=== design 1 ===
<file path="src/rtl/aibnd_clkgate_ctrl_if.sv">
// Handshake bundle between a gated-clock consumer and its enable sequencer.
// The consumer (master) raises the request/override and observes the gate
// enable, the acknowledge and the busy indication.
interface aibnd_clkgate_ctrl_if;
  logic clk_req;   // asynchronous level request for the gated clock
  logic force_on;  // asynchronous quasi-static override, holds the enable on
  logic en;        // gate enable to the NAND2, launched on the falling edge
  logic clk_ack;   // gated clock is stable and usable
  logic busy;      // sequencer is in any state other than OFF

  modport master (
    output clk_req,
    output force_on,
    input  en,
    input  clk_ack,
    input  busy
  );

  modport slave (
    input  clk_req,
    input  force_on,
    output en,
    output clk_ack,
    output busy
  );
endinterface

</file>
<file path="src/rtl/aibnd_clkgate_ctrl.sv">
// Enable sequencer for an AIB NAND2 clock gate. Synchronises the request and
// the override, raises the enable, acknowledges after a wake-up interval and
// withdraws the enable after an idle hysteresis. The enable handed to the gate
// is re-timed on the falling edge so it only moves while clk is low.
module aibnd_clkgate_ctrl #(
  parameter int SYNC_STAGES = 2,  // synchronizer depth, at least 2
  parameter int WAKE_CYC    = 4,  // enable-to-ack cycles, at least 1
  parameter int IDLE_CYC    = 8,  // idle cycles before the enable drops, at least 1
  parameter int CNT_W       = 4   // 2**CNT_W must exceed max(WAKE_CYC, IDLE_CYC)
) (
  input  logic                 clk,
  input  logic                 rst_n,
  input  logic                 vccl_aibnd,
  input  logic                 vssl_aibnd,
  aibnd_clkgate_ctrl_if.slave  gate_if
);

  typedef enum logic [1:0] {
    ST_OFF  = 2'd0,
    ST_WAKE = 2'd1,
    ST_ON   = 2'd2,
    ST_HOLD = 2'd3
  } state_t;

  localparam logic [CNT_W-1:0] WAKE_LAST = CNT_W'(WAKE_CYC - 1);
  localparam logic [CNT_W-1:0] IDLE_LAST = CNT_W'(IDLE_CYC - 1);

  // Supply pins carry no logic; fold them into a sink so they stay connected.
  logic unused_pwr;
  assign unused_pwr = vccl_aibnd & vssl_aibnd;

  logic [SYNC_STAGES-1:0] req_sync_q;
  logic [SYNC_STAGES-1:0] frc_sync_q;
  logic                   req_s;
  logic                   frc_s;
  logic                   want;

  state_t                 state_q, state_d;
  logic [CNT_W-1:0]       cnt_q, cnt_d;
  logic                   en_q, en_d;
  logic                   ack_q, ack_d;
  logic                   en_neg_q;

  // Multi-flop synchronizers for the asynchronous request and override.
  always_ff @(posedge clk or negedge rst_n) begin
    if (!rst_n) begin
      req_sync_q <= '0;
      frc_sync_q <= '0;
    end else begin
      req_sync_q <= {req_sync_q[SYNC_STAGES-2:0], gate_if.clk_req};
      frc_sync_q <= {frc_sync_q[SYNC_STAGES-2:0], gate_if.force_on};
    end
  end

  assign req_s = req_sync_q[SYNC_STAGES-1];
  assign frc_s = frc_sync_q[SYNC_STAGES-1];
  assign want  = req_s | frc_s;

  // State, shared interval counter and the posedge enable/ack registers.
  always_ff @(posedge clk or negedge rst_n) begin
    if (!rst_n) begin
      state_q <= ST_OFF;
      cnt_q   <= '0;
      en_q    <= 1'b0;
      ack_q   <= 1'b0;
    end else begin
      state_q <= state_d;
      cnt_q   <= cnt_d;
      en_q    <= en_d;
      ack_q   <= ack_d;
    end
  end

  // Next-state logic: WAKE always runs to completion; in HOLD a returning
  // request takes priority over an expiring idle count.
  always_comb begin
    state_d = state_q;
    cnt_d   = cnt_q;
    en_d    = en_q;
    ack_d   = ack_q;
    case (state_q)
      ST_OFF: begin
        en_d  = 1'b0;
        ack_d = 1'b0;
        cnt_d = '0;
        if (want) begin
          state_d = ST_WAKE;
          en_d    = 1'b1;
        end
      end
      ST_WAKE: begin
        en_d  = 1'b1;
        ack_d = 1'b0;
        if (cnt_q == WAKE_LAST) begin
          state_d = ST_ON;
          ack_d   = 1'b1;
          cnt_d   = '0;
        end else begin
          cnt_d = cnt_q + CNT_W'(1);
        end
      end
      ST_ON: begin
        en_d  = 1'b1;
        ack_d = 1'b1;
        cnt_d = '0;
        if (!want) begin
          state_d = ST_HOLD;
        end
      end
      ST_HOLD: begin
        en_d  = 1'b1;
        ack_d = 1'b1;
        if (want) begin
          state_d = ST_ON;
          cnt_d   = '0;
        end else if (cnt_q == IDLE_LAST) begin
          state_d = ST_OFF;
          en_d    = 1'b0;
          ack_d   = 1'b0;
          cnt_d   = '0;
        end else begin
          cnt_d = cnt_q + CNT_W'(1);
        end
      end
      default: begin
        state_d = ST_OFF;
        en_d    = 1'b0;
        ack_d   = 1'b0;
        cnt_d   = '0;
      end
    endcase
  end

  // Falling-edge re-time of the enable so the NAND2 input moves only while
  // clk is low; reset still closes the gate immediately in either phase.
  always_ff @(negedge clk or negedge rst_n) begin
    if (!rst_n) begin
      en_neg_q <= 1'b0;
    end else begin
      en_neg_q <= en_q;
    end
  end

  assign gate_if.en      = en_neg_q;
  assign gate_if.clk_ack = ack_q;
  assign gate_if.busy    = (state_q != ST_OFF);

endmodule

</file>
<file path="src/flat_wrapper.sv">
// flat-port wrapper written by rule: the top's interface ports become plain ports
module aibnd_clkgate_ctrl_flat 
#(
  parameter int SYNC_STAGES = 2,                                   
  parameter int WAKE_CYC    = 4,                                     
  parameter int IDLE_CYC    = 8,                                                    
  parameter int CNT_W       = 4                                                  
)
  (clk, rst_n, vccl_aibnd, vssl_aibnd, gate_if_clk_req, gate_if_force_on, gate_if_en, gate_if_clk_ack, gate_if_busy);
  aibnd_clkgate_ctrl_if gate_if_i ();
  input  logic clk;
  input  logic rst_n;
  input  logic vccl_aibnd;
  input  logic vssl_aibnd;
  input wire logic [$bits(gate_if_i.clk_req)-1:0] gate_if_clk_req;
  input wire logic [$bits(gate_if_i.force_on)-1:0] gate_if_force_on;
  output wire logic [$bits(gate_if_i.en)-1:0] gate_if_en;
  output wire logic [$bits(gate_if_i.clk_ack)-1:0] gate_if_clk_ack;
  output wire logic [$bits(gate_if_i.busy)-1:0] gate_if_busy;
  assign gate_if_i.clk_req = gate_if_clk_req;
  assign gate_if_i.force_on = gate_if_force_on;
  assign gate_if_en = gate_if_i.en;
  assign gate_if_clk_ack = gate_if_i.clk_ack;
  assign gate_if_busy = gate_if_i.busy;
  aibnd_clkgate_ctrl #(.SYNC_STAGES(SYNC_STAGES), .WAKE_CYC(WAKE_CYC), .IDLE_CYC(IDLE_CYC), .CNT_W(CNT_W)) u_core (.clk(clk), .rst_n(rst_n), .vccl_aibnd(vccl_aibnd), .vssl_aibnd(vssl_aibnd), .gate_if(gate_if_i));
endmodule
</file>
<file path="config.mk">
export PLATFORM = sky130hd
export DESIGN_NAME = aibnd_clkgate_ctrl_flat
export DESIGN_NICKNAME = d
export VERILOG_FILES = /design/src/rtl/aibnd_clkgate_ctrl_if.sv /design/src/rtl/aibnd_clkgate_ctrl.sv /design/src/flat_wrapper.sv
export SDC_FILE = /design/constraint.sdc
export NUM_CORES = 1
export LEC_CHECK = 0
export ABC_AREA = 1
export CORE_MARGIN = 4
export CORE_UTILIZATION = 45
export CTS_CLUSTER_DIAMETER = 60
export DETAILED_ROUTE_END_ITERATION = 8
export PLACE_DENSITY = 0.77
export SKIP_CTS_REPAIR_TIMING = 1
export SKIP_LAST_GASP = 1
export SLEW_MARGIN = 20
export SYNTH_ARGS = -nofsm -noshare
export SYNTH_HDL_FRONTEND = slang
export SYNTH_SLANG_ARGS = --single-unit
</file>
<file path="constraint.sdc">
create_clock -name clk -period 1.78 [get_ports clk]
set_input_delay 0.267 -clock clk [delete_from_list [all_inputs] [get_ports clk]]
set_output_delay 0.267 -clock clk [all_outputs]
set_load 0.02 [all_outputs]
</file>
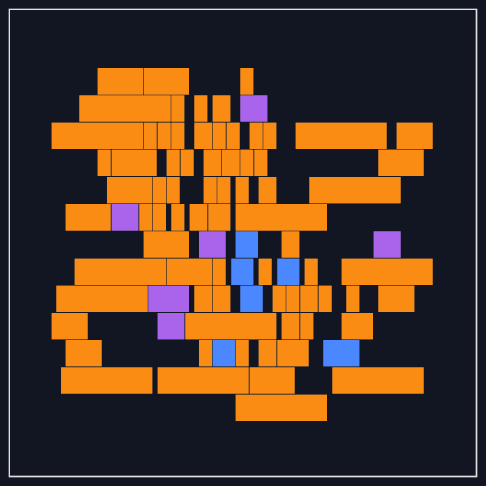
Fig. 1. Cells by drive strength (design 1).
Scale: 10 px per µm.
Blue stands for _2 cells, cells 6. Orange stands for _0 and _1 cells, cells 74. Purple stands for _3 and _4 cells, cells 6.
synthesis-to-finish area growth: 18.7%
bufs w/o clock: 8
PnR worst setup slack: -0.260 ns
Post-Layout Inst Area: 795 µm²

==> deck_impl_summary.md <==
Implementation Results

Status
  • Outcome: complete, but fails checks
  • Violated checks: setup timing

Detailed routing
  • DR WL met2: about 560 µm

Final timing
  • Tightest hold margin: between 0.3 and 0.4 ns
  • PnR worst setup slack: -0.260 ns
  • Setup-failing EPs final: 1
  • Slew margin rel.: 84.0%
  • Least-Margin Pin Slew: 0.237 ns

Setup path
  • Family with the most delay on the worst path: flip-flops
  • CP Data Required Time: approximately 1.5 ns
  • Max FO, Critical Path: 1

Finish
  • Finished Core Util: 58.9%
  • Clock buffers: 4

Power
  • Combinational cell fraction of total power: slightly below 50%
  • P_clk: around 190 µW
  • Seq. pwr: between 400 and 500 µW

GRT
  • Largest net degree at the start of global routing: 13

Yosys
  • Synth Instances: about 74

Placement
  • Final RePlAce weighted congestion: about 0.84
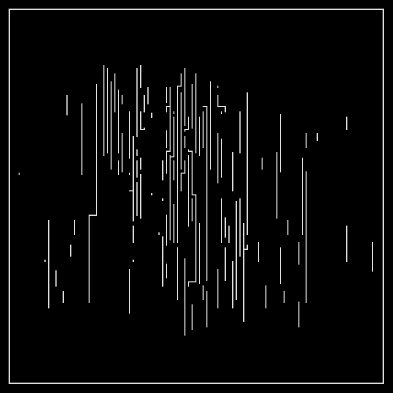
Fig. 2. M2 wires (design 1).
Scale: 8 px per µm.
The layer holds 46% of the routed length. The wires run mostly vertical.
met2 Track Usage GR: 23.9%
total wire length: 1.21 mm
vias: 513

==> routing by layer <==
metal	vias up	GRT usage (%)
met1	233	16.2
met2	18	23.9
li1	255	-
met5	-	0
met3	7	3.52
met4	0	8.52
==> Yosys cell counts, types with 2 or more instances <==
library cell / n / area share (%)
inv_1: 9 / 5.0
nand2_1: 15 / 8.4
nor2_1: 8 / 4.5
dfrtp_1: 12 / 45
o21ai_0: 3 / 2.2
o21ai_1: 2 / 1.5
ha_1: 7 / 13
nand3_1: 5 / 3.7
nor2_2: 4 / 3.7

=== design 2 ===
Fig. 3: design 2, cells by drive strength
Scale: 4 px per µm.
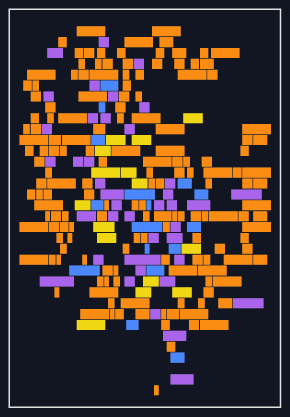
Fig. 4: design 2, congestion heat map
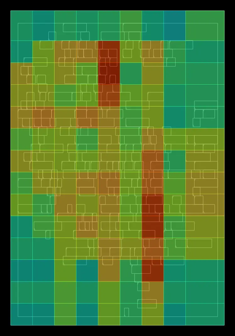
$ cat config.mk
export PLATFORM = sky130hd
export DESIGN_NAME = alu_sequencer
export DESIGN_NICKNAME = d
export VERILOG_FILES = /design/src/rtl/alu_sequencer.sv
export SDC_FILE = /design/constraint.sdc
export NUM_CORES = 1
export LEC_CHECK = 0
export CORE_ASPECT_RATIO = 1.5
export CORE_MARGIN = 2
export CORE_UTILIZATION = 30
export CTS_CLUSTER_DIAMETER = 40
export CTS_CLUSTER_SIZE = 20
export DETAILED_ROUTE_END_ITERATION = 10
export DONT_BUFFER_PORTS = 1
export PLACE_DENSITY = 0.54
export SYNTH_ARGS = -nofsm -noshare
export SYNTH_HDL_FRONTEND = slang
export SYNTH_SLANG_ARGS = --single-unit
export TNS_END_PERCENT = 50
$ cat constraint.sdc
create_clock -name clk -period 1.3 [get_ports clk]
set_input_delay 0.26 -clock clk [delete_from_list [all_inputs] [get_ports clk]]
set_output_delay 0.26 -clock clk [all_outputs]
set_load 0.005 [all_outputs]
$ cat src/rtl/alu_sequencer.sv
// rtl/alu_sequencer.sv - command/response sequencer around a combinational 8-bit ALU
// Launches operands, waits SETTLE_CYCLES edges, captures the result with flags and an accumulator.
module alu_sequencer #(
  parameter int SETTLE_CYCLES = 1
) (
  input  logic       clk,
  input  logic       rst,
  input  logic       cmd_valid,
  output logic       cmd_ready,
  input  logic [7:0] cmd_a,
  input  logic [7:0] cmd_b,
  input  logic [3:0] cmd_sel,
  input  logic       cmd_use_acc,
  output logic [7:0] alu_a,
  output logic [7:0] alu_b,
  output logic [3:0] alu_sel,
  input  logic [7:0] alu_out,
  input  logic       alu_carry,
  output logic       rsp_valid,
  input  logic       rsp_ready,
  output logic [7:0] rsp_result,
  output logic       rsp_carry,
  output logic       rsp_zero,
  output logic       rsp_dz,
  output logic       busy
);

  typedef enum logic [1:0] {
    IDLE  = 2'd0,
    DRIVE = 2'd1,
    RESP  = 2'd2
  } state_t;

  localparam logic [3:0] SEL_ADD   = 4'b0000;
  localparam logic [3:0] SEL_DIV   = 4'b0011;
  localparam logic [3:0] CNT_LAST  = 4'(SETTLE_CYCLES - 1);

  state_t     state_q;
  logic [3:0] cnt_q;
  logic [7:0] acc_q;
  logic [7:0] alu_a_q;
  logic [7:0] alu_b_q;
  logic [3:0] alu_sel_q;
  logic [7:0] rsp_result_q;
  logic       rsp_carry_q;
  logic       rsp_zero_q;
  logic       rsp_dz_q;
  logic       rsp_valid_q;
  logic       busy_q;

  logic       accept;
  logic       dz_d;
  logic [7:0] result_d;
  logic       carry_d;
  logic [7:0] launch_a_d;

  // In RESP the ready is passed through so a new command can ride the consume edge.
  always_comb begin
    cmd_ready  = (state_q == IDLE) || ((state_q == RESP) && rsp_ready);
    accept     = cmd_valid && cmd_ready;
    launch_a_d = cmd_use_acc ? acc_q : cmd_a;
  end

  // ALU carry always reflects A+B, so it is only meaningful for the add opcode.
  always_comb begin
    dz_d     = (alu_sel_q == SEL_DIV) && (alu_b_q == 8'h00);
    result_d = dz_d ? 8'hFF : alu_out;
    carry_d  = (alu_sel_q == SEL_ADD) ? alu_carry : 1'b0;
  end

  always_ff @(posedge clk) begin
    if (rst) begin
      state_q      <= IDLE;
      cnt_q        <= 4'd0;
      acc_q        <= 8'h00;
      alu_a_q      <= 8'h00;
      alu_b_q      <= 8'h00;
      alu_sel_q    <= 4'h0;
      rsp_result_q <= 8'h00;
      rsp_carry_q  <= 1'b0;
      rsp_zero_q   <= 1'b0;
      rsp_dz_q     <= 1'b0;
      rsp_valid_q  <= 1'b0;
      busy_q       <= 1'b0;
    end else begin
      case (state_q)
        IDLE: begin
          if (accept) begin
            alu_a_q     <= launch_a_d;
            alu_b_q     <= cmd_b;
            alu_sel_q   <= cmd_sel;
            cnt_q       <= 4'd0;
            state_q     <= DRIVE;
            busy_q      <= 1'b1;
          end
        end
        DRIVE: begin
          if (cnt_q == CNT_LAST) begin
            rsp_result_q <= result_d;
            rsp_carry_q  <= carry_d;
            rsp_zero_q   <= (result_d == 8'h00);
            rsp_dz_q     <= dz_d;
            acc_q        <= result_d;
            rsp_valid_q  <= 1'b1;
            state_q      <= RESP;
          end else begin
            cnt_q <= cnt_q + 4'd1;
          end
        end
        RESP: begin
          if (rsp_ready) begin
            rsp_valid_q <= 1'b0;
            if (cmd_valid) begin
              alu_a_q   <= launch_a_d;
              alu_b_q   <= cmd_b;
              alu_sel_q <= cmd_sel;
              cnt_q     <= 4'd0;
              state_q   <= DRIVE;
            end else begin
              state_q <= IDLE;
              busy_q  <= 1'b0;
            end
          end
        end
        default: begin
          state_q     <= IDLE;
          rsp_valid_q <= 1'b0;
          busy_q      <= 1'b0;
        end
      endcase
    end
  end

  assign alu_a      = alu_a_q;
  assign alu_b      = alu_b_q;
  assign alu_sel    = alu_sel_q;
  assign rsp_valid  = rsp_valid_q;
  assign rsp_result = rsp_result_q;
  assign rsp_carry  = rsp_carry_q;
  assign rsp_zero   = rsp_zero_q;
  assign rsp_dz     = rsp_dz_q;
  assign busy       = busy_q;

endmodule
==> deck_impl_summary.md <==
Implementation Results

GRT
  • Met1 Resource Use GR: between 20% and 30%
  • Met3 usage: 5.43%
  • Gr usage total: ~17%

Final timing
  • Hold Violations, Final: 0
  • Setup-failing EPs final: 14
  • PnR worst setup slack: -0.124 ns

Yosys
  • Netlist Area Pre-Place: around 0.0018 mm²
  • Most numerous cell in the Yosys netlist: dfxtp_1
  • Yosys warns: 0
  • Synth area leader: dfxtp_1
  • Seq share, synth: a little over two fifths

Setup path
  • Critical path buffer and inverter count: 1
  • Worst r2r dst: rsp_zero
  • Crit end category: flip-flop
  • CP Data Required Time: roughly 1.5 ns

Finish
  • Non-filler cells, final: 301
  • Ant diodes: 0
  • Layout cells sized above 1: slightly above 30%

Detailed routing
  • Pre-Repair DR Iteration Count: 4

Status
  • Outcome: complete, but fails checks
  • Violated checks: setup timing

Worst hold path
  • Worst Min Path Start: rst

Power
  • Clock power share: between 30% and 40%
About Fig. 3:
Blue stands for _2 cells, cells 16. Orange stands for _0 and _1 cells, cells 158. Yellow stands for _6 and larger, cells 15. Purple stands for _3 and _4 cells, cells 40.
bufs w/o clock: 37
synthesis-to-finish area growth: 30.8%
PnR worst setup slack: -0.124 ns
Post-Layout Inst Area: 0.00237 mm²

About Fig. 4:
layer with the highest usage: met2
Finished Core Util: 40.6%
met2 Track Usage GR: 28.2%

-- stage by stage --
step	util [%]	hold WS, ns
finish	40.6	0.0234
global route	40.6	0.00482
CTS	39.1	0.0165
detailed placement	36.3	0.334
global placement	36.3	0.335
floorplan	-	0.410
-- layout make-up --
class | count | share of cell area, %
sequential | 39 | 33.3
clock inverter | 1 | 0.211
multi-input combinational | 138 | 43.9
timing repair buffer | 37 | 14.1
tap | 72 | 3.81
clock buffer | 6 | 3.49
inverter | 8 | 1.27

=== design 3 ===
Fig. 5: design 3, congestion heat map
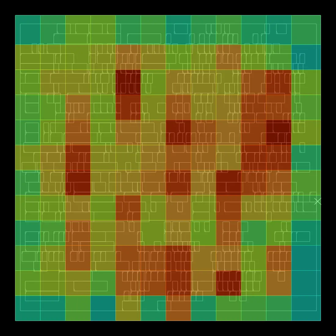
[config.mk]
export PLATFORM = sky130hd
export DESIGN_NAME = alu_mc
export DESIGN_NICKNAME = d
export VERILOG_FILES = /design/src/rtl/alu_mc_pkg.sv /design/src/rtl/alu_mc_shift.sv /design/src/rtl/alu_mc.sv
export SDC_FILE = /design/constraint.sdc
export NUM_CORES = 1
export LEC_CHECK = 0
export ABC_AREA = 1
export CORE_UTILIZATION = 45
export CTS_CLUSTER_SIZE = 10
export DETAILED_ROUTE_END_ITERATION = 10
export GPL_TIMING_DRIVEN = 0
export PLACE_DENSITY = 0.67
export RECOVER_POWER = 50
export SETUP_SLACK_MARGIN = 0.02
export SLEW_MARGIN = 20
export SYNTH_ARGS = -nofsm -noshare
export SYNTH_HDL_FRONTEND = slang
export SYNTH_HIERARCHICAL = 1
export SYNTH_SLANG_ARGS = --single-unit
export TNS_END_PERCENT = 5
[constraint.sdc]
create_clock -name clk -period 4.9 [get_ports clk]
set_clock_uncertainty 0.2 [all_clocks]
set_input_delay 0.98 -clock clk [delete_from_list [all_inputs] [get_ports clk]]
set_output_delay 0.98 -clock clk [all_outputs]
set_load 0.02 [all_outputs]
[src/rtl/alu_mc_pkg.sv]
// Shared types for the multi-cycle ALU.
//   op_e    : operation encodings carried on the 3-bit op port
//   state_t : control state (StIdle, StMulRun); StMulRun is only used
//             when ALU_MC_MUL_EN is defined
package alu_mc_pkg;

  typedef enum logic [2:0] {
    OpAdd = 3'd0,
    OpSub = 3'd1,
    OpAnd = 3'd2,
    OpOr  = 3'd3,
    OpXor = 3'd4,
    OpShl = 3'd5,
    OpShr = 3'd6,
    OpMul = 3'd7
  } op_e;

  typedef logic [0:0] state_t;
  localparam state_t StIdle   = 1'b0;
  localparam state_t StMulRun = 1'b1;

endpackage

[src/rtl/alu_mc_shift.sv]
// Combinational zero-filling barrel shifter for SHL/SHR.
//   a_i     : value to shift
//   shamt_i : shift amount
//   right_i : 1 = shift right, 0 = shift left
//   res_o   : shifted value
//   carry_o : last bit shifted out (0 for a zero shift)
module alu_mc_shift
  import alu_mc_pkg::*;
#(
  parameter int unsigned WIDTH = 8,
  parameter int unsigned SHW   = $clog2(WIDTH)
) (
  input  logic [WIDTH-1:0] a_i,
  input  logic [SHW-1:0]   shamt_i,
  input  logic             right_i,
  output logic [WIDTH-1:0] res_o,
  output logic             carry_o
);

  // One guard bit beside the operand catches the last bit to leave it.
  logic [WIDTH:0] left_ext;
  logic [WIDTH:0] right_ext;

  assign left_ext  = {1'b0, a_i} << shamt_i;
  assign right_ext = {a_i, 1'b0} >> shamt_i;

  always_comb begin
    if (right_i) begin
      res_o   = right_ext[WIDTH:1];
      carry_o = right_ext[0];
    end else begin
      res_o   = left_ext[WIDTH-1:0];
      carry_o = left_ext[WIDTH];
    end
  end

endmodule

[src/rtl/alu_mc.sv]
// Multi-cycle ALU with operand registers and a shared output bus.
//   clk, rst_n                 : clock, asynchronous active-low reset
//   bus_in, rega/regb_write_enable : operand loads (reg_a wins if both set)
//   start, op, shift_pos       : operation request (ignored while busy)
//   alu/hi/rega/regb_enable    : bus_out source selects, in priority order
//   bus_out                    : selected value, all ones when nothing selected
//   busy, done                 : multiply in progress, one-cycle completion pulse
//   carry_out, zero_out, err   : flags of the last completed operation
// Macro ALU_MC_MUL_EN enables the iterative shift-add multiplier; without it
// op=7 completes at once with err=1 and leaves result, hi and flags untouched.
module alu_mc
  import alu_mc_pkg::*;
#(
  parameter int unsigned WIDTH = 8,
  parameter int unsigned SHW   = $clog2(WIDTH)
) (
  input  logic             clk,
  input  logic             rst_n,
  input  logic [WIDTH-1:0] bus_in,
  input  logic             rega_write_enable,
  input  logic             regb_write_enable,
  input  logic             start,
  input  logic [2:0]       op,
  input  logic [SHW-1:0]   shift_pos,
  input  logic             alu_enable,
  input  logic             hi_enable,
  input  logic             rega_enable,
  input  logic             regb_enable,
  output logic [WIDTH-1:0] bus_out,
  output logic             busy,
  output logic             done,
  output logic             carry_out,
  output logic             zero_out,
  output logic             err
);

  localparam logic [WIDTH:0] One = {{WIDTH{1'b0}}, 1'b1};

  op_e              op_sel;
  logic [WIDTH-1:0] reg_a_q, reg_b_q;
  logic [WIDTH-1:0] result_q, result_d, hi_q, hi_d;
  logic             carry_q, carry_d, zero_q, zero_d, done_q, done_d;
  logic [WIDTH:0]   add_sum, sub_sum;
  logic [WIDTH-1:0] alu_res, shift_res;
  logic             alu_carry, shift_carry;
  logic             accept;

  assign op_sel = op_e'(op);
  assign accept = start && !busy;

  // reg_a has priority when both write enables are raised.
  always_ff @(posedge clk or negedge rst_n) begin
    if (!rst_n) begin
      reg_a_q <= '0;
      reg_b_q <= '0;
    end else if (rega_write_enable) begin
      reg_a_q <= bus_in;
    end else if (regb_write_enable) begin
      reg_b_q <= bus_in;
    end
  end

  assign add_sum = {1'b0, reg_a_q} + {1'b0, reg_b_q};
  assign sub_sum = {1'b0, reg_a_q} + {1'b0, ~reg_b_q} + One;

  alu_mc_shift #(
    .WIDTH (WIDTH),
    .SHW   (SHW)
  ) u_shift (
    .a_i     (reg_a_q),
    .shamt_i (shift_pos),
    .right_i (op_sel == OpShr),
    .res_o   (shift_res),
    .carry_o (shift_carry)
  );

  always_comb begin
    alu_res   = result_q;
    alu_carry = 1'b0;
    case (op_sel)
      OpAdd:   {alu_carry, alu_res} = add_sum;
      OpSub:   {alu_carry, alu_res} = sub_sum;
      OpAnd:   alu_res = reg_a_q & reg_b_q;
      OpOr:    alu_res = reg_a_q | reg_b_q;
      OpXor:   alu_res = reg_a_q ^ reg_b_q;
      OpShl,
      OpShr: begin
        alu_res   = shift_res;
        alu_carry = shift_carry;
      end
      default: alu_res = result_q;
    endcase
  end

`ifdef ALU_MC_MUL_EN
  localparam int unsigned CntW = $clog2(WIDTH);

  state_t            state_q;
  logic [WIDTH-1:0]  mcand_q;
  // Upper half accumulates partial sums; lower half starts as the multiplier
  // snapshot and is consumed one bit per cycle from the LSB.
  logic [2*WIDTH-1:0] acc_q, acc_d;
  logic [CntW-1:0]   cnt_q;
  logic [WIDTH:0]    step_sum;
  logic              mul_finish;

  assign step_sum   = {1'b0, acc_q[2*WIDTH-1:WIDTH]} + (acc_q[0] ? {1'b0, mcand_q} : '0);
  assign acc_d      = {step_sum, acc_q[WIDTH-1:1]};
  assign mul_finish = (state_q == StMulRun) && (cnt_q == CntW'(WIDTH - 1));
  assign busy       = (state_q == StMulRun);
  assign err        = 1'b0;

  always_ff @(posedge clk or negedge rst_n) begin
    if (!rst_n) begin
      state_q <= StIdle;
      mcand_q <= '0;
      acc_q   <= '0;
      cnt_q   <= '0;
    end else if (state_q == StIdle) begin
      if (accept && op_sel == OpMul) begin
        state_q <= StMulRun;
        mcand_q <= reg_a_q;
        acc_q   <= {{WIDTH{1'b0}}, reg_b_q};
        cnt_q   <= '0;
      end
    end else begin
      acc_q <= acc_d;
      cnt_q <= cnt_q + 1'b1;
      if (mul_finish) begin
        state_q <= StIdle;
      end
    end
  end
`else
  logic err_q, err_d;

  assign busy = 1'b0;
  assign err  = err_q;

  always_comb begin
    err_d = err_q;
    if (accept) begin
      err_d = (op_sel == OpMul);
    end
  end

  always_ff @(posedge clk or negedge rst_n) begin
    if (!rst_n) begin
      err_q <= 1'b0;
    end else begin
      err_q <= err_d;
    end
  end
`endif

  always_comb begin
    result_d = result_q;
    hi_d     = hi_q;
    carry_d  = carry_q;
    zero_d   = zero_q;
    done_d   = 1'b0;
    if (accept) begin
      if (op_sel == OpMul) begin
`ifndef ALU_MC_MUL_EN
        done_d = 1'b1;
`endif
      end else begin
        result_d = alu_res;
        hi_d     = '0;
        carry_d  = alu_carry;
        zero_d   = (alu_res == '0);
        done_d   = 1'b1;
      end
    end
`ifdef ALU_MC_MUL_EN
    if (mul_finish) begin
      result_d = acc_d[WIDTH-1:0];
      hi_d     = acc_d[2*WIDTH-1:WIDTH];
      carry_d  = |acc_d[2*WIDTH-1:WIDTH];
      zero_d   = (acc_d == '0);
      done_d   = 1'b1;
    end
`endif
  end

  always_ff @(posedge clk or negedge rst_n) begin
    if (!rst_n) begin
      result_q <= '0;
      hi_q     <= '0;
      carry_q  <= 1'b0;
      zero_q   <= 1'b0;
      done_q   <= 1'b0;
    end else begin
      result_q <= result_d;
      hi_q     <= hi_d;
      carry_q  <= carry_d;
      zero_q   <= zero_d;
      done_q   <= done_d;
    end
  end

  always_comb begin
    if (alu_enable)       bus_out = result_q;
    else if (hi_enable)   bus_out = hi_q;
    else if (rega_enable) bus_out = reg_a_q;
    else if (regb_enable) bus_out = reg_b_q;
    else                  bus_out = '1;
  end

  assign done      = done_q;
  assign carry_out = carry_q;
  assign zero_out  = zero_q;

endmodule

==> deck_impl_summary.md <==
Implementation Results

Die
  • CORE AREA: roughly 0.0064 mm²

Yosys
  • Synth area leader: dfrtp_1
  • Cell Type Count: 30
  • Top cells by area: dfrtp_1, nand2_1, nand3_1, ha_1, inv_1
  • Top cells by count, synth: nand2_1, nand3_1, inv_1, nor2_1, dfrtp_1
  • Flops after synth: 28
  • Avg Synthesized Cell Area: about 6.2 µm²

Setup path
  • Crit path from: rega_enable

Status
  • Outcome: complete, but fails checks
  • Violated checks: DRC

Power
  • Static leakage: around 1.8 nW

Final timing
  • Slew margin rel.: under 10%

Detailed routing
  • Via/cell ratio: 5.62
  • Drt drc: 2

GRT
  • Met2 Track Usage GR: between 40% and 50%

Finish
  • Bufs w/o clock: 44

Clock tree
  • # resized after CTS: 0
  • Clock net sink count: 28
About Fig. 5:
gr usage total: 27.7%
routed len/inst: 15.8 µm
met3 usage: 1.48%
Finished Core Util: 54.6%
layer with the highest usage: met2

-- flip-flops by register name, indices dropped and copies added (netlist names) --
register   flops
carry_out      1
err            1
result_q       8
reg_a_q        8
zero_out       1
reg_b_q        8
done           1
-- placed cells by master, fill, tap and decap left out, types with 4 or more instances in the layout --
cell type,synthesis,routed
o221ai_1,8,8
clkbuf_1,3,4
ha_1,25,25
o21ai_0,21,21
inv_1,67,67
inv_2,5,5
o211ai_1,4,4
a21oi_1,20,20
nand4_1,9,9
nor2_1,44,44
buf_2,5,5
nor2_2,6,6
dfrtp_1,28,28
nand2_1,125,125
clkdlybuf4s50_1,0,29
nand3_1,85,85

=== design 4 ===
Fig. 6: design 4, cells by drive strength
Scale: 2 px per µm.
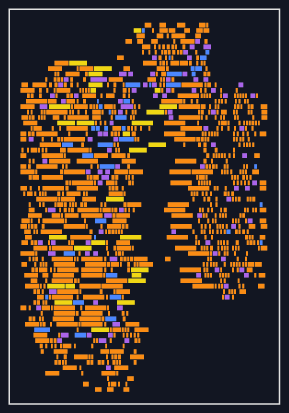
Fig. 7: design 4, M2 wires
Scale: 2 px per µm.
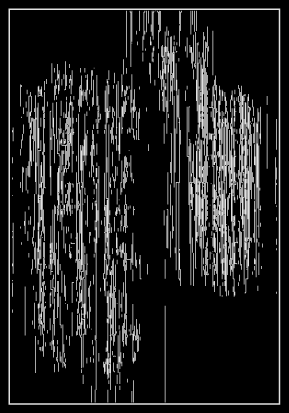
**config.mk**
```make
export PLATFORM = sky130hd
export DESIGN_NAME = qpu_exu_oitf_mc
export DESIGN_NICKNAME = d
export VERILOG_FILES = /design/src/rtl/qpu_exu_oitf_mc.sv
export SDC_FILE = /design/constraint.sdc
export NUM_CORES = 1
export LEC_CHECK = 0
export ABC_AREA = 1
export CAP_MARGIN = 20
export CORE_ASPECT_RATIO = 1.5
export CORE_MARGIN = 5
export CORE_UTILIZATION = 30
export CTS_CLUSTER_DIAMETER = 200
export DETAILED_ROUTE_END_ITERATION = 8
export REMOVE_ABC_BUFFERS = 1
export SYNTH_ARGS = -nofsm -noshare
export SYNTH_HDL_FRONTEND = slang
export SYNTH_SLANG_ARGS = --single-unit
```
**constraint.sdc**
```tcl
create_clock -name clk -period 2.4 [get_ports clk]
set_input_delay 0.36 -clock clk [delete_from_list [all_inputs] [get_ports clk]]
set_output_delay 0.36 -clock clk [all_outputs]
set_load 0.02 [all_outputs]
```
**src/rtl/qpu_exu_oitf_mc.sv**
```systemverilog
// Outstanding-instruction tracker: out-of-order retiring classical entries plus a
// measurement qubit-list FIFO with per-qubit outstanding counters.
module qpu_exu_oitf_mc #(
  parameter int unsigned DEPTH     = 4,
  parameter int unsigned ITAG_W    = 2,
  parameter int unsigned RFIDX_W   = 5,
  parameter int unsigned QUBIT_NUM = 12,
  parameter int unsigned MDEPTH    = 4,
  parameter int unsigned MPTR_W    = 2,
  parameter int unsigned QCNT_W    = 3
) (
  input  logic                 clk,
  input  logic                 rst_n,
  input  logic                 dis_cl_ena,
  output logic                 dis_cf_ready,
  output logic [ITAG_W-1:0]    dis_itag,
  input  logic                 disp_i_rs1en,
  input  logic                 disp_i_rs2en,
  input  logic                 disp_i_rdwen,
  input  logic [RFIDX_W-1:0]   disp_i_rs1idx,
  input  logic [RFIDX_W-1:0]   disp_i_rs2idx,
  input  logic [RFIDX_W-1:0]   disp_i_rdidx,
  input  logic                 ret_cl_ena,
  input  logic [ITAG_W-1:0]    ret_itag,
  output logic [RFIDX_W-1:0]   ret_rdidx,
  output logic                 ret_rdwen,
  output logic                 ret_cl_err,
  output logic                 oitfrd_match_disprs1,
  output logic                 oitfrd_match_disprs2,
  output logic                 oitfrd_match_disprd,
  output logic                 oitf_empty,
  output logic [ITAG_W:0]      oitf_cnt,
  input  logic                 dis_qf_ena,
  output logic                 dis_mf_ready,
  input  logic [QUBIT_NUM-1:0] disp_i_ql,
  input  logic                 disp_i_qfren,
  input  logic                 ret_qf_ena,
  output logic [QUBIT_NUM-1:0] ret_mf,
  output logic                 moitf_empty,
  output logic                 oitfqf_match_dispql
);

  logic [DEPTH-1:0]   vld_q, vld_d;
  logic [RFIDX_W-1:0] rdidx_q [DEPTH];
  logic [DEPTH-1:0]   rdwen_q;
  logic               alloc_en, ret_vld, ret_ok, found;

  // Classical table: allocation, indexed retire read-out, hazards and occupancy.
  always_comb begin
    dis_itag             = '0;
    found                = 1'b0;
    ret_vld              = 1'b0;
    ret_rdidx            = '0;
    ret_rdwen            = 1'b0;
    oitf_cnt             = '0;
    oitfrd_match_disprs1 = 1'b0;
    oitfrd_match_disprs2 = 1'b0;
    oitfrd_match_disprd  = 1'b0;
    for (int unsigned i = 0; i < DEPTH; i++) begin
      if (!vld_q[i] && !found) begin
        dis_itag = ITAG_W'(i);
        found    = 1'b1;
      end
      if (ret_itag == ITAG_W'(i) && vld_q[i]) begin
        ret_vld   = 1'b1;
        ret_rdidx = rdidx_q[i];
        ret_rdwen = rdwen_q[i];
      end
      oitf_cnt = oitf_cnt + {{ITAG_W{1'b0}}, vld_q[i]};
      if (vld_q[i] && rdwen_q[i]) begin
        if (disp_i_rs1en && rdidx_q[i] == disp_i_rs1idx) oitfrd_match_disprs1 = 1'b1;
        if (disp_i_rs2en && rdidx_q[i] == disp_i_rs2idx) oitfrd_match_disprs2 = 1'b1;
        if (disp_i_rdwen && rdidx_q[i] == disp_i_rdidx)  oitfrd_match_disprd  = 1'b1;
      end
    end
    dis_cf_ready = ~(&vld_q);
    oitf_empty   = ~(|vld_q);
    ret_cl_err   = ret_cl_ena & ~ret_vld;
    alloc_en     = dis_cl_ena & dis_cf_ready;
    ret_ok       = ret_cl_ena & ret_vld;
    vld_d        = vld_q;
    for (int unsigned i = 0; i < DEPTH; i++) begin
      if (alloc_en && dis_itag == ITAG_W'(i)) vld_d[i] = 1'b1;
      if (ret_ok && ret_itag == ITAG_W'(i))   vld_d[i] = 1'b0;
    end
  end

  logic [MPTR_W-1:0]    wptr_q, wptr_d, rptr_q, rptr_d;
  logic                 wflag_q, wflag_d, rflag_q, rflag_d;
  logic [QUBIT_NUM-1:0] mem_q [MDEPTH];
  logic [QCNT_W-1:0]    qcnt_q [QUBIT_NUM];
  logic [QCNT_W-1:0]    qcnt_d [QUBIT_NUM];
  logic                 mf_full, push, pop;
  logic [QUBIT_NUM-1:0] qbusy;

  always_comb begin
    mf_full      = (wptr_q == rptr_q) && (wflag_q != rflag_q);
    moitf_empty  = (wptr_q == rptr_q) && (wflag_q == rflag_q);
    dis_mf_ready = ~mf_full;
    ret_mf       = moitf_empty ? '0 : mem_q[rptr_q];
    push         = dis_qf_ena & ~mf_full;
    pop          = ret_qf_ena & ~moitf_empty;
    wptr_d       = wptr_q;
    wflag_d      = wflag_q;
    rptr_d       = rptr_q;
    rflag_d      = rflag_q;
    // Pointers wrap explicitly so non-power-of-two depths work.
    if (push) begin
      if (wptr_q == MPTR_W'(MDEPTH - 1)) begin
        wptr_d  = '0;
        wflag_d = ~wflag_q;
      end else begin
        wptr_d = wptr_q + MPTR_W'(1);
      end
    end
    if (pop) begin
      if (rptr_q == MPTR_W'(MDEPTH - 1)) begin
        rptr_d  = '0;
        rflag_d = ~rflag_q;
      end else begin
        rptr_d = rptr_q + MPTR_W'(1);
      end
    end
    for (int unsigned j = 0; j < QUBIT_NUM; j++) begin
      qcnt_d[j] = qcnt_q[j];
      if (push && disp_i_ql[j] && !(pop && ret_mf[j]))      qcnt_d[j] = qcnt_q[j] + QCNT_W'(1);
      else if (pop && ret_mf[j] && !(push && disp_i_ql[j])) qcnt_d[j] = qcnt_q[j] - QCNT_W'(1);
      qbusy[j] = (qcnt_q[j] != '0);
    end
    oitfqf_match_dispql = disp_i_qfren & (|(qbusy & disp_i_ql));
  end

  always_ff @(posedge clk) begin
    if (!rst_n) begin
      vld_q   <= '0;
      wptr_q  <= '0;
      rptr_q  <= '0;
      wflag_q <= 1'b0;
      rflag_q <= 1'b0;
      for (int unsigned j = 0; j < QUBIT_NUM; j++) qcnt_q[j] <= '0;
    end else begin
      vld_q   <= vld_d;
      wptr_q  <= wptr_d;
      rptr_q  <= rptr_d;
      wflag_q <= wflag_d;
      rflag_q <= rflag_d;
      for (int unsigned j = 0; j < QUBIT_NUM; j++) qcnt_q[j] <= qcnt_d[j];
    end
  end

  // Payload storage carries no reset; validity is tracked by vld_q and the pointers.
  always_ff @(posedge clk) begin
    for (int unsigned i = 0; i < DEPTH; i++) begin
      if (rst_n && alloc_en && dis_itag == ITAG_W'(i)) begin
        rdidx_q[i] <= disp_i_rdidx;
        rdwen_q[i] <= disp_i_rdwen;
      end
    end
    if (rst_n && push) mem_q[wptr_q] <= disp_i_ql;
  end

endmodule

```
==> deck_impl_summary.md <==
Implementation Results

Power
  • Combinational power: roughly 1.8 mW

Setup path
  • Crit path from: vld_q[0]
  • RR Startpoint: wptr_q[1]
  • CP arrival: slightly below 2 ns
  • CP max stage cell: fa_1
  • Crit Path Category: flip-flop to output pin

GRT
  • Met3 usage: under 10%
  • Met1 Resource Use GR: around 15%

Finish
  • Ant diodes: 0
  • Layout cells sized above 1: about 15%
  • Fillers: about 2400
  • Clock buffers: 22
  • Seq area share: ~34%

Die
  • Number of top-level pins: 71
  • Die area: 0.0264 mm²
  • CORE AREA: approximately 0.023 mm²

Final timing
  • Fin crit period: between 2 and 2.5 ns

Status
  • Outcome: finished, final reports clean

Yosys
  • Yosys warns: 0
  • Dominant flop cell: edfxtp_1
  • Comb area leader: simple AND/OR/NAND/NOR gates
  • Top cells by area: edfxtp_1, dfxtp_1, nand2_1, nor2_1, inv_1
Notes on Fig. 6 above:
Orange stands for _0 and _1 cells, cells 897. Yellow stands for _6 and larger, cells 29. Purple stands for _3 and _4 cells, cells 96. Blue stands for _2 cells, cells 39.
PnR worst setup slack: 0.0862 ns
synthesis-to-finish area growth: 31.7%
bufs w/o clock: 151

Notes on Fig. 7 above:
The layer carries 10400 µm of wire. The layer holds 53% of the routed length. 869 nets have wire on it. The longest straight run is 77.2 µm.
met2 Track Usage GR: 28.5%
total wire length: 19.6 mm
vias: 6182

## worst max-delay path, delay by kind of cell (launching register included)
family | cells | cell delay [ns]
adder cells (fa/ha/maj) | 3 | 0.98
buffers and inverters | 3 | 0.22
flip-flops | 1 | 0.34
## per-stage QoR
step	cells	setup TNS (ns)	hold WS [ns]	instance area, µm²
global route	1341	-0.00144	0.425	9170
global placement	1301	-1.90	0.455	8500
detailed placement	1301	-2.44	0.459	8500
floorplan	878	0	0.444	6860
CTS	1336	0	0.469	9110
finish	1341	0	0.387	9170

=== design 5 ===
Fig. 8: design 5, zoomed window
Region (41, 42) to (66, 67) µm. Cells in grey, sequential cells in the stronger grey; small squares are vias.
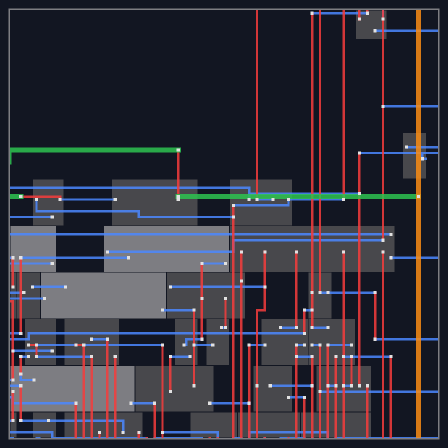
Fig. 9: design 5, congestion heat map
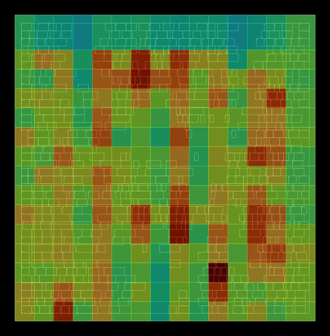
<file path="config.mk">
export PLATFORM = sky130hd
export DESIGN_NAME = mem_port_arbiter
export DESIGN_NICKNAME = d
export VERILOG_FILES = /design/src/rtl/mem_port_arbiter.sv
export SDC_FILE = /design/constraint.sdc
export NUM_CORES = 1
export LEC_CHECK = 0
export CAP_MARGIN = 20
export CORE_AREA = 2 2 105 107
export CTS_BUF_LIST = sky130_fd_sc_hd__clkbuf_4 sky130_fd_sc_hd__clkbuf_8
export DETAILED_ROUTE_END_ITERATION = 10
export DIE_AREA = 0 0 107 109
export GPL_TIMING_DRIVEN = 0
export MAX_ROUTING_LAYER = met4
export PLACE_DENSITY = 0.92
export SETUP_SLACK_MARGIN = 0.2
export SYNTH_ARGS = -nofsm -noshare
export SYNTH_HDL_FRONTEND = slang
export SYNTH_SLANG_ARGS = --single-unit
</file>
<file path="constraint.sdc">
create_clock -name clk -period 4.8 [get_ports clk]
set_input_delay 0.96 -clock clk [delete_from_list [all_inputs] [get_ports clk]]
set_output_delay 0.96 -clock clk [all_outputs]
set_load 0.005 [all_outputs]
</file>
<file path="src/rtl/mem_port_arbiter.sv">
`default_nettype none
// ============================================================================
//  Module   : mem_port_arbiter
//  Purpose  : Shares the single RAM data port between the CPU load/store path
//             (read/write) and the GPU/video fetch path (read-only). Grants
//             are combinational on registered state, one access per cycle,
//             with a burst limit so a continuously requesting owner cannot
//             starve the other side. The RAM command is registered. Read data
//             returns through a tag pipeline aligned to the RAM read latency.
//  Ports    : clk, rst                      - clock, sync active-high reset
//             cpu_req/we/addr/wdata, cpu_gnt - CPU request side
//             cpu_rvalid, cpu_rdata          - CPU read return
//             gpu_req/addr, gpu_gnt          - GPU request side (reads only)
//             gpu_rvalid, gpu_rdata          - GPU read return
//             mem_en/we/addr/wdata, mem_rdata - RAM port
//             busy                           - command issued or read in flight
//  Options  : `define ARB_PERF_EN adds perf_clr input and 16-bit saturating
//             cpu_wait_cnt / gpu_wait_cnt outputs.
//  Revision : 1.0 - initial release
// ============================================================================
module mem_port_arbiter #(
    parameter int AW        = 32,
    parameter int DW        = 32,
    parameter int RD_LAT    = 1,
    parameter int MAX_BURST = 4
) (
    input  logic          clk,
    input  logic          rst,
    input  logic          cpu_req,
    input  logic          cpu_we,
    input  logic [AW-1:0] cpu_addr,
    input  logic [DW-1:0] cpu_wdata,
    output logic          cpu_gnt,
    output logic          cpu_rvalid,
    output logic [DW-1:0] cpu_rdata,
    input  logic          gpu_req,
    input  logic [AW-1:0] gpu_addr,
    output logic          gpu_gnt,
    output logic          gpu_rvalid,
    output logic [DW-1:0] gpu_rdata,
`ifdef ARB_PERF_EN
    input  logic          perf_clr,
    output logic [15:0]   cpu_wait_cnt,
    output logic [15:0]   gpu_wait_cnt,
`endif
    output logic          mem_en,
    output logic          mem_we,
    output logic [AW-1:0] mem_addr,
    output logic [DW-1:0] mem_wdata,
    input  logic [DW-1:0] mem_rdata,
    output logic          busy
);

    typedef enum logic [1:0] {
        OWN_IDLE = 2'd0,
        OWN_CPU  = 2'd1,
        OWN_GPU  = 2'd2
    } owner_t;

    localparam logic [3:0] MAX_BURST_C = 4'(MAX_BURST);

    owner_t          owner_q, owner_d;
    logic [3:0]      bcnt_q, bcnt_d;
    logic            cpu_win, gpu_win;
    logic            burst_full;
    logic [3:0]      bcnt_inc;

    logic            mem_en_q, mem_we_q, mem_gpu_q;
    logic [AW-1:0]   mem_addr_q;
    logic [DW-1:0]   mem_wdata_q;

    logic [RD_LAT-1:0] tag_vld_q, tag_vld_d;
    logic [RD_LAT-1:0] tag_gpu_q, tag_gpu_d;
    logic [RD_LAT:0]   tag_vld_sh, tag_gpu_sh;

    assign burst_full = (bcnt_q == MAX_BURST_C);
    assign bcnt_inc   = burst_full ? bcnt_q : bcnt_q + 4'd1;

    // Grant decision and owner/burst-counter next state.
    always_comb begin
        cpu_win = 1'b0;
        gpu_win = 1'b0;
        owner_d = OWN_IDLE;
        bcnt_d  = 4'd0;
        if (!rst) begin
            case (owner_q)
                OWN_CPU: begin
                    if (cpu_req) begin
                        if (burst_full && gpu_req) gpu_win = 1'b1;
                        else                       cpu_win = 1'b1;
                    end else begin
                        gpu_win = gpu_req;
                    end
                end
                OWN_GPU: begin
                    if (gpu_req) begin
                        if (burst_full && cpu_req) cpu_win = 1'b1;
                        else                       gpu_win = 1'b1;
                    end else begin
                        cpu_win = cpu_req;
                    end
                end
                default: begin
                    // From idle the CPU wins a tie.
                    cpu_win = cpu_req;
                    gpu_win = gpu_req & ~cpu_req;
                end
            endcase
        end
        if (cpu_win) begin
            owner_d = OWN_CPU;
            bcnt_d  = (owner_q == OWN_CPU) ? bcnt_inc : 4'd1;
        end else if (gpu_win) begin
            owner_d = OWN_GPU;
            bcnt_d  = (owner_q == OWN_GPU) ? bcnt_inc : 4'd1;
        end
    end

    always_ff @(posedge clk) begin
        if (rst) begin
            owner_q <= OWN_IDLE;
            bcnt_q  <= 4'd0;
        end else begin
            owner_q <= owner_d;
            bcnt_q  <= bcnt_d;
        end
    end

    // Registered RAM command; address/data hold when nothing is granted.
    always_ff @(posedge clk) begin
        if (rst) begin
            mem_en_q    <= 1'b0;
            mem_we_q    <= 1'b0;
            mem_gpu_q   <= 1'b0;
            mem_addr_q  <= '0;
            mem_wdata_q <= '0;
        end else begin
            mem_en_q <= cpu_win | gpu_win;
            if (cpu_win) begin
                mem_we_q    <= cpu_we;
                mem_gpu_q   <= 1'b0;
                mem_addr_q  <= cpu_addr;
                mem_wdata_q <= cpu_wdata;
            end else if (gpu_win) begin
                mem_we_q    <= 1'b0;
                mem_gpu_q   <= 1'b1;
                mem_addr_q  <= gpu_addr;
            end
        end
    end

    // Read tag pipeline: a tag enters when a read command is on the RAM port
    // and leaves RD_LAT cycles later, in step with mem_rdata.
    assign tag_vld_sh = {tag_vld_q, mem_en_q & ~mem_we_q};
    assign tag_gpu_sh = {tag_gpu_q, mem_gpu_q};
    assign tag_vld_d  = tag_vld_sh[RD_LAT-1:0];
    assign tag_gpu_d  = tag_gpu_sh[RD_LAT-1:0];

    always_ff @(posedge clk) begin
        if (rst) begin
            tag_vld_q <= '0;
            tag_gpu_q <= '0;
        end else begin
            tag_vld_q <= tag_vld_d;
            tag_gpu_q <= tag_gpu_d;
        end
    end

`ifdef ARB_PERF_EN
    logic [15:0] cpu_wait_q, gpu_wait_q;

    always_ff @(posedge clk) begin
        if (rst || perf_clr) begin
            cpu_wait_q <= 16'd0;
            gpu_wait_q <= 16'd0;
        end else begin
            if (cpu_req && !cpu_gnt && cpu_wait_q != 16'hFFFF)
                cpu_wait_q <= cpu_wait_q + 16'd1;
            if (gpu_req && !gpu_gnt && gpu_wait_q != 16'hFFFF)
                gpu_wait_q <= gpu_wait_q + 16'd1;
        end
    end

    assign cpu_wait_cnt = cpu_wait_q;
    assign gpu_wait_cnt = gpu_wait_q;
`endif

    assign cpu_gnt    = cpu_win;
    assign gpu_gnt    = gpu_win;
    assign mem_en     = mem_en_q;
    assign mem_we     = mem_we_q;
    assign mem_addr   = mem_addr_q;
    assign mem_wdata  = mem_wdata_q;
    assign cpu_rvalid = tag_vld_q[RD_LAT-1] & ~tag_gpu_q[RD_LAT-1];
    assign gpu_rvalid = tag_vld_q[RD_LAT-1] &  tag_gpu_q[RD_LAT-1];
    assign cpu_rdata  = mem_rdata;
    assign gpu_rdata  = mem_rdata;
    assign busy       = mem_en_q | (|tag_vld_q);

endmodule
`default_nettype wire

</file>
==> deck_impl_summary.md <==
Implementation Results

Clock tree
  • Clock net sink count: 75
  • Clk buf depth: 2
  • Root Driver: clkbuf_8
  • Worst-path clk slew: around 0.080 ns
  • Total CTS buffers: 9

Final timing
  • Fmax achieved: between 200 and 300 MHz
  • Slew margin rel.: about three fifths

Status
  • Outcome: finished, final reports clean

GRT
  • Gr usage total: 21.9%
  • Initial antenna violation count: 0

Job
  • Count of tool warnings: 28

Power
  • Internal power: ~1.2 mW
  • Total chip power: between 1.5 and 2 mW
  • Sequential Power Share: a little over two fifths

Finish
  • Layout cells sized above 1: around 16%
  • Synthesis-to-finish area growth: 74.1%

Worst hold path
  • Worst Hold Depth: 1
  • Hold endpoint: mem_gpu_q

Yosys
  • FFs w/ async S/R, synth: 0%

Die
  • Die height: 109 µm
  • Tap Cells: between 100 and 150

Detailed routing
  • Via/cell ratio: between 5 and 6

Setup path
  • CP Data Required Time: around 3.8 ns
  • Max FO, Critical Path: 10
  • Crit path from: cpu_req

Placement
  • Inst Count DP: 762
About Fig. 8:
Red stands for metal 2. Green stands for metal 3. Orange stands for metal 4. Blue stands for metal 1.
Sequential cells in the window: 3. 26 logic cells have their middle in the window. Most frequent: inv_1 (4), ha_1 (3), dfxtp_1 (3). Netlist names of flops here include `owner_q` (2), `bcnt_q` (1).

About Fig. 9:
layer with the highest usage: met2
met3 usage: 5.62%
Finished Core Util: 60.5%
routed len/inst: 16.9 µm
met1 Resource Use GR: 24.2%

## layout by cell type, fill, tap and decap left out, drive strengths merged, types with 3 or more instances in the layout
cell / n
nor2: 3
a22o: 32
ha: 4
nand3b: 33
clkdlybuf4s50: 235
buf: 82
nor2b: 5
inv: 9
o21ai: 32
clkbuf: 27
dfxtp: 75
nor3: 35
a311oi: 32
a21oi: 3
## critical path, cell delays in order
cell,delay (ns)
clkdlybuf4s50_1,0.56
nor2b_1,0.36
o311ai_4,0.26
inv_4,0.17
buf_6,0.16
clkdlybuf4s50_1,0.51

=== design 6 ===
[src/rtl/hub75_scan_ctrl.sv]
// hub75_scan_ctrl
//   Scans a HUB75 LED panel using binary-coded modulation. For every row and
//   bit plane the controller fetches COLS pixel-plane words from an external
//   memory, shifts them into the panel, latches them, and then enables the
//   LEDs for BASE_OE << plane cycles. Planes run 0..PLANES-1 within a row and
//   rows run 0..ROWS-1 within a frame.
//
// Ports
//   clk, reset           : clock, asynchronous active-high reset
//   enable               : scanning permitted; checked only between DISPLAY
//                          phases, so a running shift/latch/display completes
//   rd_en, rd_row,
//   rd_col, rd_plane     : pixel-plane read request
//   rd_data              : {r0,g0,b0,r1,g1,b1}, valid one cycle after rd_en
//   hub75_clk, hub75_lat,
//   hub75_oe_, hub75_row : panel shift clock, latch, active-low enable, row
//   hub75_r0..hub75_b1   : panel serial data (upper and lower half)
//   frame_done           : one-cycle pulse after the last DISPLAY of a frame
//
// All outputs come straight from flops. The output flops are loaded from the
// *next* state/counter values so that each output lines up with the cycle
// the FSM is actually in.

module hub75_scan_ctrl #(
  parameter int COLS     = 64,
  parameter int ROW_BITS = 3,
  parameter int PLANES   = 8,
  parameter int BASE_OE  = 4
) (
  input  logic                        clk,
  input  logic                        reset,
  input  logic                        enable,
  output logic                        rd_en,
  output logic [ROW_BITS-1:0]         rd_row,
  output logic [$clog2(COLS)-1:0]     rd_col,
  output logic [$clog2(PLANES)-1:0]   rd_plane,
  input  logic [5:0]                  rd_data,
  output logic                        hub75_clk,
  output logic                        hub75_lat,
  output logic                        hub75_oe_,
  output logic [ROW_BITS-1:0]         hub75_row,
  output logic                        hub75_r0,
  output logic                        hub75_g0,
  output logic                        hub75_b0,
  output logic                        hub75_r1,
  output logic                        hub75_g1,
  output logic                        hub75_b1,
  output logic                        frame_done
);

  localparam int CW = $clog2(COLS);
  localparam int PW = $clog2(PLANES);
  // Shift cycle index runs 0 .. 2*COLS+1
  localparam int NW = CW + 2;
  // Display down-counter must hold BASE_OE << (PLANES-1)
  localparam int DW = $clog2(BASE_OE) + PLANES;

  localparam logic [NW-1:0]       SHIFT_LAST = NW'(2 * COLS + 1);
  localparam logic [NW-1:0]       FETCH_END  = NW'(2 * COLS);
  localparam logic [PW-1:0]       LAST_PLANE = PW'(PLANES - 1);
  localparam logic [ROW_BITS-1:0] LAST_ROW   = '1;

  typedef enum logic [1:0] {IDLE, SHIFT, LATCH, DISPLAY} state_t;

  state_t              state_q, state_d;
  logic [NW-1:0]       cnt_q, cnt_d;
  logic [DW-1:0]       dcnt_q, dcnt_d;
  logic [ROW_BITS-1:0] row_q, row_d;
  logic [PW-1:0]       plane_q, plane_d;

  logic                rd_en_q, rd_en_d;
  logic [ROW_BITS-1:0] rd_row_q, rd_row_d;
  logic [CW-1:0]       rd_col_q, rd_col_d;
  logic [PW-1:0]       rd_plane_q, rd_plane_d;
  logic                sclk_q, sclk_d;
  logic                lat_q, lat_d;
  logic                oe_n_q, oe_n_d;
  logic [ROW_BITS-1:0] prow_q, prow_d;
  logic [5:0]          data_q, data_d;
  logic                frame_done_q, frame_done_d;

  always_comb begin
    state_d      = state_q;
    cnt_d        = cnt_q;
    dcnt_d       = dcnt_q;
    row_d        = row_q;
    plane_d      = plane_q;
    data_d       = data_q;
    prow_d       = prow_q;
    frame_done_d = 1'b0;

    case (state_q)
      IDLE: begin
        if (enable) begin
          state_d = SHIFT;
          cnt_d   = '0;
        end
      end
      SHIFT: begin
        if (cnt_q == SHIFT_LAST) begin
          state_d = LATCH;
        end else begin
          cnt_d = cnt_q + NW'(1);
        end
      end
      LATCH: begin
        state_d = DISPLAY;
        dcnt_d  = (DW'(BASE_OE) << plane_q) - DW'(1);
      end
      DISPLAY: begin
        if (dcnt_q == '0) begin
          if (plane_q == LAST_PLANE) begin
            plane_d = '0;
            row_d   = row_q + ROW_BITS'(1);
            if (row_q == LAST_ROW) begin
              frame_done_d = 1'b1;
            end
          end else begin
            plane_d = plane_q + PW'(1);
          end
          state_d = enable ? SHIFT : IDLE;
          cnt_d   = '0;
        end else begin
          dcnt_d = dcnt_q - DW'(1);
        end
      end
      default: state_d = IDLE;
    endcase

    // rd_data for column c arrives during shift cycle 2c+1; capture it so it
    // is on the panel pins for cycles 2c+2 and 2c+3.
    if (state_q == SHIFT && cnt_q[0] && cnt_q < SHIFT_LAST) begin
      data_d = rd_data;
    end

    if (state_d == LATCH) begin
      prow_d = row_q;
    end

    rd_en_d    = (state_d == SHIFT) && !cnt_d[0] && (cnt_d < FETCH_END);
    rd_col_d   = rd_en_d ? cnt_d[CW:1] : '0;
    rd_row_d   = row_d;
    rd_plane_d = plane_d;
    // Panel clock is high in the second cycle of each data pair (odd index >= 3)
    sclk_d     = (state_d == SHIFT) && cnt_d[0] && (cnt_d != NW'(1));
    lat_d      = (state_d == LATCH);
    oe_n_d     = (state_d != DISPLAY);
  end

  always_ff @(posedge clk or posedge reset) begin
    if (reset) begin
      state_q      <= IDLE;
      cnt_q        <= '0;
      dcnt_q       <= '0;
      row_q        <= '0;
      plane_q      <= '0;
      rd_en_q      <= 1'b0;
      rd_row_q     <= '0;
      rd_col_q     <= '0;
      rd_plane_q   <= '0;
      sclk_q       <= 1'b0;
      lat_q        <= 1'b0;
      oe_n_q       <= 1'b1;
      prow_q       <= '0;
      data_q       <= '0;
      frame_done_q <= 1'b0;
    end else begin
      state_q      <= state_d;
      cnt_q        <= cnt_d;
      dcnt_q       <= dcnt_d;
      row_q        <= row_d;
      plane_q      <= plane_d;
      rd_en_q      <= rd_en_d;
      rd_row_q     <= rd_row_d;
      rd_col_q     <= rd_col_d;
      rd_plane_q   <= rd_plane_d;
      sclk_q       <= sclk_d;
      lat_q        <= lat_d;
      oe_n_q       <= oe_n_d;
      prow_q       <= prow_d;
      data_q       <= data_d;
      frame_done_q <= frame_done_d;
    end
  end

  assign rd_en      = rd_en_q;
  assign rd_row     = rd_row_q;
  assign rd_col     = rd_col_q;
  assign rd_plane   = rd_plane_q;
  assign hub75_clk  = sclk_q;
  assign hub75_lat  = lat_q;
  assign hub75_oe_  = oe_n_q;
  assign hub75_row  = prow_q;
  assign hub75_r0   = data_q[5];
  assign hub75_g0   = data_q[4];
  assign hub75_b0   = data_q[3];
  assign hub75_r1   = data_q[2];
  assign hub75_g1   = data_q[1];
  assign hub75_b1   = data_q[0];
  assign frame_done = frame_done_q;

endmodule

[config.mk]
export PLATFORM = sky130hd
export DESIGN_NAME = hub75_scan_ctrl
export DESIGN_NICKNAME = d
export VERILOG_FILES = /design/src/rtl/hub75_scan_ctrl.sv
export SDC_FILE = /design/constraint.sdc
export NUM_CORES = 1
export LEC_CHECK = 0
export CAP_MARGIN = 20
export CELL_PAD_IN_SITES_DETAIL_PLACEMENT = 1
export CELL_PAD_IN_SITES_GLOBAL_PLACEMENT = 1
export CORE_ASPECT_RATIO = 0.9
export CORE_MARGIN = 1.5
export CORE_UTILIZATION = 46
export CTS_CLUSTER_SIZE = 28
export DETAILED_ROUTE_END_ITERATION = 10
export PLACE_DENSITY_LB_ADDON = 0.1
export SLEW_MARGIN = 10
export SYNTH_ARGS = -nofsm -noshare
export SYNTH_HDL_FRONTEND = slang
export SYNTH_SLANG_ARGS = --single-unit
[constraint.sdc]
create_clock -name clk -period 5.65 [get_ports clk]
set_input_delay 0.8475 -clock clk [delete_from_list [all_inputs] [get_ports clk]]
set_output_delay 0.8475 -clock clk [all_outputs]
set_load 0.03 [all_outputs]
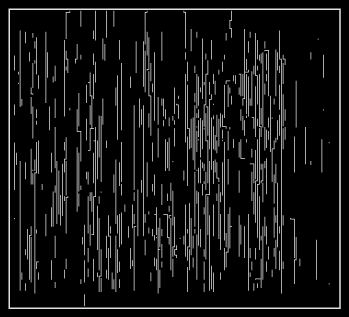
Fig. 10. M2 wires (design 6).
Scale: 4 px per µm.
The longest straight run is 58.5 µm. The wires run mostly vertical. The layer carries 2700 µm of wire. The layer holds 44% of the routed length. 276 nets have wire on it.
met2 Track Usage GR: 34.7%
vias: 2114
total wire length: 6.20 mm

==> deck_impl_summary.md <==
Implementation Results

Setup path
  • Reg2Reg Depth: 7
  • Crit-path cells: inv_1 > ha_1 > or3b_1 > o31ai_4 > a41oi_2 > or3_1 > a211oi_2

Finish
  • Post-Layout Inst Area: around 0.0031 mm²
  • Ant diodes: 0
  • Reg area: approximately 0.0012 mm²
  • Layout Nets: between 300 and 400
  • Non-filler cells, final: approximately 360

Yosys
  • Comb area leader: AND-OR/OR-AND gates
  • Synth area leader: dfrtp_1

Clock tree
  • # resized after CTS: 0
  • Total CTS buffers: 5

Status
  • Outcome: finished, final reports clean

Detailed routing
  • Via/cell ratio: between 5 and 6
  • Met3 WL: between 300 and 400 µm

Power
  • Combinational cell fraction of total power: approximately 55%
  • Switch share: about 46%

GRT
  • Initial antenna violation count: 0
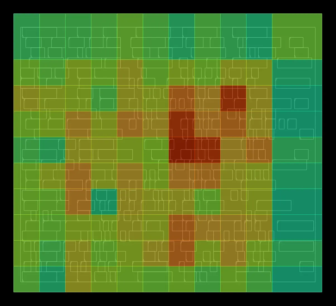
Fig. 11. Congestion heat map (design 6).
routed len/inst: 17.1 µm
gr usage total: 23.1%
met1 Resource Use GR: 33.4%

cell usage after synthesis (all sizes together) (2+ instances only):
library cell / count
dfrtp: 45
nand2: 20
inv: 18
o21ai: 16
a21oi: 15
nor2: 15
ha: 13
nor3: 12
mux2: 11
buf: 6
or3: 6
a211oi: 5
a21o: 5
a31oi: 5
nand3: 5
nor4: 5
a22oi: 4
nor2b: 4
nor3b: 4
o2bb2ai: 4
and2: 3
clkbuf: 3
nand2b: 3
xnor2: 3
xor2: 3
a221o: 2
a22o: 2
and3: 2
o21a: 2
or4: 2

=== design 7 ===
Fig. 12: design 7, cells by drive strength
Scale: 4 px per µm.
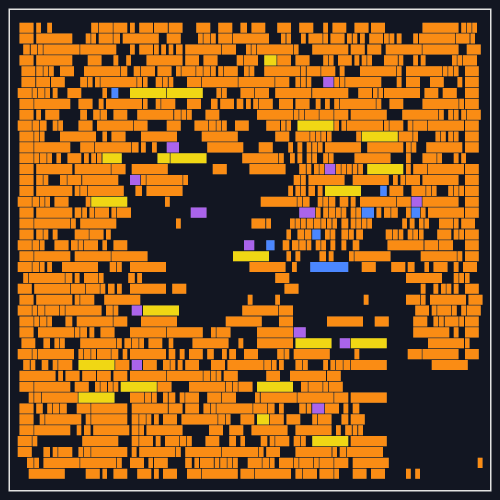
===== config.mk =====
export PLATFORM = sky130hd
export DESIGN_NAME = axi_lite_cmd_master_flat
export DESIGN_NICKNAME = d
export VERILOG_FILES = /design/src/rtl/axi_lite_cmd_master_if.sv /design/src/rtl/axi_lite_cmd_master.sv /design/src/flat_wrapper.sv
export SDC_FILE = /design/constraint.sdc
export NUM_CORES = 1
export LEC_CHECK = 0
export ABC_AREA = 1
export CORE_MARGIN = 1.5
export CORE_UTILIZATION = 42
export CTS_CLUSTER_SIZE = 14
export DETAILED_ROUTE_END_ITERATION = 16
export GPL_ROUTABILITY_DRIVEN = 0
export PLACE_DENSITY = 0.86
export RECOVER_POWER = 100
export SETUP_SLACK_MARGIN = 0.15
export SYNTH_ARGS = -nofsm -noshare
export SYNTH_HDL_FRONTEND = slang
export SYNTH_SLANG_ARGS = --single-unit
export TNS_END_PERCENT = 100

===== constraint.sdc =====
create_clock -name clk -period 5.18 [get_ports clk]
set_clock_uncertainty 0.15 [all_clocks]
set_input_delay 0.777 -clock clk [delete_from_list [all_inputs] [get_ports clk]]
set_output_delay 0.777 -clock clk [all_outputs]
set_load 0.1 [all_outputs]

===== src/rtl/axi_lite_cmd_master_if.sv =====
// AXI4-Lite bus bundle between axi_lite_cmd_master and an AXI4-Lite slave.
// Master drives AW/W/AR channels and the B/R ready signals.
interface axi_lite_cmd_master_if #(
  parameter int ADDR_W = 32,
  parameter int DATA_W = 32
);
  logic [ADDR_W-1:0]   AWADDR;
  logic [2:0]          AWPROT;
  logic                AWVALID;
  logic                AWREADY;
  logic [DATA_W-1:0]   WDATA;
  logic [DATA_W/8-1:0] WSTRB;
  logic                WVALID;
  logic                WREADY;
  logic                BVALID;
  logic                BREADY;
  logic [1:0]          BRESP;
  logic [ADDR_W-1:0]   ARADDR;
  logic [2:0]          ARPROT;
  logic                ARVALID;
  logic                ARREADY;
  logic                RVALID;
  logic                RREADY;
  logic [DATA_W-1:0]   RDATA;
  logic [1:0]          RRESP;

  modport master (
    output AWADDR, AWPROT, AWVALID, input AWREADY,
    output WDATA, WSTRB, WVALID, input WREADY,
    input BVALID, BRESP, output BREADY,
    output ARADDR, ARPROT, ARVALID, input ARREADY,
    input RVALID, RDATA, RRESP, output RREADY
  );

  modport slave (
    input AWADDR, AWPROT, AWVALID, output AWREADY,
    input WDATA, WSTRB, WVALID, output WREADY,
    output BVALID, BRESP, input BREADY,
    input ARADDR, ARPROT, ARVALID, output ARREADY,
    output RVALID, RDATA, RRESP, input RREADY
  );
endinterface


===== src/rtl/axi_lite_cmd_master.sv =====
// Single-outstanding AXI4-Lite initiator: one register command in, one completion out.
// Optional watchdog (sticky timeout_err) enabled by defining AXI_LITE_MASTER_TIMEOUT_EN.
module axi_lite_cmd_master #(
  parameter int         ADDR_W         = 32,
  parameter int         DATA_W         = 32,
  parameter logic [2:0] PROT           = 3'b000,
  parameter int         TIMEOUT_CYCLES = 1024
) (
  input  logic                clk,
  input  logic                rst,
  input  logic                cmd_valid,
  output logic                cmd_ready,
  input  logic                cmd_write,
  input  logic [ADDR_W-1:0]   cmd_addr,
  input  logic [DATA_W-1:0]   cmd_wdata,
  input  logic [DATA_W/8-1:0] cmd_wstrb,
  output logic                rsp_valid,
  input  logic                rsp_ready,
  output logic                rsp_write,
  output logic [DATA_W-1:0]   rsp_rdata,
  output logic [1:0]          rsp_resp,
  axi_lite_cmd_master_if.master axi
`ifdef AXI_LITE_MASTER_TIMEOUT_EN
  , output logic              timeout_err
`endif
);

  localparam logic [2:0] ST_IDLE    = 3'd0;
  localparam logic [2:0] ST_WR_REQ  = 3'd1;
  localparam logic [2:0] ST_WR_RESP = 3'd2;
  localparam logic [2:0] ST_RD_REQ  = 3'd3;
  localparam logic [2:0] ST_RD_DATA = 3'd4;
  localparam logic [2:0] ST_RSP     = 3'd5;

  if (DATA_W != 32 || TIMEOUT_CYCLES < 1) begin : g_bad_cfg
    $error("axi_lite_cmd_master: DATA_W must be 32 and TIMEOUT_CYCLES >= 1");
  end

  logic [2:0]          state_r;
  logic                cmd_ready_r;
  logic                awvalid_r;
  logic                wvalid_r;
  logic                bready_r;
  logic                arvalid_r;
  logic                rready_r;
  logic                rsp_valid_r;
  logic                rsp_write_r;
  logic [ADDR_W-1:0]   awaddr_r;
  logic [ADDR_W-1:0]   araddr_r;
  logic [DATA_W-1:0]   wdata_r;
  logic [DATA_W/8-1:0] wstrb_r;
  logic [DATA_W-1:0]   rsp_rdata_r;
  logic [1:0]          rsp_resp_r;
  logic [ADDR_W-1:0]   addr_aligned_s;
  logic                aw_done_s;
  logic                w_done_s;

  // Masking keeps every address bit in use; bits [1:0] are forced to zero.
  assign addr_aligned_s = cmd_addr & {{(ADDR_W-2){1'b1}}, 2'b00};
  // A channel counts as done once its valid has already dropped or is handshaking now.
  assign aw_done_s      = !awvalid_r || axi.AWREADY;
  assign w_done_s       = !wvalid_r  || axi.WREADY;

  // Transaction sequencer: owns every registered AXI and response output.
  always_ff @(posedge clk or posedge rst) begin
    if (rst) begin
      state_r     <= ST_IDLE;
      cmd_ready_r <= 1'b1;
      awvalid_r   <= 1'b0;
      wvalid_r    <= 1'b0;
      bready_r    <= 1'b0;
      arvalid_r   <= 1'b0;
      rready_r    <= 1'b0;
      rsp_valid_r <= 1'b0;
      rsp_write_r <= 1'b0;
      awaddr_r    <= {ADDR_W{1'b0}};
      araddr_r    <= {ADDR_W{1'b0}};
      wdata_r     <= {DATA_W{1'b0}};
      wstrb_r     <= {(DATA_W/8){1'b0}};
      rsp_rdata_r <= {DATA_W{1'b0}};
      rsp_resp_r  <= 2'b00;
    end else begin
      case (state_r)
        ST_IDLE: begin
          if (cmd_valid) begin
            cmd_ready_r <= 1'b0;
            if (cmd_write) begin
              state_r   <= ST_WR_REQ;
              awaddr_r  <= addr_aligned_s;
              wdata_r   <= cmd_wdata;
              wstrb_r   <= cmd_wstrb;
              awvalid_r <= 1'b1;
              wvalid_r  <= 1'b1;
            end else begin
              state_r   <= ST_RD_REQ;
              araddr_r  <= addr_aligned_s;
              arvalid_r <= 1'b1;
            end
          end
        end
        ST_WR_REQ: begin
          if (awvalid_r && axi.AWREADY) awvalid_r <= 1'b0;
          if (wvalid_r && axi.WREADY)   wvalid_r  <= 1'b0;
          if (aw_done_s && w_done_s) begin
            state_r  <= ST_WR_RESP;
            bready_r <= 1'b1;
          end
        end
        ST_WR_RESP: begin
          if (axi.BVALID) begin
            state_r     <= ST_RSP;
            bready_r    <= 1'b0;
            rsp_valid_r <= 1'b1;
            rsp_write_r <= 1'b1;
            rsp_resp_r  <= axi.BRESP;
            rsp_rdata_r <= {DATA_W{1'b0}};
          end
        end
        ST_RD_REQ: begin
          if (axi.ARREADY) begin
            state_r   <= ST_RD_DATA;
            arvalid_r <= 1'b0;
            rready_r  <= 1'b1;
          end
        end
        ST_RD_DATA: begin
          if (axi.RVALID) begin
            state_r     <= ST_RSP;
            rready_r    <= 1'b0;
            rsp_valid_r <= 1'b1;
            rsp_write_r <= 1'b0;
            rsp_resp_r  <= axi.RRESP;
            rsp_rdata_r <= axi.RDATA;
          end
        end
        ST_RSP: begin
          if (rsp_ready) begin
            state_r     <= ST_IDLE;
            rsp_valid_r <= 1'b0;
            cmd_ready_r <= 1'b1;
          end
        end
        default: begin
          state_r     <= ST_IDLE;
          cmd_ready_r <= 1'b1;
          awvalid_r   <= 1'b0;
          wvalid_r    <= 1'b0;
          bready_r    <= 1'b0;
          arvalid_r   <= 1'b0;
          rready_r    <= 1'b0;
          rsp_valid_r <= 1'b0;
        end
      endcase
    end
  end

  assign cmd_ready   = cmd_ready_r;
  assign rsp_valid   = rsp_valid_r;
  assign rsp_write   = rsp_write_r;
  assign rsp_rdata   = rsp_rdata_r;
  assign rsp_resp    = rsp_resp_r;
  assign axi.AWADDR  = awaddr_r;
  assign axi.AWPROT  = PROT;
  assign axi.AWVALID = awvalid_r;
  assign axi.WDATA   = wdata_r;
  assign axi.WSTRB   = wstrb_r;
  assign axi.WVALID  = wvalid_r;
  assign axi.BREADY  = bready_r;
  assign axi.ARADDR  = araddr_r;
  assign axi.ARPROT  = PROT;
  assign axi.ARVALID = arvalid_r;
  assign axi.RREADY  = rready_r;

`ifdef AXI_LITE_MASTER_TIMEOUT_EN
  localparam int CNT_W = $clog2(TIMEOUT_CYCLES + 1);

  logic [CNT_W-1:0] wdog_cnt_r;
  logic             timeout_err_r;
  logic             busy_s;

  assign busy_s = (state_r == ST_WR_REQ) || (state_r == ST_WR_RESP) ||
                  (state_r == ST_RD_REQ) || (state_r == ST_RD_DATA);

  // Watchdog: counts bus-wait cycles, saturates, and latches the error until reset.
  always_ff @(posedge clk or posedge rst) begin
    if (rst) begin
      wdog_cnt_r    <= {CNT_W{1'b0}};
      timeout_err_r <= 1'b0;
    end else if (busy_s) begin
      if (wdog_cnt_r != CNT_W'(TIMEOUT_CYCLES)) wdog_cnt_r <= wdog_cnt_r + 1'b1;
      if (wdog_cnt_r == CNT_W'(TIMEOUT_CYCLES - 1)) timeout_err_r <= 1'b1;
    end else begin
      wdog_cnt_r <= {CNT_W{1'b0}};
    end
  end

  assign timeout_err = timeout_err_r;
`endif

endmodule


===== src/flat_wrapper.sv =====
// flat-port wrapper written by rule: the top's interface ports become plain ports
module axi_lite_cmd_master_flat 
#(
  parameter int         ADDR_W         = 32,
  parameter int         DATA_W         = 32,
  parameter logic [2:0] PROT           = 3'b000,
  parameter int         TIMEOUT_CYCLES = 1024
)
  (clk, rst, cmd_valid, cmd_ready, cmd_write, cmd_addr, cmd_wdata, cmd_wstrb, rsp_valid, rsp_ready, rsp_write, rsp_rdata, rsp_resp, axi_AWADDR, axi_AWPROT, axi_AWVALID, axi_AWREADY, axi_WDATA, axi_WSTRB, axi_WVALID, axi_WREADY, axi_BVALID, axi_BRESP, axi_BREADY, axi_ARADDR, axi_ARPROT, axi_ARVALID, axi_ARREADY, axi_RVALID, axi_RDATA, axi_RRESP, axi_RREADY);
  axi_lite_cmd_master_if #(.ADDR_W(ADDR_W), .DATA_W(DATA_W)) axi_i ();
  input  logic clk;
  input  logic rst;
  input  logic cmd_valid;
  output logic cmd_ready;
  input  logic cmd_write;
  input  logic [ADDR_W-1:0] cmd_addr;
  input  logic [DATA_W-1:0] cmd_wdata;
  input  logic [DATA_W/8-1:0] cmd_wstrb;
  output logic rsp_valid;
  input  logic rsp_ready;
  output logic rsp_write;
  output logic [DATA_W-1:0] rsp_rdata;
  output logic [1:0] rsp_resp;
  output wire logic [$bits(axi_i.AWADDR)-1:0] axi_AWADDR;
  output wire logic [$bits(axi_i.AWPROT)-1:0] axi_AWPROT;
  output wire logic [$bits(axi_i.AWVALID)-1:0] axi_AWVALID;
  input wire logic [$bits(axi_i.AWREADY)-1:0] axi_AWREADY;
  output wire logic [$bits(axi_i.WDATA)-1:0] axi_WDATA;
  output wire logic [$bits(axi_i.WSTRB)-1:0] axi_WSTRB;
  output wire logic [$bits(axi_i.WVALID)-1:0] axi_WVALID;
  input wire logic [$bits(axi_i.WREADY)-1:0] axi_WREADY;
  input wire logic [$bits(axi_i.BVALID)-1:0] axi_BVALID;
  input wire logic [$bits(axi_i.BRESP)-1:0] axi_BRESP;
  output wire logic [$bits(axi_i.BREADY)-1:0] axi_BREADY;
  output wire logic [$bits(axi_i.ARADDR)-1:0] axi_ARADDR;
  output wire logic [$bits(axi_i.ARPROT)-1:0] axi_ARPROT;
  output wire logic [$bits(axi_i.ARVALID)-1:0] axi_ARVALID;
  input wire logic [$bits(axi_i.ARREADY)-1:0] axi_ARREADY;
  input wire logic [$bits(axi_i.RVALID)-1:0] axi_RVALID;
  input wire logic [$bits(axi_i.RDATA)-1:0] axi_RDATA;
  input wire logic [$bits(axi_i.RRESP)-1:0] axi_RRESP;
  output wire logic [$bits(axi_i.RREADY)-1:0] axi_RREADY;
  assign axi_AWADDR = axi_i.AWADDR;
  assign axi_AWPROT = axi_i.AWPROT;
  assign axi_AWVALID = axi_i.AWVALID;
  assign axi_i.AWREADY = axi_AWREADY;
  assign axi_WDATA = axi_i.WDATA;
  assign axi_WSTRB = axi_i.WSTRB;
  assign axi_WVALID = axi_i.WVALID;
  assign axi_i.WREADY = axi_WREADY;
  assign axi_i.BVALID = axi_BVALID;
  assign axi_i.BRESP = axi_BRESP;
  assign axi_BREADY = axi_i.BREADY;
  assign axi_ARADDR = axi_i.ARADDR;
  assign axi_ARPROT = axi_i.ARPROT;
  assign axi_ARVALID = axi_i.ARVALID;
  assign axi_i.ARREADY = axi_ARREADY;
  assign axi_i.RVALID = axi_RVALID;
  assign axi_i.RDATA = axi_RDATA;
  assign axi_i.RRESP = axi_RRESP;
  assign axi_RREADY = axi_i.RREADY;
  axi_lite_cmd_master #(.ADDR_W(ADDR_W), .DATA_W(DATA_W), .PROT(PROT), .TIMEOUT_CYCLES(TIMEOUT_CYCLES)) u_core (.clk(clk), .rst(rst), .cmd_valid(cmd_valid), .cmd_ready(cmd_ready), .cmd_write(cmd_write), .cmd_addr(cmd_addr), .cmd_wdata(cmd_wdata), .cmd_wstrb(cmd_wstrb), .rsp_valid(rsp_valid), .rsp_ready(rsp_ready), .rsp_write(rsp_write), .rsp_rdata(rsp_rdata), .rsp_resp(rsp_resp), .axi(axi_i));
endmodule

==> deck_impl_summary.md <==
Implementation Results

Status
  • Outcome: complete, but fails checks
  • Violated checks: capacitance limit, slew limit

Clock tree
  • CTS tree: yes
  • Clock Latency Late Sink: about 0.4 ns

Final timing
  • Total Neg Setup Slack: 0 ns
  • Period Utilization, post-route: 65.8%
  • Hold Violations, Final: 0
  • Max Slew Vio Count: 131
  • RSZ-0062 raised after global routing: no

Job
  • Maximum Capacitance Violations: 3

Yosys
  • Yosys aoi share: under 10%
  • Top cells by count, synth: nand2_1, dfrtp_1, inv_1, nand3_1, o21ai_0
  • Post-synth mux share: 0%
  • Cell Type Count: 21

Placement
  • Setup WS pre-CTS: 1.99 ns
  • Placed cell area: between 0.008 and 0.009 mm²

Setup path
  • CP endpoint: u_core.axi.ARADDR[14]
  • Worst r2r dst: u_core.axi.ARADDR[14]

Detailed routing
  • Routed len/inst: between 10 and 15 µm
  • Metal-1 WL: around 5.8 mm

Finish
  • Layout Nets: between 1000 and 1500

Die
  • FP Rows: 42

GRT
  • Gr usage total: approximately a fifth
  • Largest net degree at the start of global routing: just under 100
Notes on Fig. 12 above:
Orange stands for _0 and _1 cells, cells 864. Purple stands for _3 and _4 cells, cells 13. Blue stands for _2 cells, cells 7. Yellow stands for _6 and larger, cells 21.
synthesis-to-finish area growth: 52.8%
PnR worst setup slack: 1.77 ns
Post-Layout Inst Area: 0.00879 mm²

-- worst max-delay path, stage by stage --
cell	delay, ns
dlygate4sd3_1	0.52
inv_1	0.07
nor2_2	0.11
buf_4	0.37
nand2_1	1.08
o21ai_0	0.60
-- area by class of cell --
| type | instances | share of cell area [%] |
|---|---|---|
| multi-input combinational | 429 | 20.3 |
| timing repair buffer | 254 | 28.7 |
| inverter | 49 | 2.15 |
| sequential | 141 | 40.2 |
| clock inverter | 12 | 1.04 |
| antenna | 1 | 0.0285 |
| clock buffer | 20 | 5.08 |
| tap | 176 | 2.51 |

=== design 8 ===
==> src/rtl/nanov_periph_pkg.sv <==
// rtl/nanov_periph_pkg.sv - shared register map, TX state type and bit helpers for the nanoV store peripherals
package nanov_periph_pkg;

  localparam logic [31:0] PERIPH_GPIO_ADDR      = 32'h8000_0000;
  localparam logic [31:0] PERIPH_UART_DATA_ADDR = 32'h8000_0004;
  localparam logic [31:0] PERIPH_UART_CTRL_ADDR = 32'h8000_0008;

  typedef enum logic [1:0] {
    TX_IDLE  = 2'd0,
    TX_START = 2'd1,
    TX_DATA  = 2'd2,
    TX_STOP  = 2'd3
  } uart_tx_state_t;

  // The CPU drives store data bit-reversed; data bit i sits on bus bit 31-i.
  // Only the low byte of the store data has a destination, so only the top
  // bus byte is ever un-reversed.
  function automatic logic [7:0] bit_reverse8(input logic [7:0] v);
    logic [7:0] r;
    for (int i = 0; i < 8; i++) r[i] = v[7-i];
    return r;
  endfunction

endpackage

==> src/rtl/nanov_uart_tx.sv <==
// rtl/nanov_uart_tx.sv - FIFO-buffered 8N1 UART transmitter with sticky overflow flag
module nanov_uart_tx
  import nanov_periph_pkg::*;
#(
  parameter int CLKS_PER_BIT = 16,
  parameter int FIFO_DEPTH   = 4
) (
  input  logic       clk,
  input  logic       rst,
  input  logic       push,
  input  logic [7:0] push_data,
  input  logic       clr_ovf,
  output logic       uart_tx,
  output logic       busy,
  output logic       overflow
);

  localparam int AW = $clog2(FIFO_DEPTH);
  localparam int CW = $clog2(CLKS_PER_BIT);
  localparam logic [CW-1:0] CNT_RELOAD = CW'(CLKS_PER_BIT - 1);

  logic [7:0]     mem_q [FIFO_DEPTH];
  logic [AW:0]    wr_ptr_q, wr_ptr_d, rd_ptr_q, rd_ptr_d;
  uart_tx_state_t state_q, state_d;
  logic [CW-1:0]  cnt_q, cnt_d;
  logic [2:0]     bit_idx_q, bit_idx_d;
  logic [7:0]     shreg_q, shreg_d;
  logic           tx_q, tx_d, busy_q, busy_d, ovf_q, ovf_d;
  logic           fifo_empty, fifo_full, pop, push_ok;

  // Pointer MSBs differ only when the writer has lapped the reader.
  assign fifo_empty = (wr_ptr_q == rd_ptr_q);
  assign fifo_full  = (wr_ptr_q[AW] != rd_ptr_q[AW]) &&
                      (wr_ptr_q[AW-1:0] == rd_ptr_q[AW-1:0]);
  assign pop        = (state_q == TX_IDLE) && !fifo_empty;
  // A pop on the same edge frees a slot, so a push into a full FIFO still lands.
  assign push_ok    = push && (!fifo_full || pop);

  // FIFO storage, written at the write pointer; contents need no reset.
  always_ff @(posedge clk) begin
    if (push_ok) mem_q[wr_ptr_q[AW-1:0]] <= push_data;
  end

  // Next-state logic for pointers, overflow flag, TX FSM and registered outputs.
  always_comb begin
    state_d   = state_q;
    cnt_d     = cnt_q;
    bit_idx_d = bit_idx_q;
    shreg_d   = shreg_q;
    wr_ptr_d  = wr_ptr_q + (AW+1)'(push_ok);
    rd_ptr_d  = rd_ptr_q + (AW+1)'(pop);
    ovf_d     = ovf_q;
    if (push && !push_ok) ovf_d = 1'b1;
    else if (clr_ovf)     ovf_d = 1'b0;

    case (state_q)
      TX_IDLE: begin
        if (pop) begin
          shreg_d = mem_q[rd_ptr_q[AW-1:0]];
          cnt_d   = CNT_RELOAD;
          state_d = TX_START;
        end
      end
      TX_START: begin
        if (cnt_q == '0) begin
          cnt_d     = CNT_RELOAD;
          bit_idx_d = 3'd0;
          state_d   = TX_DATA;
        end else begin
          cnt_d = cnt_q - CW'(1);
        end
      end
      TX_DATA: begin
        if (cnt_q == '0) begin
          cnt_d     = CNT_RELOAD;
          shreg_d   = {1'b0, shreg_q[7:1]};
          bit_idx_d = bit_idx_q + 3'd1;
          if (bit_idx_q == 3'd7) state_d = TX_STOP;
        end else begin
          cnt_d = cnt_q - CW'(1);
        end
      end
      TX_STOP: begin
        if (cnt_q == '0) state_d = TX_IDLE;
        else             cnt_d   = cnt_q - CW'(1);
      end
      default: state_d = TX_IDLE;
    endcase

    // Line level and busy are derived from next state so they leave a flop.
    case (state_d)
      TX_START: tx_d = 1'b0;
      TX_DATA:  tx_d = shreg_d[0];
      default:  tx_d = 1'b1;
    endcase
    busy_d = (wr_ptr_d != rd_ptr_d) || (state_d != TX_IDLE);
  end

  // State registers; reset aborts any frame and empties the FIFO.
  always_ff @(posedge clk) begin
    if (rst) begin
      state_q   <= TX_IDLE;
      cnt_q     <= '0;
      bit_idx_q <= '0;
      shreg_q   <= '0;
      wr_ptr_q  <= '0;
      rd_ptr_q  <= '0;
      tx_q      <= 1'b1;
      busy_q    <= 1'b0;
      ovf_q     <= 1'b0;
    end else begin
      state_q   <= state_d;
      cnt_q     <= cnt_d;
      bit_idx_q <= bit_idx_d;
      shreg_q   <= shreg_d;
      wr_ptr_q  <= wr_ptr_d;
      rd_ptr_q  <= rd_ptr_d;
      tx_q      <= tx_d;
      busy_q    <= busy_d;
      ovf_q     <= ovf_d;
    end
  end

  assign uart_tx  = tx_q;
  assign busy     = busy_q;
  assign overflow = ovf_q;

endmodule

==> src/rtl/nanov_store_periph.sv <==
// rtl/nanov_store_periph.sv - nanoV store snooper: address latch, data un-reversal and GPIO/UART decode
module nanov_store_periph
  import nanov_periph_pkg::*;
#(
  parameter int CLKS_PER_BIT = 16,
  parameter int FIFO_DEPTH   = 4
) (
  input  logic        clk,
  input  logic        rst,
  input  logic [31:0] data_in,
  input  logic        store_addr_in,
  input  logic        store_data_in,
  output logic [7:0]  gpio_out,
  output logic        uart_tx,
  output logic        uart_busy,
  output logic        uart_overflow
);

  logic [31:0] addr_q, addr_d;
  logic        addr_valid_q, addr_valid_d;
  logic [7:0]  gpio_q, gpio_d;
  logic [7:0]  wdata;
  logic        data_fire, uart_push, uart_clr_ovf;

  assign wdata        = bit_reverse8(data_in[31:24]);
  assign data_fire    = store_data_in && addr_valid_q;
  // Decode always uses the previously latched address, even when a new
  // address strobe arrives on the same edge.
  assign uart_push    = data_fire && (addr_q == PERIPH_UART_DATA_ADDR);
  assign uart_clr_ovf = data_fire && (addr_q == PERIPH_UART_CTRL_ADDR) && wdata[0];

  // Address latch and GPIO register next-state.
  always_comb begin
    addr_d       = addr_q;
    addr_valid_d = addr_valid_q;
    gpio_d       = gpio_q;
    if (data_fire && (addr_q == PERIPH_GPIO_ADDR)) gpio_d = wdata;
    if (store_addr_in) begin
      addr_d       = data_in;
      addr_valid_d = 1'b1;
    end else if (data_fire) begin
      addr_valid_d = 1'b0;
    end
  end

  // Registers for address capture and GPIO output.
  always_ff @(posedge clk) begin
    if (rst) begin
      addr_q       <= '0;
      addr_valid_q <= 1'b0;
      gpio_q       <= '0;
    end else begin
      addr_q       <= addr_d;
      addr_valid_q <= addr_valid_d;
      gpio_q       <= gpio_d;
    end
  end

  assign gpio_out = gpio_q;

  nanov_uart_tx #(
    .CLKS_PER_BIT (CLKS_PER_BIT),
    .FIFO_DEPTH   (FIFO_DEPTH)
  ) u_uart_tx (
    .clk       (clk),
    .rst       (rst),
    .push      (uart_push),
    .push_data (wdata),
    .clr_ovf   (uart_clr_ovf),
    .uart_tx   (uart_tx),
    .busy      (uart_busy),
    .overflow  (uart_overflow)
  );

endmodule
==> config.mk <==
export PLATFORM = sky130hd
export DESIGN_NAME = nanov_store_periph
export DESIGN_NICKNAME = d
export VERILOG_FILES = /design/src/rtl/nanov_periph_pkg.sv /design/src/rtl/nanov_uart_tx.sv /design/src/rtl/nanov_store_periph.sv
export SDC_FILE = /design/constraint.sdc
export NUM_CORES = 1
export LEC_CHECK = 0
export CAP_MARGIN = 20
export CORE_MARGIN = 2
export CORE_UTILIZATION = 50
export DETAILED_ROUTE_END_ITERATION = 7
export PLACE_DENSITY = 0.75
export SYNTH_ARGS = -nofsm -noshare
export SYNTH_HDL_FRONTEND = slang
export SYNTH_SLANG_ARGS = --single-unit
==> constraint.sdc <==
create_clock -name clk -period 2.43 [get_ports clk]
set_input_delay 0.486 -clock clk [delete_from_list [all_inputs] [get_ports clk]]
set_output_delay 0.486 -clock clk [all_outputs]
set_load 0.03 [all_outputs]
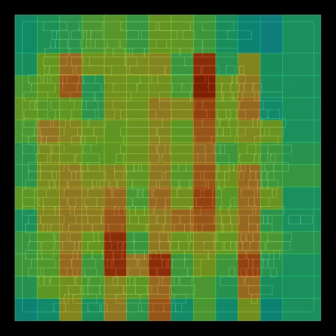
Fig. 13. Congestion heat map (design 8).
met2 Track Usage GR: 30.7%
layer with the highest usage: met2

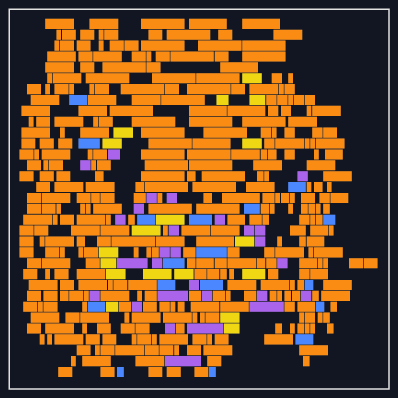
Fig. 14. Cells by drive strength (design 8).
Scale: 4 px per µm.
Orange stands for _0 and _1 cells, cells 351. Yellow stands for _6 and larger, cells 18. Blue stands for _2 cells, cells 17. Purple stands for _3 and _4 cells, cells 28.
Post-Layout Inst Area: 0.00512 mm²
PnR worst setup slack: 0.111 ns
bufs w/o clock: 71
synthesis-to-finish area growth: 24.7%

==> deck_impl_summary.md <==
Implementation Results

Status
  • Outcome: finished, final reports clean

GRT
  • Gr usage total: between 10% and 20%
  • Vias in the first global route: between 2000 and 3000

Yosys
  • Seq share, synth: between 50% and 60%
  • Netlist Area Pre-Place: a little over 0.004 mm²
  • Yosys warns: 0
  • Yosys stat chip area: just over 0.004 mm²
  • XOR/XNOR share of the synthesized area: between 2 and 2.5%
  • Cell Type Count: around 49

Setup path
  • Crit end category: flip-flop
  • Crit path from: addr_valid_q
  • R2R Setup Slk: about 0.11 ns

Detailed routing
  • Top Layer Used: met4

Clock tree
  • CTS tree: yes
  • Clock net sink count: just under 100

Finish
  • Clock-cell share: ~4%
  • Ant diodes: 0
  • Non-filler cells, final: between 500 and 600

Die
  • CORE AREA: approximately 0.008 mm²

Final timing
  • Fin crit period: between 2 and 2.5 ns

Power
  • Net switching power: approximately 1.3 mW
[sequential cells by signal (all words and copies together) (netlist names)]
| register | count |
|---|---|
| u_uart_tx.wr_ptr_q | 3 |
| u_uart_tx.cnt_q | 4 |
| gpio_out | 8 |
| addr_q | 32 |
| u_uart_tx.uart_tx | 1 |
| u_uart_tx.bit_idx_q | 3 |
| u_uart_tx.busy | 1 |
| addr_valid_q | 1 |
| u_uart_tx.mem_q | 32 |
| u_uart_tx.shreg_q | 8 |
| u_uart_tx.rd_ptr_q | 3 |
| u_uart_tx.state_q | 2 |
| u_uart_tx.overflow | 1 |

=== design 9 ===
Fig. 15: design 9, cells by drive strength
Scale: 3 px per µm.
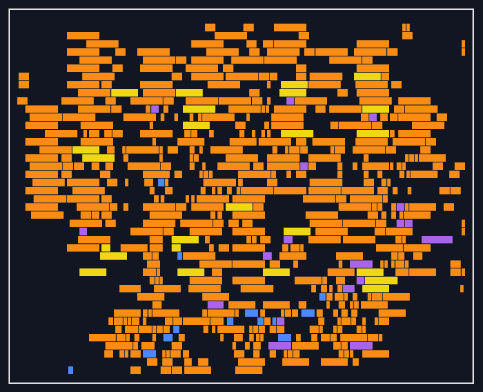
[src/rtl/uart_pkg.sv]
// Shared UART constants, derived bit-timing helper and the tx-queue pacer state encoding.
package uart_pkg;

  localparam int unsigned DEF_CLK_FREQ  = 32'd50_000_000;
  localparam int unsigned DEF_BAUD      = 32'd9600;
  localparam int unsigned DEF_FRAME_BITS = 32'd10;

  typedef enum logic [1:0] {
    ST_IDLE  = 2'd0,
    ST_ISSUE = 2'd1,
    ST_GAP   = 2'd2
  } txq_state_e;

  // Clocks per UART bit, truncated.
  function automatic int unsigned bit_cycles(input int unsigned clk_freq,
                                             input int unsigned baud);
    return clk_freq / baud;
  endfunction

endpackage

[src/rtl/txq_fifo_mem.sv]
// Byte FIFO storage with wrapping read/write pointers and a separate occupancy counter.
module txq_fifo_mem #(
  parameter int unsigned DEPTH = 16
) (
  input  logic                     clk,
  input  logic                     rst,
  input  logic                     push,
  input  logic                     pop,
  input  logic [7:0]               wdata,
  output logic [7:0]               head,
  output logic [$clog2(DEPTH):0]   count,
  output logic                     full,
  output logic                     empty
);

  localparam int unsigned AW = $clog2(DEPTH);
  localparam int unsigned CW = AW + 1;

  logic [7:0]    mem_q [DEPTH];
  logic [AW-1:0] wptr_q, wptr_d;
  logic [AW-1:0] rptr_q, rptr_d;
  logic [CW-1:0] count_q, count_d;

  // Pointer advance and occupancy next-state.
  always_comb begin
    wptr_d  = wptr_q;
    rptr_d  = rptr_q;
    count_d = count_q;
    if (push) begin
      wptr_d = wptr_q + AW'(1);
    end else begin
      wptr_d = wptr_q;
    end
    if (pop) begin
      rptr_d = rptr_q + AW'(1);
    end else begin
      rptr_d = rptr_q;
    end
    case ({push, pop})
      2'b10:   count_d = count_q + CW'(1);
      2'b01:   count_d = count_q - CW'(1);
      default: count_d = count_q;
    endcase
  end

  // Pointer and occupancy registers; reset flushes the queue.
  always_ff @(posedge clk or negedge rst) begin
    if (!rst) begin
      wptr_q  <= '0;
      rptr_q  <= '0;
      count_q <= '0;
    end else begin
      wptr_q  <= wptr_d;
      rptr_q  <= rptr_d;
      count_q <= count_d;
    end
  end

  // Storage array; contents are don't-care until written.
  always_ff @(posedge clk) begin
    if (push) begin
      mem_q[wptr_q] <= wdata;
    end
  end

  assign head  = mem_q[rptr_q];
  assign count = count_q;
  assign full  = (count_q == CW'(DEPTH));
  assign empty = (count_q == CW'(0));

endmodule

[src/rtl/uart_tx_queue.sv]
// Byte queue and frame pacer feeding tx_uart with strobes at least one frame apart.
// Optional saturating drop counter enabled by defining UART_TX_QUEUE_DROPCNT_EN.
module uart_tx_queue
  import uart_pkg::*;
#(
  parameter int unsigned CLK_FREQ     = DEF_CLK_FREQ,
  parameter int unsigned BAUD         = DEF_BAUD,
  parameter int unsigned FRAME_BITS   = DEF_FRAME_BITS,
  parameter int unsigned GUARD_CYCLES = 32'd16,
  parameter int unsigned DEPTH        = 32'd16
) (
  input  logic                   clk,
  input  logic                   rst,
  input  logic [7:0]             in_data,
  input  logic                   in_valid,
  output logic [7:0]             out_data,
  output logic                   out_valid,
  output logic [$clog2(DEPTH):0] count,
  output logic                   empty,
  output logic                   full,
  output logic                   overflow,
  output logic [7:0]             drop_cnt
);

  localparam int unsigned BIT_CYC = bit_cycles(CLK_FREQ, BAUD);
  localparam int unsigned GAP     = BIT_CYC * FRAME_BITS + GUARD_CYCLES;
  localparam int unsigned GW      = $clog2(GAP + 1);

  txq_state_e    state_q, state_d;
  logic [GW-1:0] gap_q, gap_d;
  logic [7:0]    out_data_q, out_data_d;
  logic          out_valid_q, out_valid_d;
  logic          ovf_q, ovf_d;
  logic          pop_s, push_s, drop_s;
  logic [7:0]    head_s;
  logic          full_s, empty_s;

  // A full FIFO still takes a byte when the head leaves on the same edge.
  assign push_s = in_valid & (~full_s | pop_s);
  assign drop_s = in_valid & full_s & ~pop_s;

  txq_fifo_mem #(.DEPTH(DEPTH)) u_fifo (
    .clk   (clk),
    .rst   (rst),
    .push  (push_s),
    .pop   (pop_s),
    .wdata (in_data),
    .head  (head_s),
    .count (count),
    .full  (full_s),
    .empty (empty_s)
  );

  // Pacing FSM next-state and strobe generation.
  always_comb begin
    state_d     = state_q;
    gap_d       = gap_q;
    out_valid_d = 1'b0;
    out_data_d  = out_data_q;
    pop_s       = 1'b0;
    case (state_q)
      ST_IDLE: begin
        if (!empty_s) state_d = ST_ISSUE;
        else          state_d = ST_IDLE;
      end
      ST_ISSUE: begin
        out_valid_d = 1'b1;
        out_data_d  = head_s;
        pop_s       = 1'b1;
        gap_d       = GW'(GAP - 1);
        state_d     = ST_GAP;
      end
      ST_GAP: begin
        if (gap_q == GW'(0)) begin
          if (!empty_s) state_d = ST_ISSUE;
          else          state_d = ST_IDLE;
        end else begin
          gap_d = gap_q - GW'(1);
        end
      end
      default: state_d = ST_IDLE;
    endcase
  end

  assign ovf_d = ovf_q | drop_s;

  // FSM, gap counter, output and sticky-overflow registers.
  always_ff @(posedge clk or negedge rst) begin
    if (!rst) begin
      state_q     <= ST_IDLE;
      gap_q       <= '0;
      out_data_q  <= 8'h00;
      out_valid_q <= 1'b0;
      ovf_q       <= 1'b0;
    end else begin
      state_q     <= state_d;
      gap_q       <= gap_d;
      out_data_q  <= out_data_d;
      out_valid_q <= out_valid_d;
      ovf_q       <= ovf_d;
    end
  end

`ifdef UART_TX_QUEUE_DROPCNT_EN
  logic [7:0] drop_q, drop_d;

  // Saturating count of dropped pushes.
  always_comb begin
    drop_d = drop_q;
    if (drop_s && (drop_q != 8'hFF)) drop_d = drop_q + 8'd1;
    else                             drop_d = drop_q;
  end

  // Drop counter register.
  always_ff @(posedge clk or negedge rst) begin
    if (!rst) drop_q <= 8'h00;
    else      drop_q <= drop_d;
  end

  assign drop_cnt = drop_q;
`else
  assign drop_cnt = 8'h00;
`endif

  assign out_data  = out_data_q;
  assign out_valid = out_valid_q;
  assign empty     = empty_s;
  assign full      = full_s;
  assign overflow  = ovf_q;

endmodule

[config.mk]
export PLATFORM = sky130hd
export DESIGN_NAME = uart_tx_queue
export DESIGN_NICKNAME = d
export VERILOG_FILES = /design/src/rtl/uart_pkg.sv /design/src/rtl/txq_fifo_mem.sv /design/src/rtl/uart_tx_queue.sv
export SDC_FILE = /design/constraint.sdc
export NUM_CORES = 1
export LEC_CHECK = 0
export CORE_ASPECT_RATIO = 0.8
export CORE_MARGIN = 2
export CORE_UTILIZATION = 40
export DETAILED_ROUTE_END_ITERATION = 8
export PLACE_DENSITY = 0.55
export SYNTH_ARGS = -nofsm -noshare
export SYNTH_HDL_FRONTEND = slang
export SYNTH_SLANG_ARGS = --single-unit
[constraint.sdc]
create_clock -name clk -period 5.3 [get_ports clk]
set_input_delay 1.59 -clock clk [delete_from_list [all_inputs] [get_ports clk]]
set_output_delay 1.59 -clock clk [all_outputs]
set_load 0.01 [all_outputs]
==> deck_impl_summary.md <==
Implementation Results

Final timing
  • Hold Violations, Final: 0
  • Fin crit period: between 3 and 4 ns

Detailed routing
  • DRT iter0 DRCs: approximately 350
  • Vias: 4135

Yosys
  • Netlist Area Pre-Place: a little over 0.007 mm²
  • Cell Type Count: 46
  • EDFF count, synth: 128
  • FFs w/ async S/R, synth: 24.3%

Setup path
  • Worst r2r dst: u_fifo.mem_q[1][2]
  • Crit end category: output pin

Status
  • Outcome: finished, final reports clean

Finish
  • Signal buf overhead: 3.73%
  • Layout cells sized above 1: slightly below 10%
  • Top Layout Cells: edfxtp_1, mux2i_1, nand2_1, dfrtp_1, nand3_1

GRT
  • Layer with the highest usage: met2

Die
  • Die area: between 0.015 and 0.02 mm²
  • Number of top-level pins: 36

Placement
  • Inst Count DP: between 700 and 800
Notes on Fig. 15 above:
Purple stands for _3 and _4 cells, cells 18. Yellow stands for _6 and larger, cells 24. Blue stands for _2 cells, cells 13. Orange stands for _0 and _1 cells, cells 503.
synthesis-to-finish area growth: 15.1%
bufs w/o clock: 33
PnR worst setup slack: 1.64 ns

power by group:
group	internal (mW)	switching, mW
Clock	0.840	0.511
Combinational	0.522	0.683
Sequential	1.65	0.247
stage by stage:
| step | area (µm²) | setup slack (ns) |
|---|---|---|
| finish | 8310 | 1.64 |
| global route | 8310 | 1.50 |
| global placement | 7660 | 1.43 |
| floorplan | 7240 | 2.33 |
| CTS | 8310 | 1.59 |
| detailed placement | 7660 | 1.35 |
worst max-delay path: stages (launching register included):
cell	delay, ns
dfrtp_1	0.44
nor4_2	0.32
nor2b_1	0.30
clkdlybuf4s50_1	0.59

=== design 10 ===
[src/rtl/fetch_sequencer.sv]
// Fetch sequencer for a dual-bank (even/odd halfword) Thumb program ROM.
// Holds the fetch PC, drives the ROM row address, the odd-alignment bit and the
// IR_0/IR_1 mux selects, advances by the decoder's issue count, and inserts
// flush bubbles after a taken redirect.
module fetch_sequencer #(
  parameter int ADDR_W    = 14,
  parameter int RESET_PC  = 0,
  parameter int FLUSH_CYC = 1
) (
  input  logic              clk,
  input  logic              rst,
  input  logic              en,
  input  logic              br_valid,
  input  logic [ADDR_W+1:0] br_target,
  input  logic [1:0]        issue_cnt,
  output logic [ADDR_W-1:0] rom_addr,
  output logic              pc_1,
  output logic              sel_mem_1,
  output logic [1:0]        sel_mem_0,
  output logic              fetch_valid,
  output logic [ADDR_W+1:0] pc_out,
  output logic              issue_err
);

  localparam int PC_W = ADDR_W + 2;

  // Halfword alignment mask: the Thumb bit never reaches the PC register.
  localparam logic [PC_W-1:0] PC_MASK = ~PC_W'(1);
  localparam logic [PC_W-1:0] PC_INIT = PC_W'(RESET_PC) & PC_MASK;
  localparam logic [2:0]      FLUSH_INIT = 3'(FLUSH_CYC);

  localparam logic [1:0] ST_IDLE  = 2'd0;
  localparam logic [1:0] ST_FETCH = 2'd1;
  localparam logic [1:0] ST_FLUSH = 2'd2;

  logic [1:0]      state_q, state_d;
  logic [PC_W-1:0] pc_q, pc_d;
  logic [2:0]      flush_cnt_q, flush_cnt_d;
  logic            issue_err_q, issue_err_d;

  logic [PC_W-1:0] br_pc;
  logic [PC_W-1:0] pc_step;
  logic            issue_bad;

  assign br_pc     = br_target & PC_MASK;
  assign issue_bad = (issue_cnt == 2'd3);
  // Each issued Thumb instruction is one halfword; issue_cnt=3 is treated as 0.
  assign pc_step   = issue_bad ? '0 : PC_W'({issue_cnt, 1'b0});

  // Next-state, PC and flush-counter logic; br_valid overrides issue_cnt and en.
  always_comb begin
    state_d     = state_q;
    pc_d        = pc_q;
    flush_cnt_d = flush_cnt_q;
    issue_err_d = issue_err_q;
    case (state_q)
      ST_IDLE: begin
        if (br_valid) begin
          // Redirect while parked only moves the PC; no bubble is needed.
          pc_d = br_pc;
        end else if (en) begin
          state_d = ST_FETCH;
        end
      end
      ST_FETCH: begin
        if (br_valid) begin
          pc_d        = br_pc;
          flush_cnt_d = FLUSH_INIT;
          state_d     = ST_FLUSH;
        end else begin
          pc_d = pc_q + pc_step;
          if (issue_bad) begin
            issue_err_d = 1'b1;
          end
          if (!en) begin
            state_d = ST_IDLE;
          end
        end
      end
      ST_FLUSH: begin
        if (br_valid) begin
          // A second redirect restarts the bubble from the new target.
          pc_d        = br_pc;
          flush_cnt_d = FLUSH_INIT;
        end else if (flush_cnt_q <= 3'd1) begin
          flush_cnt_d = 3'd0;
          state_d     = en ? ST_FETCH : ST_IDLE;
        end else begin
          flush_cnt_d = flush_cnt_q - 3'd1;
        end
      end
      default: begin
        // Unreachable encoding: recover to a parked, bubble-free state.
        state_d     = ST_IDLE;
        flush_cnt_d = 3'd0;
      end
    endcase
  end

  // State registers with asynchronous reset to the parked reset PC.
  always_ff @(posedge clk or posedge rst) begin
    if (rst) begin
      state_q     <= ST_IDLE;
      pc_q        <= PC_INIT;
      flush_cnt_q <= 3'd0;
      issue_err_q <= 1'b0;
    end else begin
      state_q     <= state_d;
      pc_q        <= pc_d;
      flush_cnt_q <= flush_cnt_d;
      issue_err_q <= issue_err_d;
    end
  end

  // ROM addressing and mux selects are pure functions of the current PC.
  // An odd fetch takes IR_0 from bank1 at the row and IR_1 from bank0 at row+1
  // (the ROM computes row+1 with ADDR_W-bit wrap).
  always_comb begin
    rom_addr  = pc_q[PC_W-1:2];
    pc_1      = pc_q[1];
    sel_mem_1 = ~pc_q[1];
    sel_mem_0 = pc_q[1] ? 2'd2 : 2'd0;
  end

  assign fetch_valid = (state_q == ST_FETCH);
  assign pc_out      = pc_q;
  assign issue_err   = issue_err_q;

endmodule

[config.mk]
export PLATFORM = sky130hd
export DESIGN_NAME = fetch_sequencer
export DESIGN_NICKNAME = d
export VERILOG_FILES = /design/src/rtl/fetch_sequencer.sv
export SDC_FILE = /design/constraint.sdc
export NUM_CORES = 1
export LEC_CHECK = 0
export CAP_MARGIN = 20
export CELL_PAD_IN_SITES_DETAIL_PLACEMENT = 2
export CELL_PAD_IN_SITES_GLOBAL_PLACEMENT = 2
export CORE_MARGIN = 2
export CORE_UTILIZATION = 27
export CTS_CLUSTER_SIZE = 12
export DETAILED_ROUTE_END_ITERATION = 8
export PLACE_DENSITY = 0.93
export SYNTH_ARGS = -nofsm -noshare
export SYNTH_HDL_FRONTEND = slang
export SYNTH_SLANG_ARGS = --single-unit
[constraint.sdc]
create_clock -name clk -period 2.63 [get_ports clk]
set_input_delay 0.263 -clock clk [delete_from_list [all_inputs] [get_ports clk]]
set_output_delay 0.263 -clock clk [all_outputs]
set_load 0.05 [all_outputs]
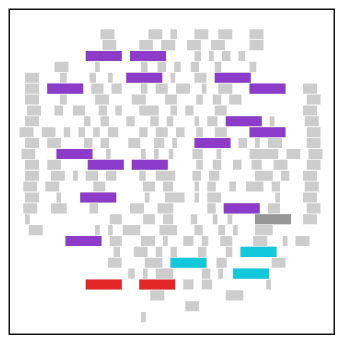
Fig. 16. Where the registers sit (design 10).
Scale: 4 px per µm.
Red stands for `state_q`, sequential cells 2. Purple stands for `pc_out`, sequential cells 15. Cyan stands for `flush_cnt_q`, sequential cells 3.
Finished Core Util: 37.6%
Seq area share: 24.9%

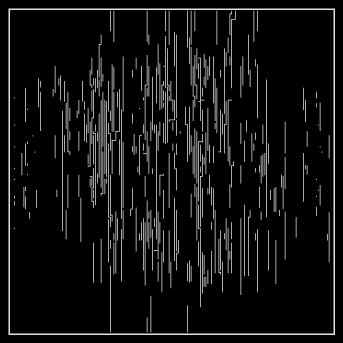
Fig. 17. M2 wires (design 10).
Scale: 4 px per µm.
222 nets have wire on it. The layer carries 2280 µm of wire. The longest straight run is 34.3 µm.
vias: 1528
total wire length: 5.00 mm
met2 Track Usage GR: 26.4%

==> deck_impl_summary.md <==
Implementation Results

Finish
  • Synthesis-to-finish area growth: 32.3%
  • Logic share of the area: approximately 40%
  • Largest cell class by area: logic gates
  • Flop count: 21

Setup path
  • Crit Path Category: flip-flop to output pin
  • CP endpoint: fetch_valid
  • Crit end category: output pin
  • CP max stage cell: clkdlybuf4s50_1

GRT
  • Layer with the highest usage: met2
  • First-pass GRT wire length: approximately 8.4 mm
  • Gr usage total: about 17%

Status
  • Outcome: finished, final reports clean

Placement
  • Inst Count DP: ~290

Yosys
  • Cell Type Count: between 40 and 50
  • Synth Area in Adders: between 7 and 8%
  • Netlist Area Pre-Place: 0.00160 mm²

Job
  • Count of tool warnings: 31

Die
  • CORE AREA: between 0.005 and 0.006 mm²
  • FP Util: between 20 and 30%

Detailed routing
  • Top Layer Used: met4

Final timing
  • Hold Violations, Final: 0

Clock tree
  • Hold_buf cts: 0
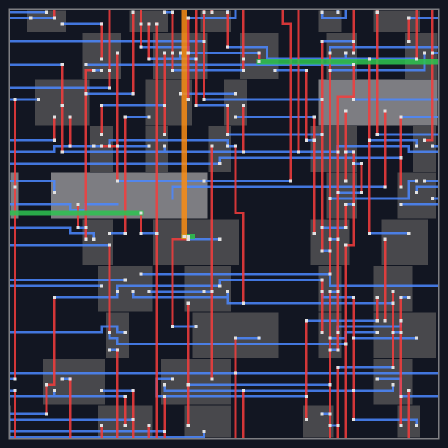
Fig. 18. Zoomed window (design 10).
Region (28, 28) to (53, 53) µm. Cells in grey, sequential cells in the stronger grey; small squares are vias.
Orange stands for metal 4. Blue stands for metal 1. Green stands for metal 3. Red stands for metal 2.
Sequential cells in the window: 2. Netlist names of flops here include `pc_out` (2). Most frequent: nand2_1 (5), nor2_1 (4). 36 logic cells have their middle in the window.

[cells in the mapped netlist (2+ instances only)]
library cell and count:
a21o_1 2, nor2_1 8, ha_1 8, nand3_1 5, nor2b_1 3, dfrtp_1 21
o22ai_1 8, buf_6 2, nand2_1 12, o22a_1 3, o41ai_1 2, a21oi_2 2
inv_1 10, nor3_1 3, nand2b_1 2, nand4_1 4, a31o_2 2, buf_4 18
o21ai_0 6, buf_2 6, nor4_1 4, o32ai_1 3, o31ai_1 3, and4_1 3
a21oi_1 15, mux2i_1 3, o21a_1 4

=== design 11 ===
Fig. 19: design 11, M2 wires
Scale: 8 px per µm.
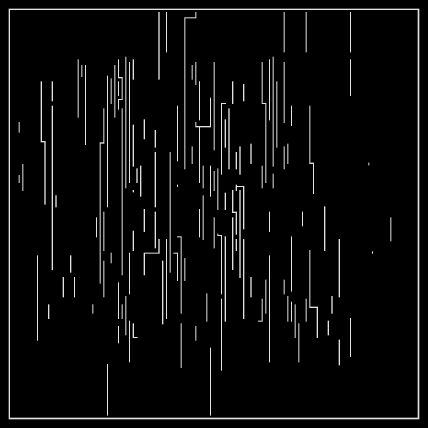
Fig. 20: design 11, where the registers sit
Scale: 8 px per µm.
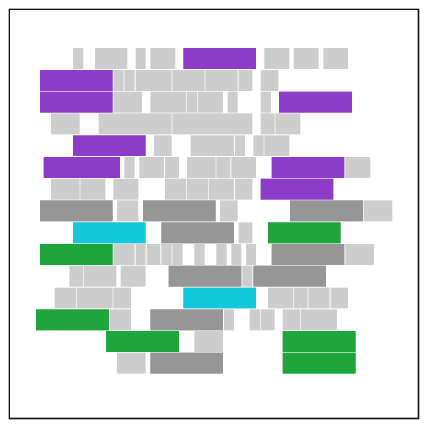
Fig. 21: design 11, zoomed window
Region (13, 13) to (38, 38) µm. Cells in grey, sequential cells in the stronger grey; small squares are vias.
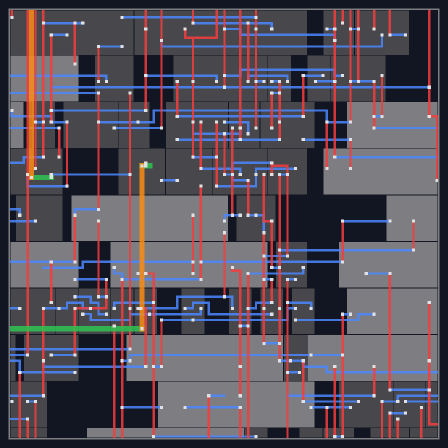
## src/rtl/sr_input_conditioner.sv

```systemverilog
`default_nettype none
// ============================================================================
// Module      : sr_input_conditioner
// Description : Synchronises, debounces and arbitrates raw set/reset requests
//               into mutually exclusive s/r drive for a downstream srFF.
// Revision    : 1.0 - initial release
// ============================================================================
module sr_input_conditioner #(
  parameter int DEBOUNCE_CYCLES = 4,
  parameter bit PULSE_MODE      = 1'b0,
  parameter int CNT_W           = 8
) (
  input  logic             clk,
  input  logic             rst,
  input  logic             set_raw,
  input  logic             reset_raw,
  output logic             s,
  output logic             r,
  output logic             conflict,
  output logic [CNT_W-1:0] conflict_cnt
);

  localparam int              DB_W    = $clog2(DEBOUNCE_CYCLES + 1);
  localparam logic [DB_W-1:0] DB_LAST = DB_W'(DEBOUNCE_CYCLES - 1);

  typedef enum logic [1:0] {
    IDLE     = 2'd0,
    SET      = 2'd1,
    RESET    = 2'd2,
    CONFLICT = 2'd3
  } state_t;

  // Channel index 0 carries set, index 1 carries reset.
  logic [1:0]      sync1_q, sync2_q;
  logic [1:0]      db_q, db_d;
  logic [DB_W-1:0] db_cnt_q [2];
  logic [DB_W-1:0] db_cnt_d [2];

  state_t          state_q, state_d;
  logic            s_q, s_d;
  logic            r_q, r_d;
  logic            conflict_q, conflict_d;
  logic [CNT_W-1:0] conflict_cnt_q, conflict_cnt_d;

  logic ds, dr;

  always_ff @(posedge clk or posedge rst) begin
    if (rst) begin
      sync1_q <= '0;
      sync2_q <= '0;
    end else begin
      sync1_q <= {reset_raw, set_raw};
      sync2_q <= sync1_q;
    end
  end

  // Any cycle of agreement restarts the count, so only an unbroken run of
  // DEBOUNCE_CYCLES disagreeing samples moves the debounced level.
  always_comb begin
    for (int i = 0; i < 2; i++) begin
      db_d[i]     = db_q[i];
      db_cnt_d[i] = '0;
      if (sync2_q[i] != db_q[i]) begin
        if (db_cnt_q[i] == DB_LAST) begin
          db_d[i] = sync2_q[i];
        end else begin
          db_cnt_d[i] = db_cnt_q[i] + 1'b1;
        end
      end
    end
  end

  always_ff @(posedge clk or posedge rst) begin
    if (rst) begin
      db_q        <= '0;
      db_cnt_q[0] <= '0;
      db_cnt_q[1] <= '0;
    end else begin
      db_q        <= db_d;
      db_cnt_q[0] <= db_cnt_d[0];
      db_cnt_q[1] <= db_cnt_d[1];
    end
  end

  assign ds = db_q[0];
  assign dr = db_q[1];

  always_comb begin
    state_d = state_q;
    case (state_q)
      IDLE: begin
        if (ds && dr)  state_d = CONFLICT;
        else if (ds)   state_d = SET;
        else if (dr)   state_d = RESET;
      end
      SET: begin
        if (dr)        state_d = CONFLICT;
        else if (!ds)  state_d = IDLE;
      end
      RESET: begin
        if (ds)        state_d = CONFLICT;
        else if (!dr)  state_d = IDLE;
      end
      CONFLICT: begin
        if (!ds && !dr) state_d = IDLE;
      end
      default: state_d = IDLE;
    endcase
  end

  // Outputs decode the next state so they line up with the state register.
  always_comb begin
    if (PULSE_MODE) begin
      s_d = (state_d == SET)   && (state_q != SET);
      r_d = (state_d == RESET) && (state_q != RESET);
    end else begin
      s_d = (state_d == SET);
      r_d = (state_d == RESET);
    end
    conflict_d     = (state_d == CONFLICT);
    conflict_cnt_d = conflict_cnt_q;
    if ((state_d == CONFLICT) && (state_q != CONFLICT) && (conflict_cnt_q != '1)) begin
      conflict_cnt_d = conflict_cnt_q + 1'b1;
    end
  end

  always_ff @(posedge clk or posedge rst) begin
    if (rst) begin
      state_q        <= IDLE;
      s_q            <= 1'b0;
      r_q            <= 1'b0;
      conflict_q     <= 1'b0;
      conflict_cnt_q <= '0;
    end else begin
      state_q        <= state_d;
      s_q            <= s_d;
      r_q            <= r_d;
      conflict_q     <= conflict_d;
      conflict_cnt_q <= conflict_cnt_d;
    end
  end

  assign s            = s_q;
  assign r            = r_q;
  assign conflict     = conflict_q;
  assign conflict_cnt = conflict_cnt_q;

endmodule
`default_nettype wire
```

## config.mk

```make
export PLATFORM = sky130hd
export DESIGN_NAME = sr_input_conditioner
export DESIGN_NICKNAME = d
export VERILOG_FILES = /design/src/rtl/sr_input_conditioner.sv
export SDC_FILE = /design/constraint.sdc
export NUM_CORES = 1
export LEC_CHECK = 0
export CORE_MARGIN = 3
export CORE_UTILIZATION = 51
export DETAILED_ROUTE_END_ITERATION = 10
export PLACE_DENSITY = 0.84
export SETUP_SLACK_MARGIN = 0.05
export SYNTH_ARGS = -nofsm -noshare
export SYNTH_HDL_FRONTEND = slang
export SYNTH_SLANG_ARGS = --single-unit
```

## constraint.sdc

```tcl
create_clock -name clk -period 1.72 [get_ports clk]
set_input_delay 0.344 -clock clk [delete_from_list [all_inputs] [get_ports clk]]
set_output_delay 0.344 -clock clk [all_outputs]
set_load 0.02 [all_outputs]
```

==> deck_impl_summary.md <==
Implementation Results

Status
  • Outcome: finished, final reports clean

Power
  • Total chip power: approximately 2.0 mW
  • Switch share: around two fifths
  • P per Cell Area: 1560 mW/mm²
  • Sequential Power Share: about 48%

Final timing
  • Hold Violations, Final: 0

Clock tree
  • Total CTS buffers: 3
  • Hold_buf cts: 0
  • Post-CTS setup buffers: 0

Setup path
  • Crit path from: db_q[1]
  • CP endpoint: conflict_cnt[7]
  • Critical path buffer and inverter count: 0

Finish
  • Ant diodes: 0
  • Top Layout Cells: dfrtp_1, nand2_1, dlygate4sd2_1, nor2_1, clkdlybuf4s50_1

Detailed routing
  • Drt drc: 0
  • Routed len/inst: between 10 and 15 µm

Yosys
  • EDFF count, synth: 0
  • Max-area cell share: about three fifths
About Fig. 19:
The layer holds 49% of the routed length. 91 nets have wire on it. The wires run mostly vertical. The layer carries 737 µm of wire. The longest straight run is 20.7 µm.
vias: 642
met2 Track Usage GR: 21.0%
total wire length: 1.51 mm

About Fig. 20:
Cyan stands for `sync2_q`, sequential cells 2. Purple stands for `conflict_cnt`, sequential cells 8. Green stands for `db_cnt_q`, sequential cells 6.
Seq. pwr: 932 µW
Seq area share: 50.2%
Finished Core Util: 68.6%
Reg area: 627 µm²

About Fig. 21:
Blue stands for metal 1. Orange stands for metal 4. Green stands for metal 3. Red stands for metal 2.
Sequential cells in the window: 9. 46 logic cells have their middle in the window. Netlist names of flops here include `conflict_cnt` (2), `db_q` (2), `state_q` (2). Most frequent: dfrtp_1 (9), nand2_1 (5).

## layout make-up
class                           count  area (µm²)
Clock buffer                        3        22.5
Clock inverter                      1        5.00
Fill cell                         143         572
Inverter                            5        18.8
Multi-Input combinational cell     53         403
Sequential cell                    25         627
Tap cell                           25        31.3
Timing Repair Buffer               15         141
## per-stage QoR
stage	instance area [µm²]	utilization [%]	TNS (ns)	worst slack [ns]
final	1250	68.6	0	0.0739
after global routing	1250	68.6	-0.00577	-0.00577
after CTS	1230	67.7	0	0.0705
after global placement	1210	66.7	0	0.178
after detailed placement	1210	66.7	0	0.138
after floorplan	1030	-	0	0.0644

=== design 12 ===
### src/rtl/mag_countdown_timer.sv
// Microwave cook-time countdown: BCD MM:SS keypad entry, 1 s decrement while mag_on, level done at 00:00.
// Optional "+30 s" key enabled by defining MAG_TIMER_ADD30_EN.
module mag_countdown_timer #(
   parameter int unsigned CLK_HZ = 1000
) (
   input  logic       clk,
   input  logic       rst,
   input  logic       clear,
   input  logic       digit_valid,
   input  logic [3:0] digit,
   input  logic       mag_on,
`ifdef MAG_TIMER_ADD30_EN
   input  logic       add30,
`endif
   output logic [3:0] min_tens,
   output logic [3:0] min_ones,
   output logic [3:0] sec_tens,
   output logic [3:0] sec_ones,
   output logic       running,
   output logic       timer_done
);

   localparam int unsigned PW = $clog2(CLK_HZ);
   localparam logic [PW-1:0] PRE_MAX = PW'(CLK_HZ - 1);

   typedef enum logic [2:0] {S_IDLE, S_ENTRY, S_RUN, S_PAUSED, S_DONE} state_t;

   state_t        state, state_nx;
   logic [3:0]    mt_nx, mo_nx, st_nx, so_nx;
   logic [PW-1:0] presc, presc_nx;
   logic          digit_ok;
   logic          time_zero;

   assign digit_ok  = digit_valid && (digit <= 4'd9);
   assign time_zero = ({min_tens, min_ones, sec_tens, sec_ones} == 16'h0000);

   // State, time digits and prescaler; status flags follow the next state so they stay registered
   always_ff @(posedge clk) begin
      if (rst) begin
         state      <= S_IDLE;
         min_tens   <= 4'd0;
         min_ones   <= 4'd0;
         sec_tens   <= 4'd0;
         sec_ones   <= 4'd0;
         presc      <= '0;
         running    <= 1'b0;
         timer_done <= 1'b0;
      end else begin
         state      <= state_nx;
         min_tens   <= mt_nx;
         min_ones   <= mo_nx;
         sec_tens   <= st_nx;
         sec_ones   <= so_nx;
         presc      <= presc_nx;
         running    <= (state_nx == S_RUN);
         timer_done <= (state_nx == S_DONE);
      end
   end

   always_comb begin
      state_nx = state;
      mt_nx    = min_tens;
      mo_nx    = min_ones;
      st_nx    = sec_tens;
      so_nx    = sec_ones;
      presc_nx = presc;
      if (clear) begin
         state_nx = S_IDLE;
         mt_nx    = 4'd0;
         mo_nx    = 4'd0;
         st_nx    = 4'd0;
         so_nx    = 4'd0;
         presc_nx = '0;
      end
`ifdef MAG_TIMER_ADD30_EN
      else if (add30) begin
         if (state == S_DONE) begin
            state_nx = S_ENTRY;
            mt_nx    = 4'd0;
            mo_nx    = 4'd0;
            st_nx    = 4'd3;
            so_nx    = 4'd0;
         end else begin
            if (state == S_IDLE) state_nx = S_ENTRY;
            // Seconds tens wraps by 3 with a BCD carry into minutes; 99 minutes cannot carry
            if (sec_tens < 4'd3) begin
               st_nx = sec_tens + 4'd3;
            end else if (!(min_tens == 4'd9 && min_ones == 4'd9)) begin
               st_nx = sec_tens - 4'd3;
               if (min_ones == 4'd9) begin
                  mo_nx = 4'd0;
                  mt_nx = min_tens + 4'd1;
               end else begin
                  mo_nx = min_ones + 4'd1;
               end
            end
         end
      end
`endif
      else begin
         case (state)
            S_IDLE, S_ENTRY: begin
               if (digit_ok) begin
                  state_nx = S_ENTRY;
                  mt_nx    = min_ones;
                  mo_nx    = sec_tens;
                  st_nx    = sec_ones;
                  so_nx    = digit;
               end else if (mag_on) begin
                  state_nx = time_zero ? S_DONE : S_RUN;
                  presc_nx = '0;
               end
            end
            S_RUN: begin
               if (!mag_on) begin
                  state_nx = S_PAUSED;
               end else if (presc == PRE_MAX) begin
                  presc_nx = '0;
                  // One-second BCD decrement with 59-second minute borrow
                  if (sec_ones != 4'd0) begin
                     so_nx = sec_ones - 4'd1;
                  end else begin
                     so_nx = 4'd9;
                     if (sec_tens != 4'd0) begin
                        st_nx = sec_tens - 4'd1;
                     end else begin
                        st_nx = 4'd5;
                        if (min_ones != 4'd0) begin
                           mo_nx = min_ones - 4'd1;
                        end else begin
                           mo_nx = 4'd9;
                           mt_nx = min_tens - 4'd1;
                        end
                     end
                  end
                  if ({mt_nx, mo_nx, st_nx, so_nx} == 16'h0000) state_nx = S_DONE;
               end else begin
                  presc_nx = presc + PW'(1);
               end
            end
            S_PAUSED: begin
               if (mag_on) state_nx = S_RUN;
            end
            S_DONE: begin
               if (digit_ok) begin
                  state_nx = S_ENTRY;
                  so_nx    = digit;
               end
            end
            default: state_nx = S_IDLE;
         endcase
      end
   end

endmodule
### config.mk
export PLATFORM = sky130hd
export DESIGN_NAME = mag_countdown_timer
export DESIGN_NICKNAME = d
export VERILOG_FILES = /design/src/rtl/mag_countdown_timer.sv
export SDC_FILE = /design/constraint.sdc
export NUM_CORES = 1
export LEC_CHECK = 0
export CORE_ASPECT_RATIO = 1.2
export CORE_UTILIZATION = 49
export DETAILED_ROUTE_END_ITERATION = 6
export GPL_ROUTABILITY_DRIVEN = 0
export GPL_TIMING_DRIVEN = 0
export HOLD_SLACK_MARGIN = 0.03
export PLACE_DENSITY = 0.8
export SYNTH_ARGS = -nofsm -noshare
export SYNTH_HDL_FRONTEND = slang
export SYNTH_SLANG_ARGS = --single-unit
### constraint.sdc
create_clock -name clk -period 2 [get_ports clk]
set_input_delay 0.5 -clock clk [delete_from_list [all_inputs] [get_ports clk]]
set_output_delay 0.5 -clock clk [all_outputs]
set_load 0.01 [all_outputs]
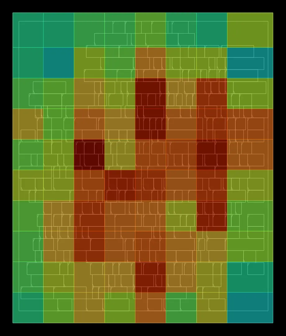
Fig. 22. Congestion heat map (design 12).
layer with the highest usage: met2
routed len/inst: 16.5 µm

==> deck_impl_summary.md <==
Implementation Results

Status
  • Outcome: complete, but fails checks
  • Violated checks: setup timing

Yosys
  • Synth Area in Adders: about 2.0%
  • Synth Instances: between 200 and 250
  • Dominant flop cell: dfxtp_1
  • Netlist Area Pre-Place: roughly 0.0019 mm²

Setup path
  • R2R Setup Slk: -0.09 ns
  • Crit-path cells: or4_4 > nor4b_4 > nand4b_1 > a221o_1 > a21oi_1
  • Max FO, Critical Path: 7

Placement
  • Placed cell area: roughly 0.0022 mm²
  • Dpl hpwl: ~3.4 mm

Die
  • Die area: between 0.004 and 0.005 mm²
  • Number of top-level pins: 27

Power
  • Switch share: between 20% and 30%
  • Clock power share: approximately 32%

Final timing
  • Setup-failing EPs final: 4
  • Fmax achieved: about 480 MHz
  • PnR worst setup slack: -0.0921 ns

Clock tree
  • Total CTS buffers: 5
  • H-tree levels: 2
  • Post-CTS setup buffers: 8
  • CTS tree: yes
  • # resized after CTS: 42

Finish
  • Layout Nets: ~300
  • Top Layout Cells: nand2_1, nor2_1, dfxtp_1, clkdlybuf4s50_1, a21oi_1
  • Synthesis-to-finish area growth: 38.4%
  • Most frequent logic cell in the layout: nand2_1

Worst hold path
  • Worst Hold Depth: 2

Job
  • Count of tool warnings: 30
## routing by layer
layer | GRT usage [%] | wire length (µm)
met1 | 32.7 | 2190
met2 | 47.4 | 2970
met3 | 5.00 | 305
met4 | 11.9 | 155
met5 | 0 | 0
## state kept, by name (all words and copies together), names as in the netlist
name	cells
min_ones	4
sec_tens	4
state	3
min_tens	4
sec_ones	4
timer_done	1
running	1
presc	10


==> gallery <==
Cells by drive strength.
picture 1
Scale: 10 px per µm.
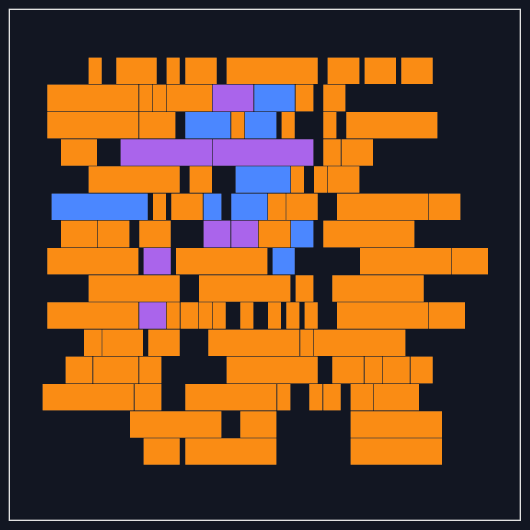
picture 2
Scale: 6 px per µm.
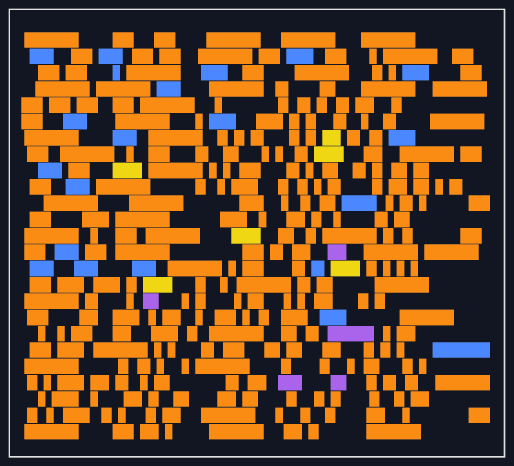
picture 3
Scale: 4 px per µm.
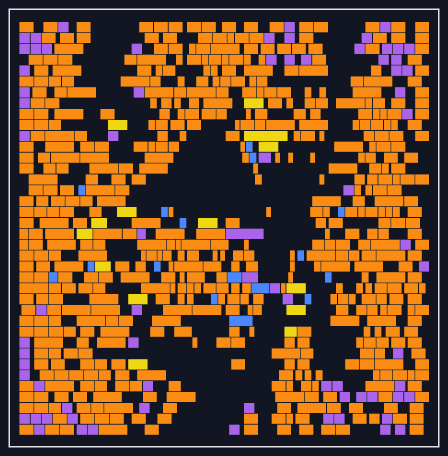
picture 4
Scale: 6 px per µm.
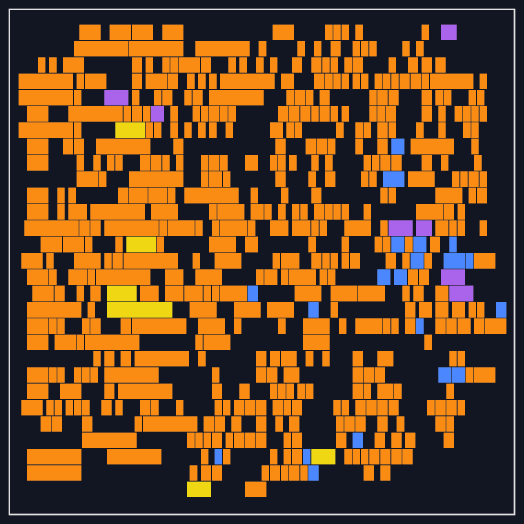
picture 5
Scale: 6 px per µm.
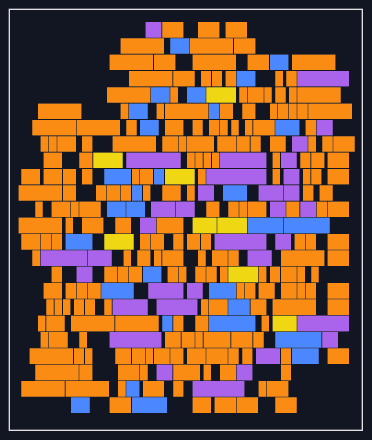
picture 6
Scale: 6 px per µm.
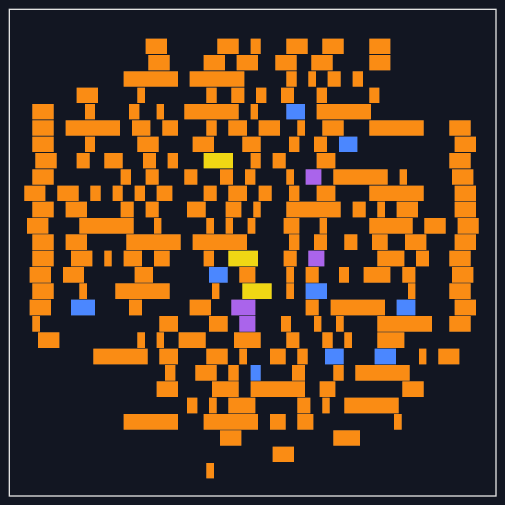
| from | picture |
|---|---|
| design 10 | picture 6 |
| design 5 | picture 3 |
| design 3 | picture 4 |
| design 12 | picture 5 |
| design 6 | picture 2 |
| design 11 | picture 1 |


==> gallery <==
Zoomed window.
(a)
Region (11, 11) to (36, 36) µm. Cells in grey, sequential cells in the stronger grey; small squares are vias.
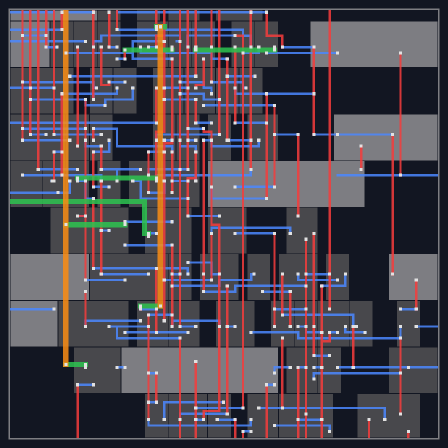
(b)
Region (65, 50) to (90, 75) µm. Cells in grey, sequential cells in the stronger grey; small squares are vias.
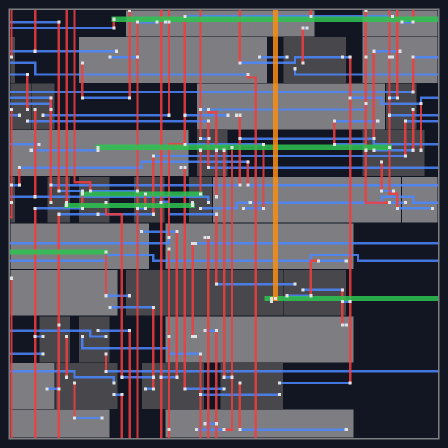
(c)
Region (29, 25) to (54, 50) µm. Cells in grey, sequential cells in the stronger grey; small squares are vias.
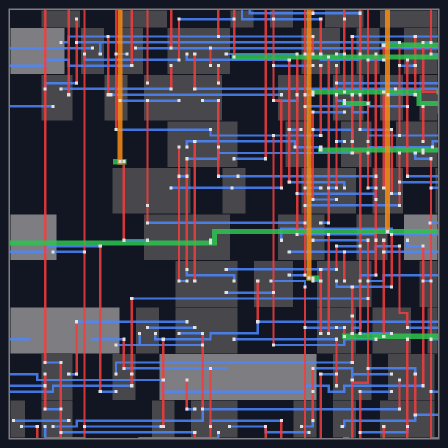
(d)
Region (17, 22) to (42, 47) µm. Cells in grey, sequential cells in the stronger grey; small squares are vias.
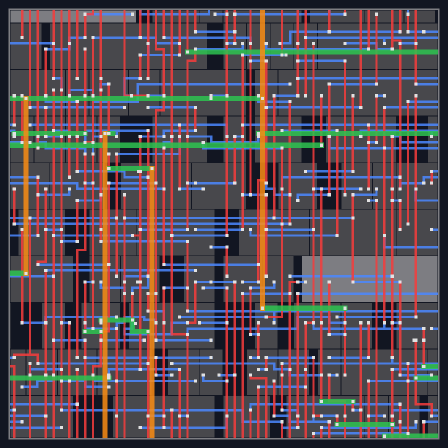
(e)
Region (35, 35) to (60, 60) µm. Cells in grey, sequential cells in the stronger grey; small squares are vias.
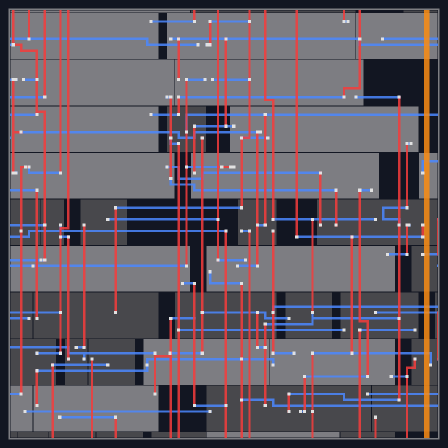
(f)
Region (48, 48) to (73, 73) µm. Cells in grey, sequential cells in the stronger grey; small squares are vias.
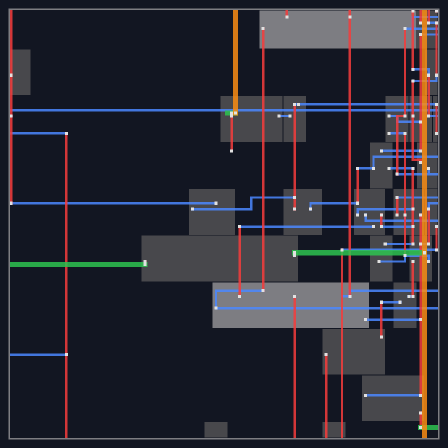
(d): design 12
(e): design 8
(c): design 6
(f): design 7
(a): design 1
(b): design 9

Power figures rest on the tool's default switching activity, not on a simulated workload.
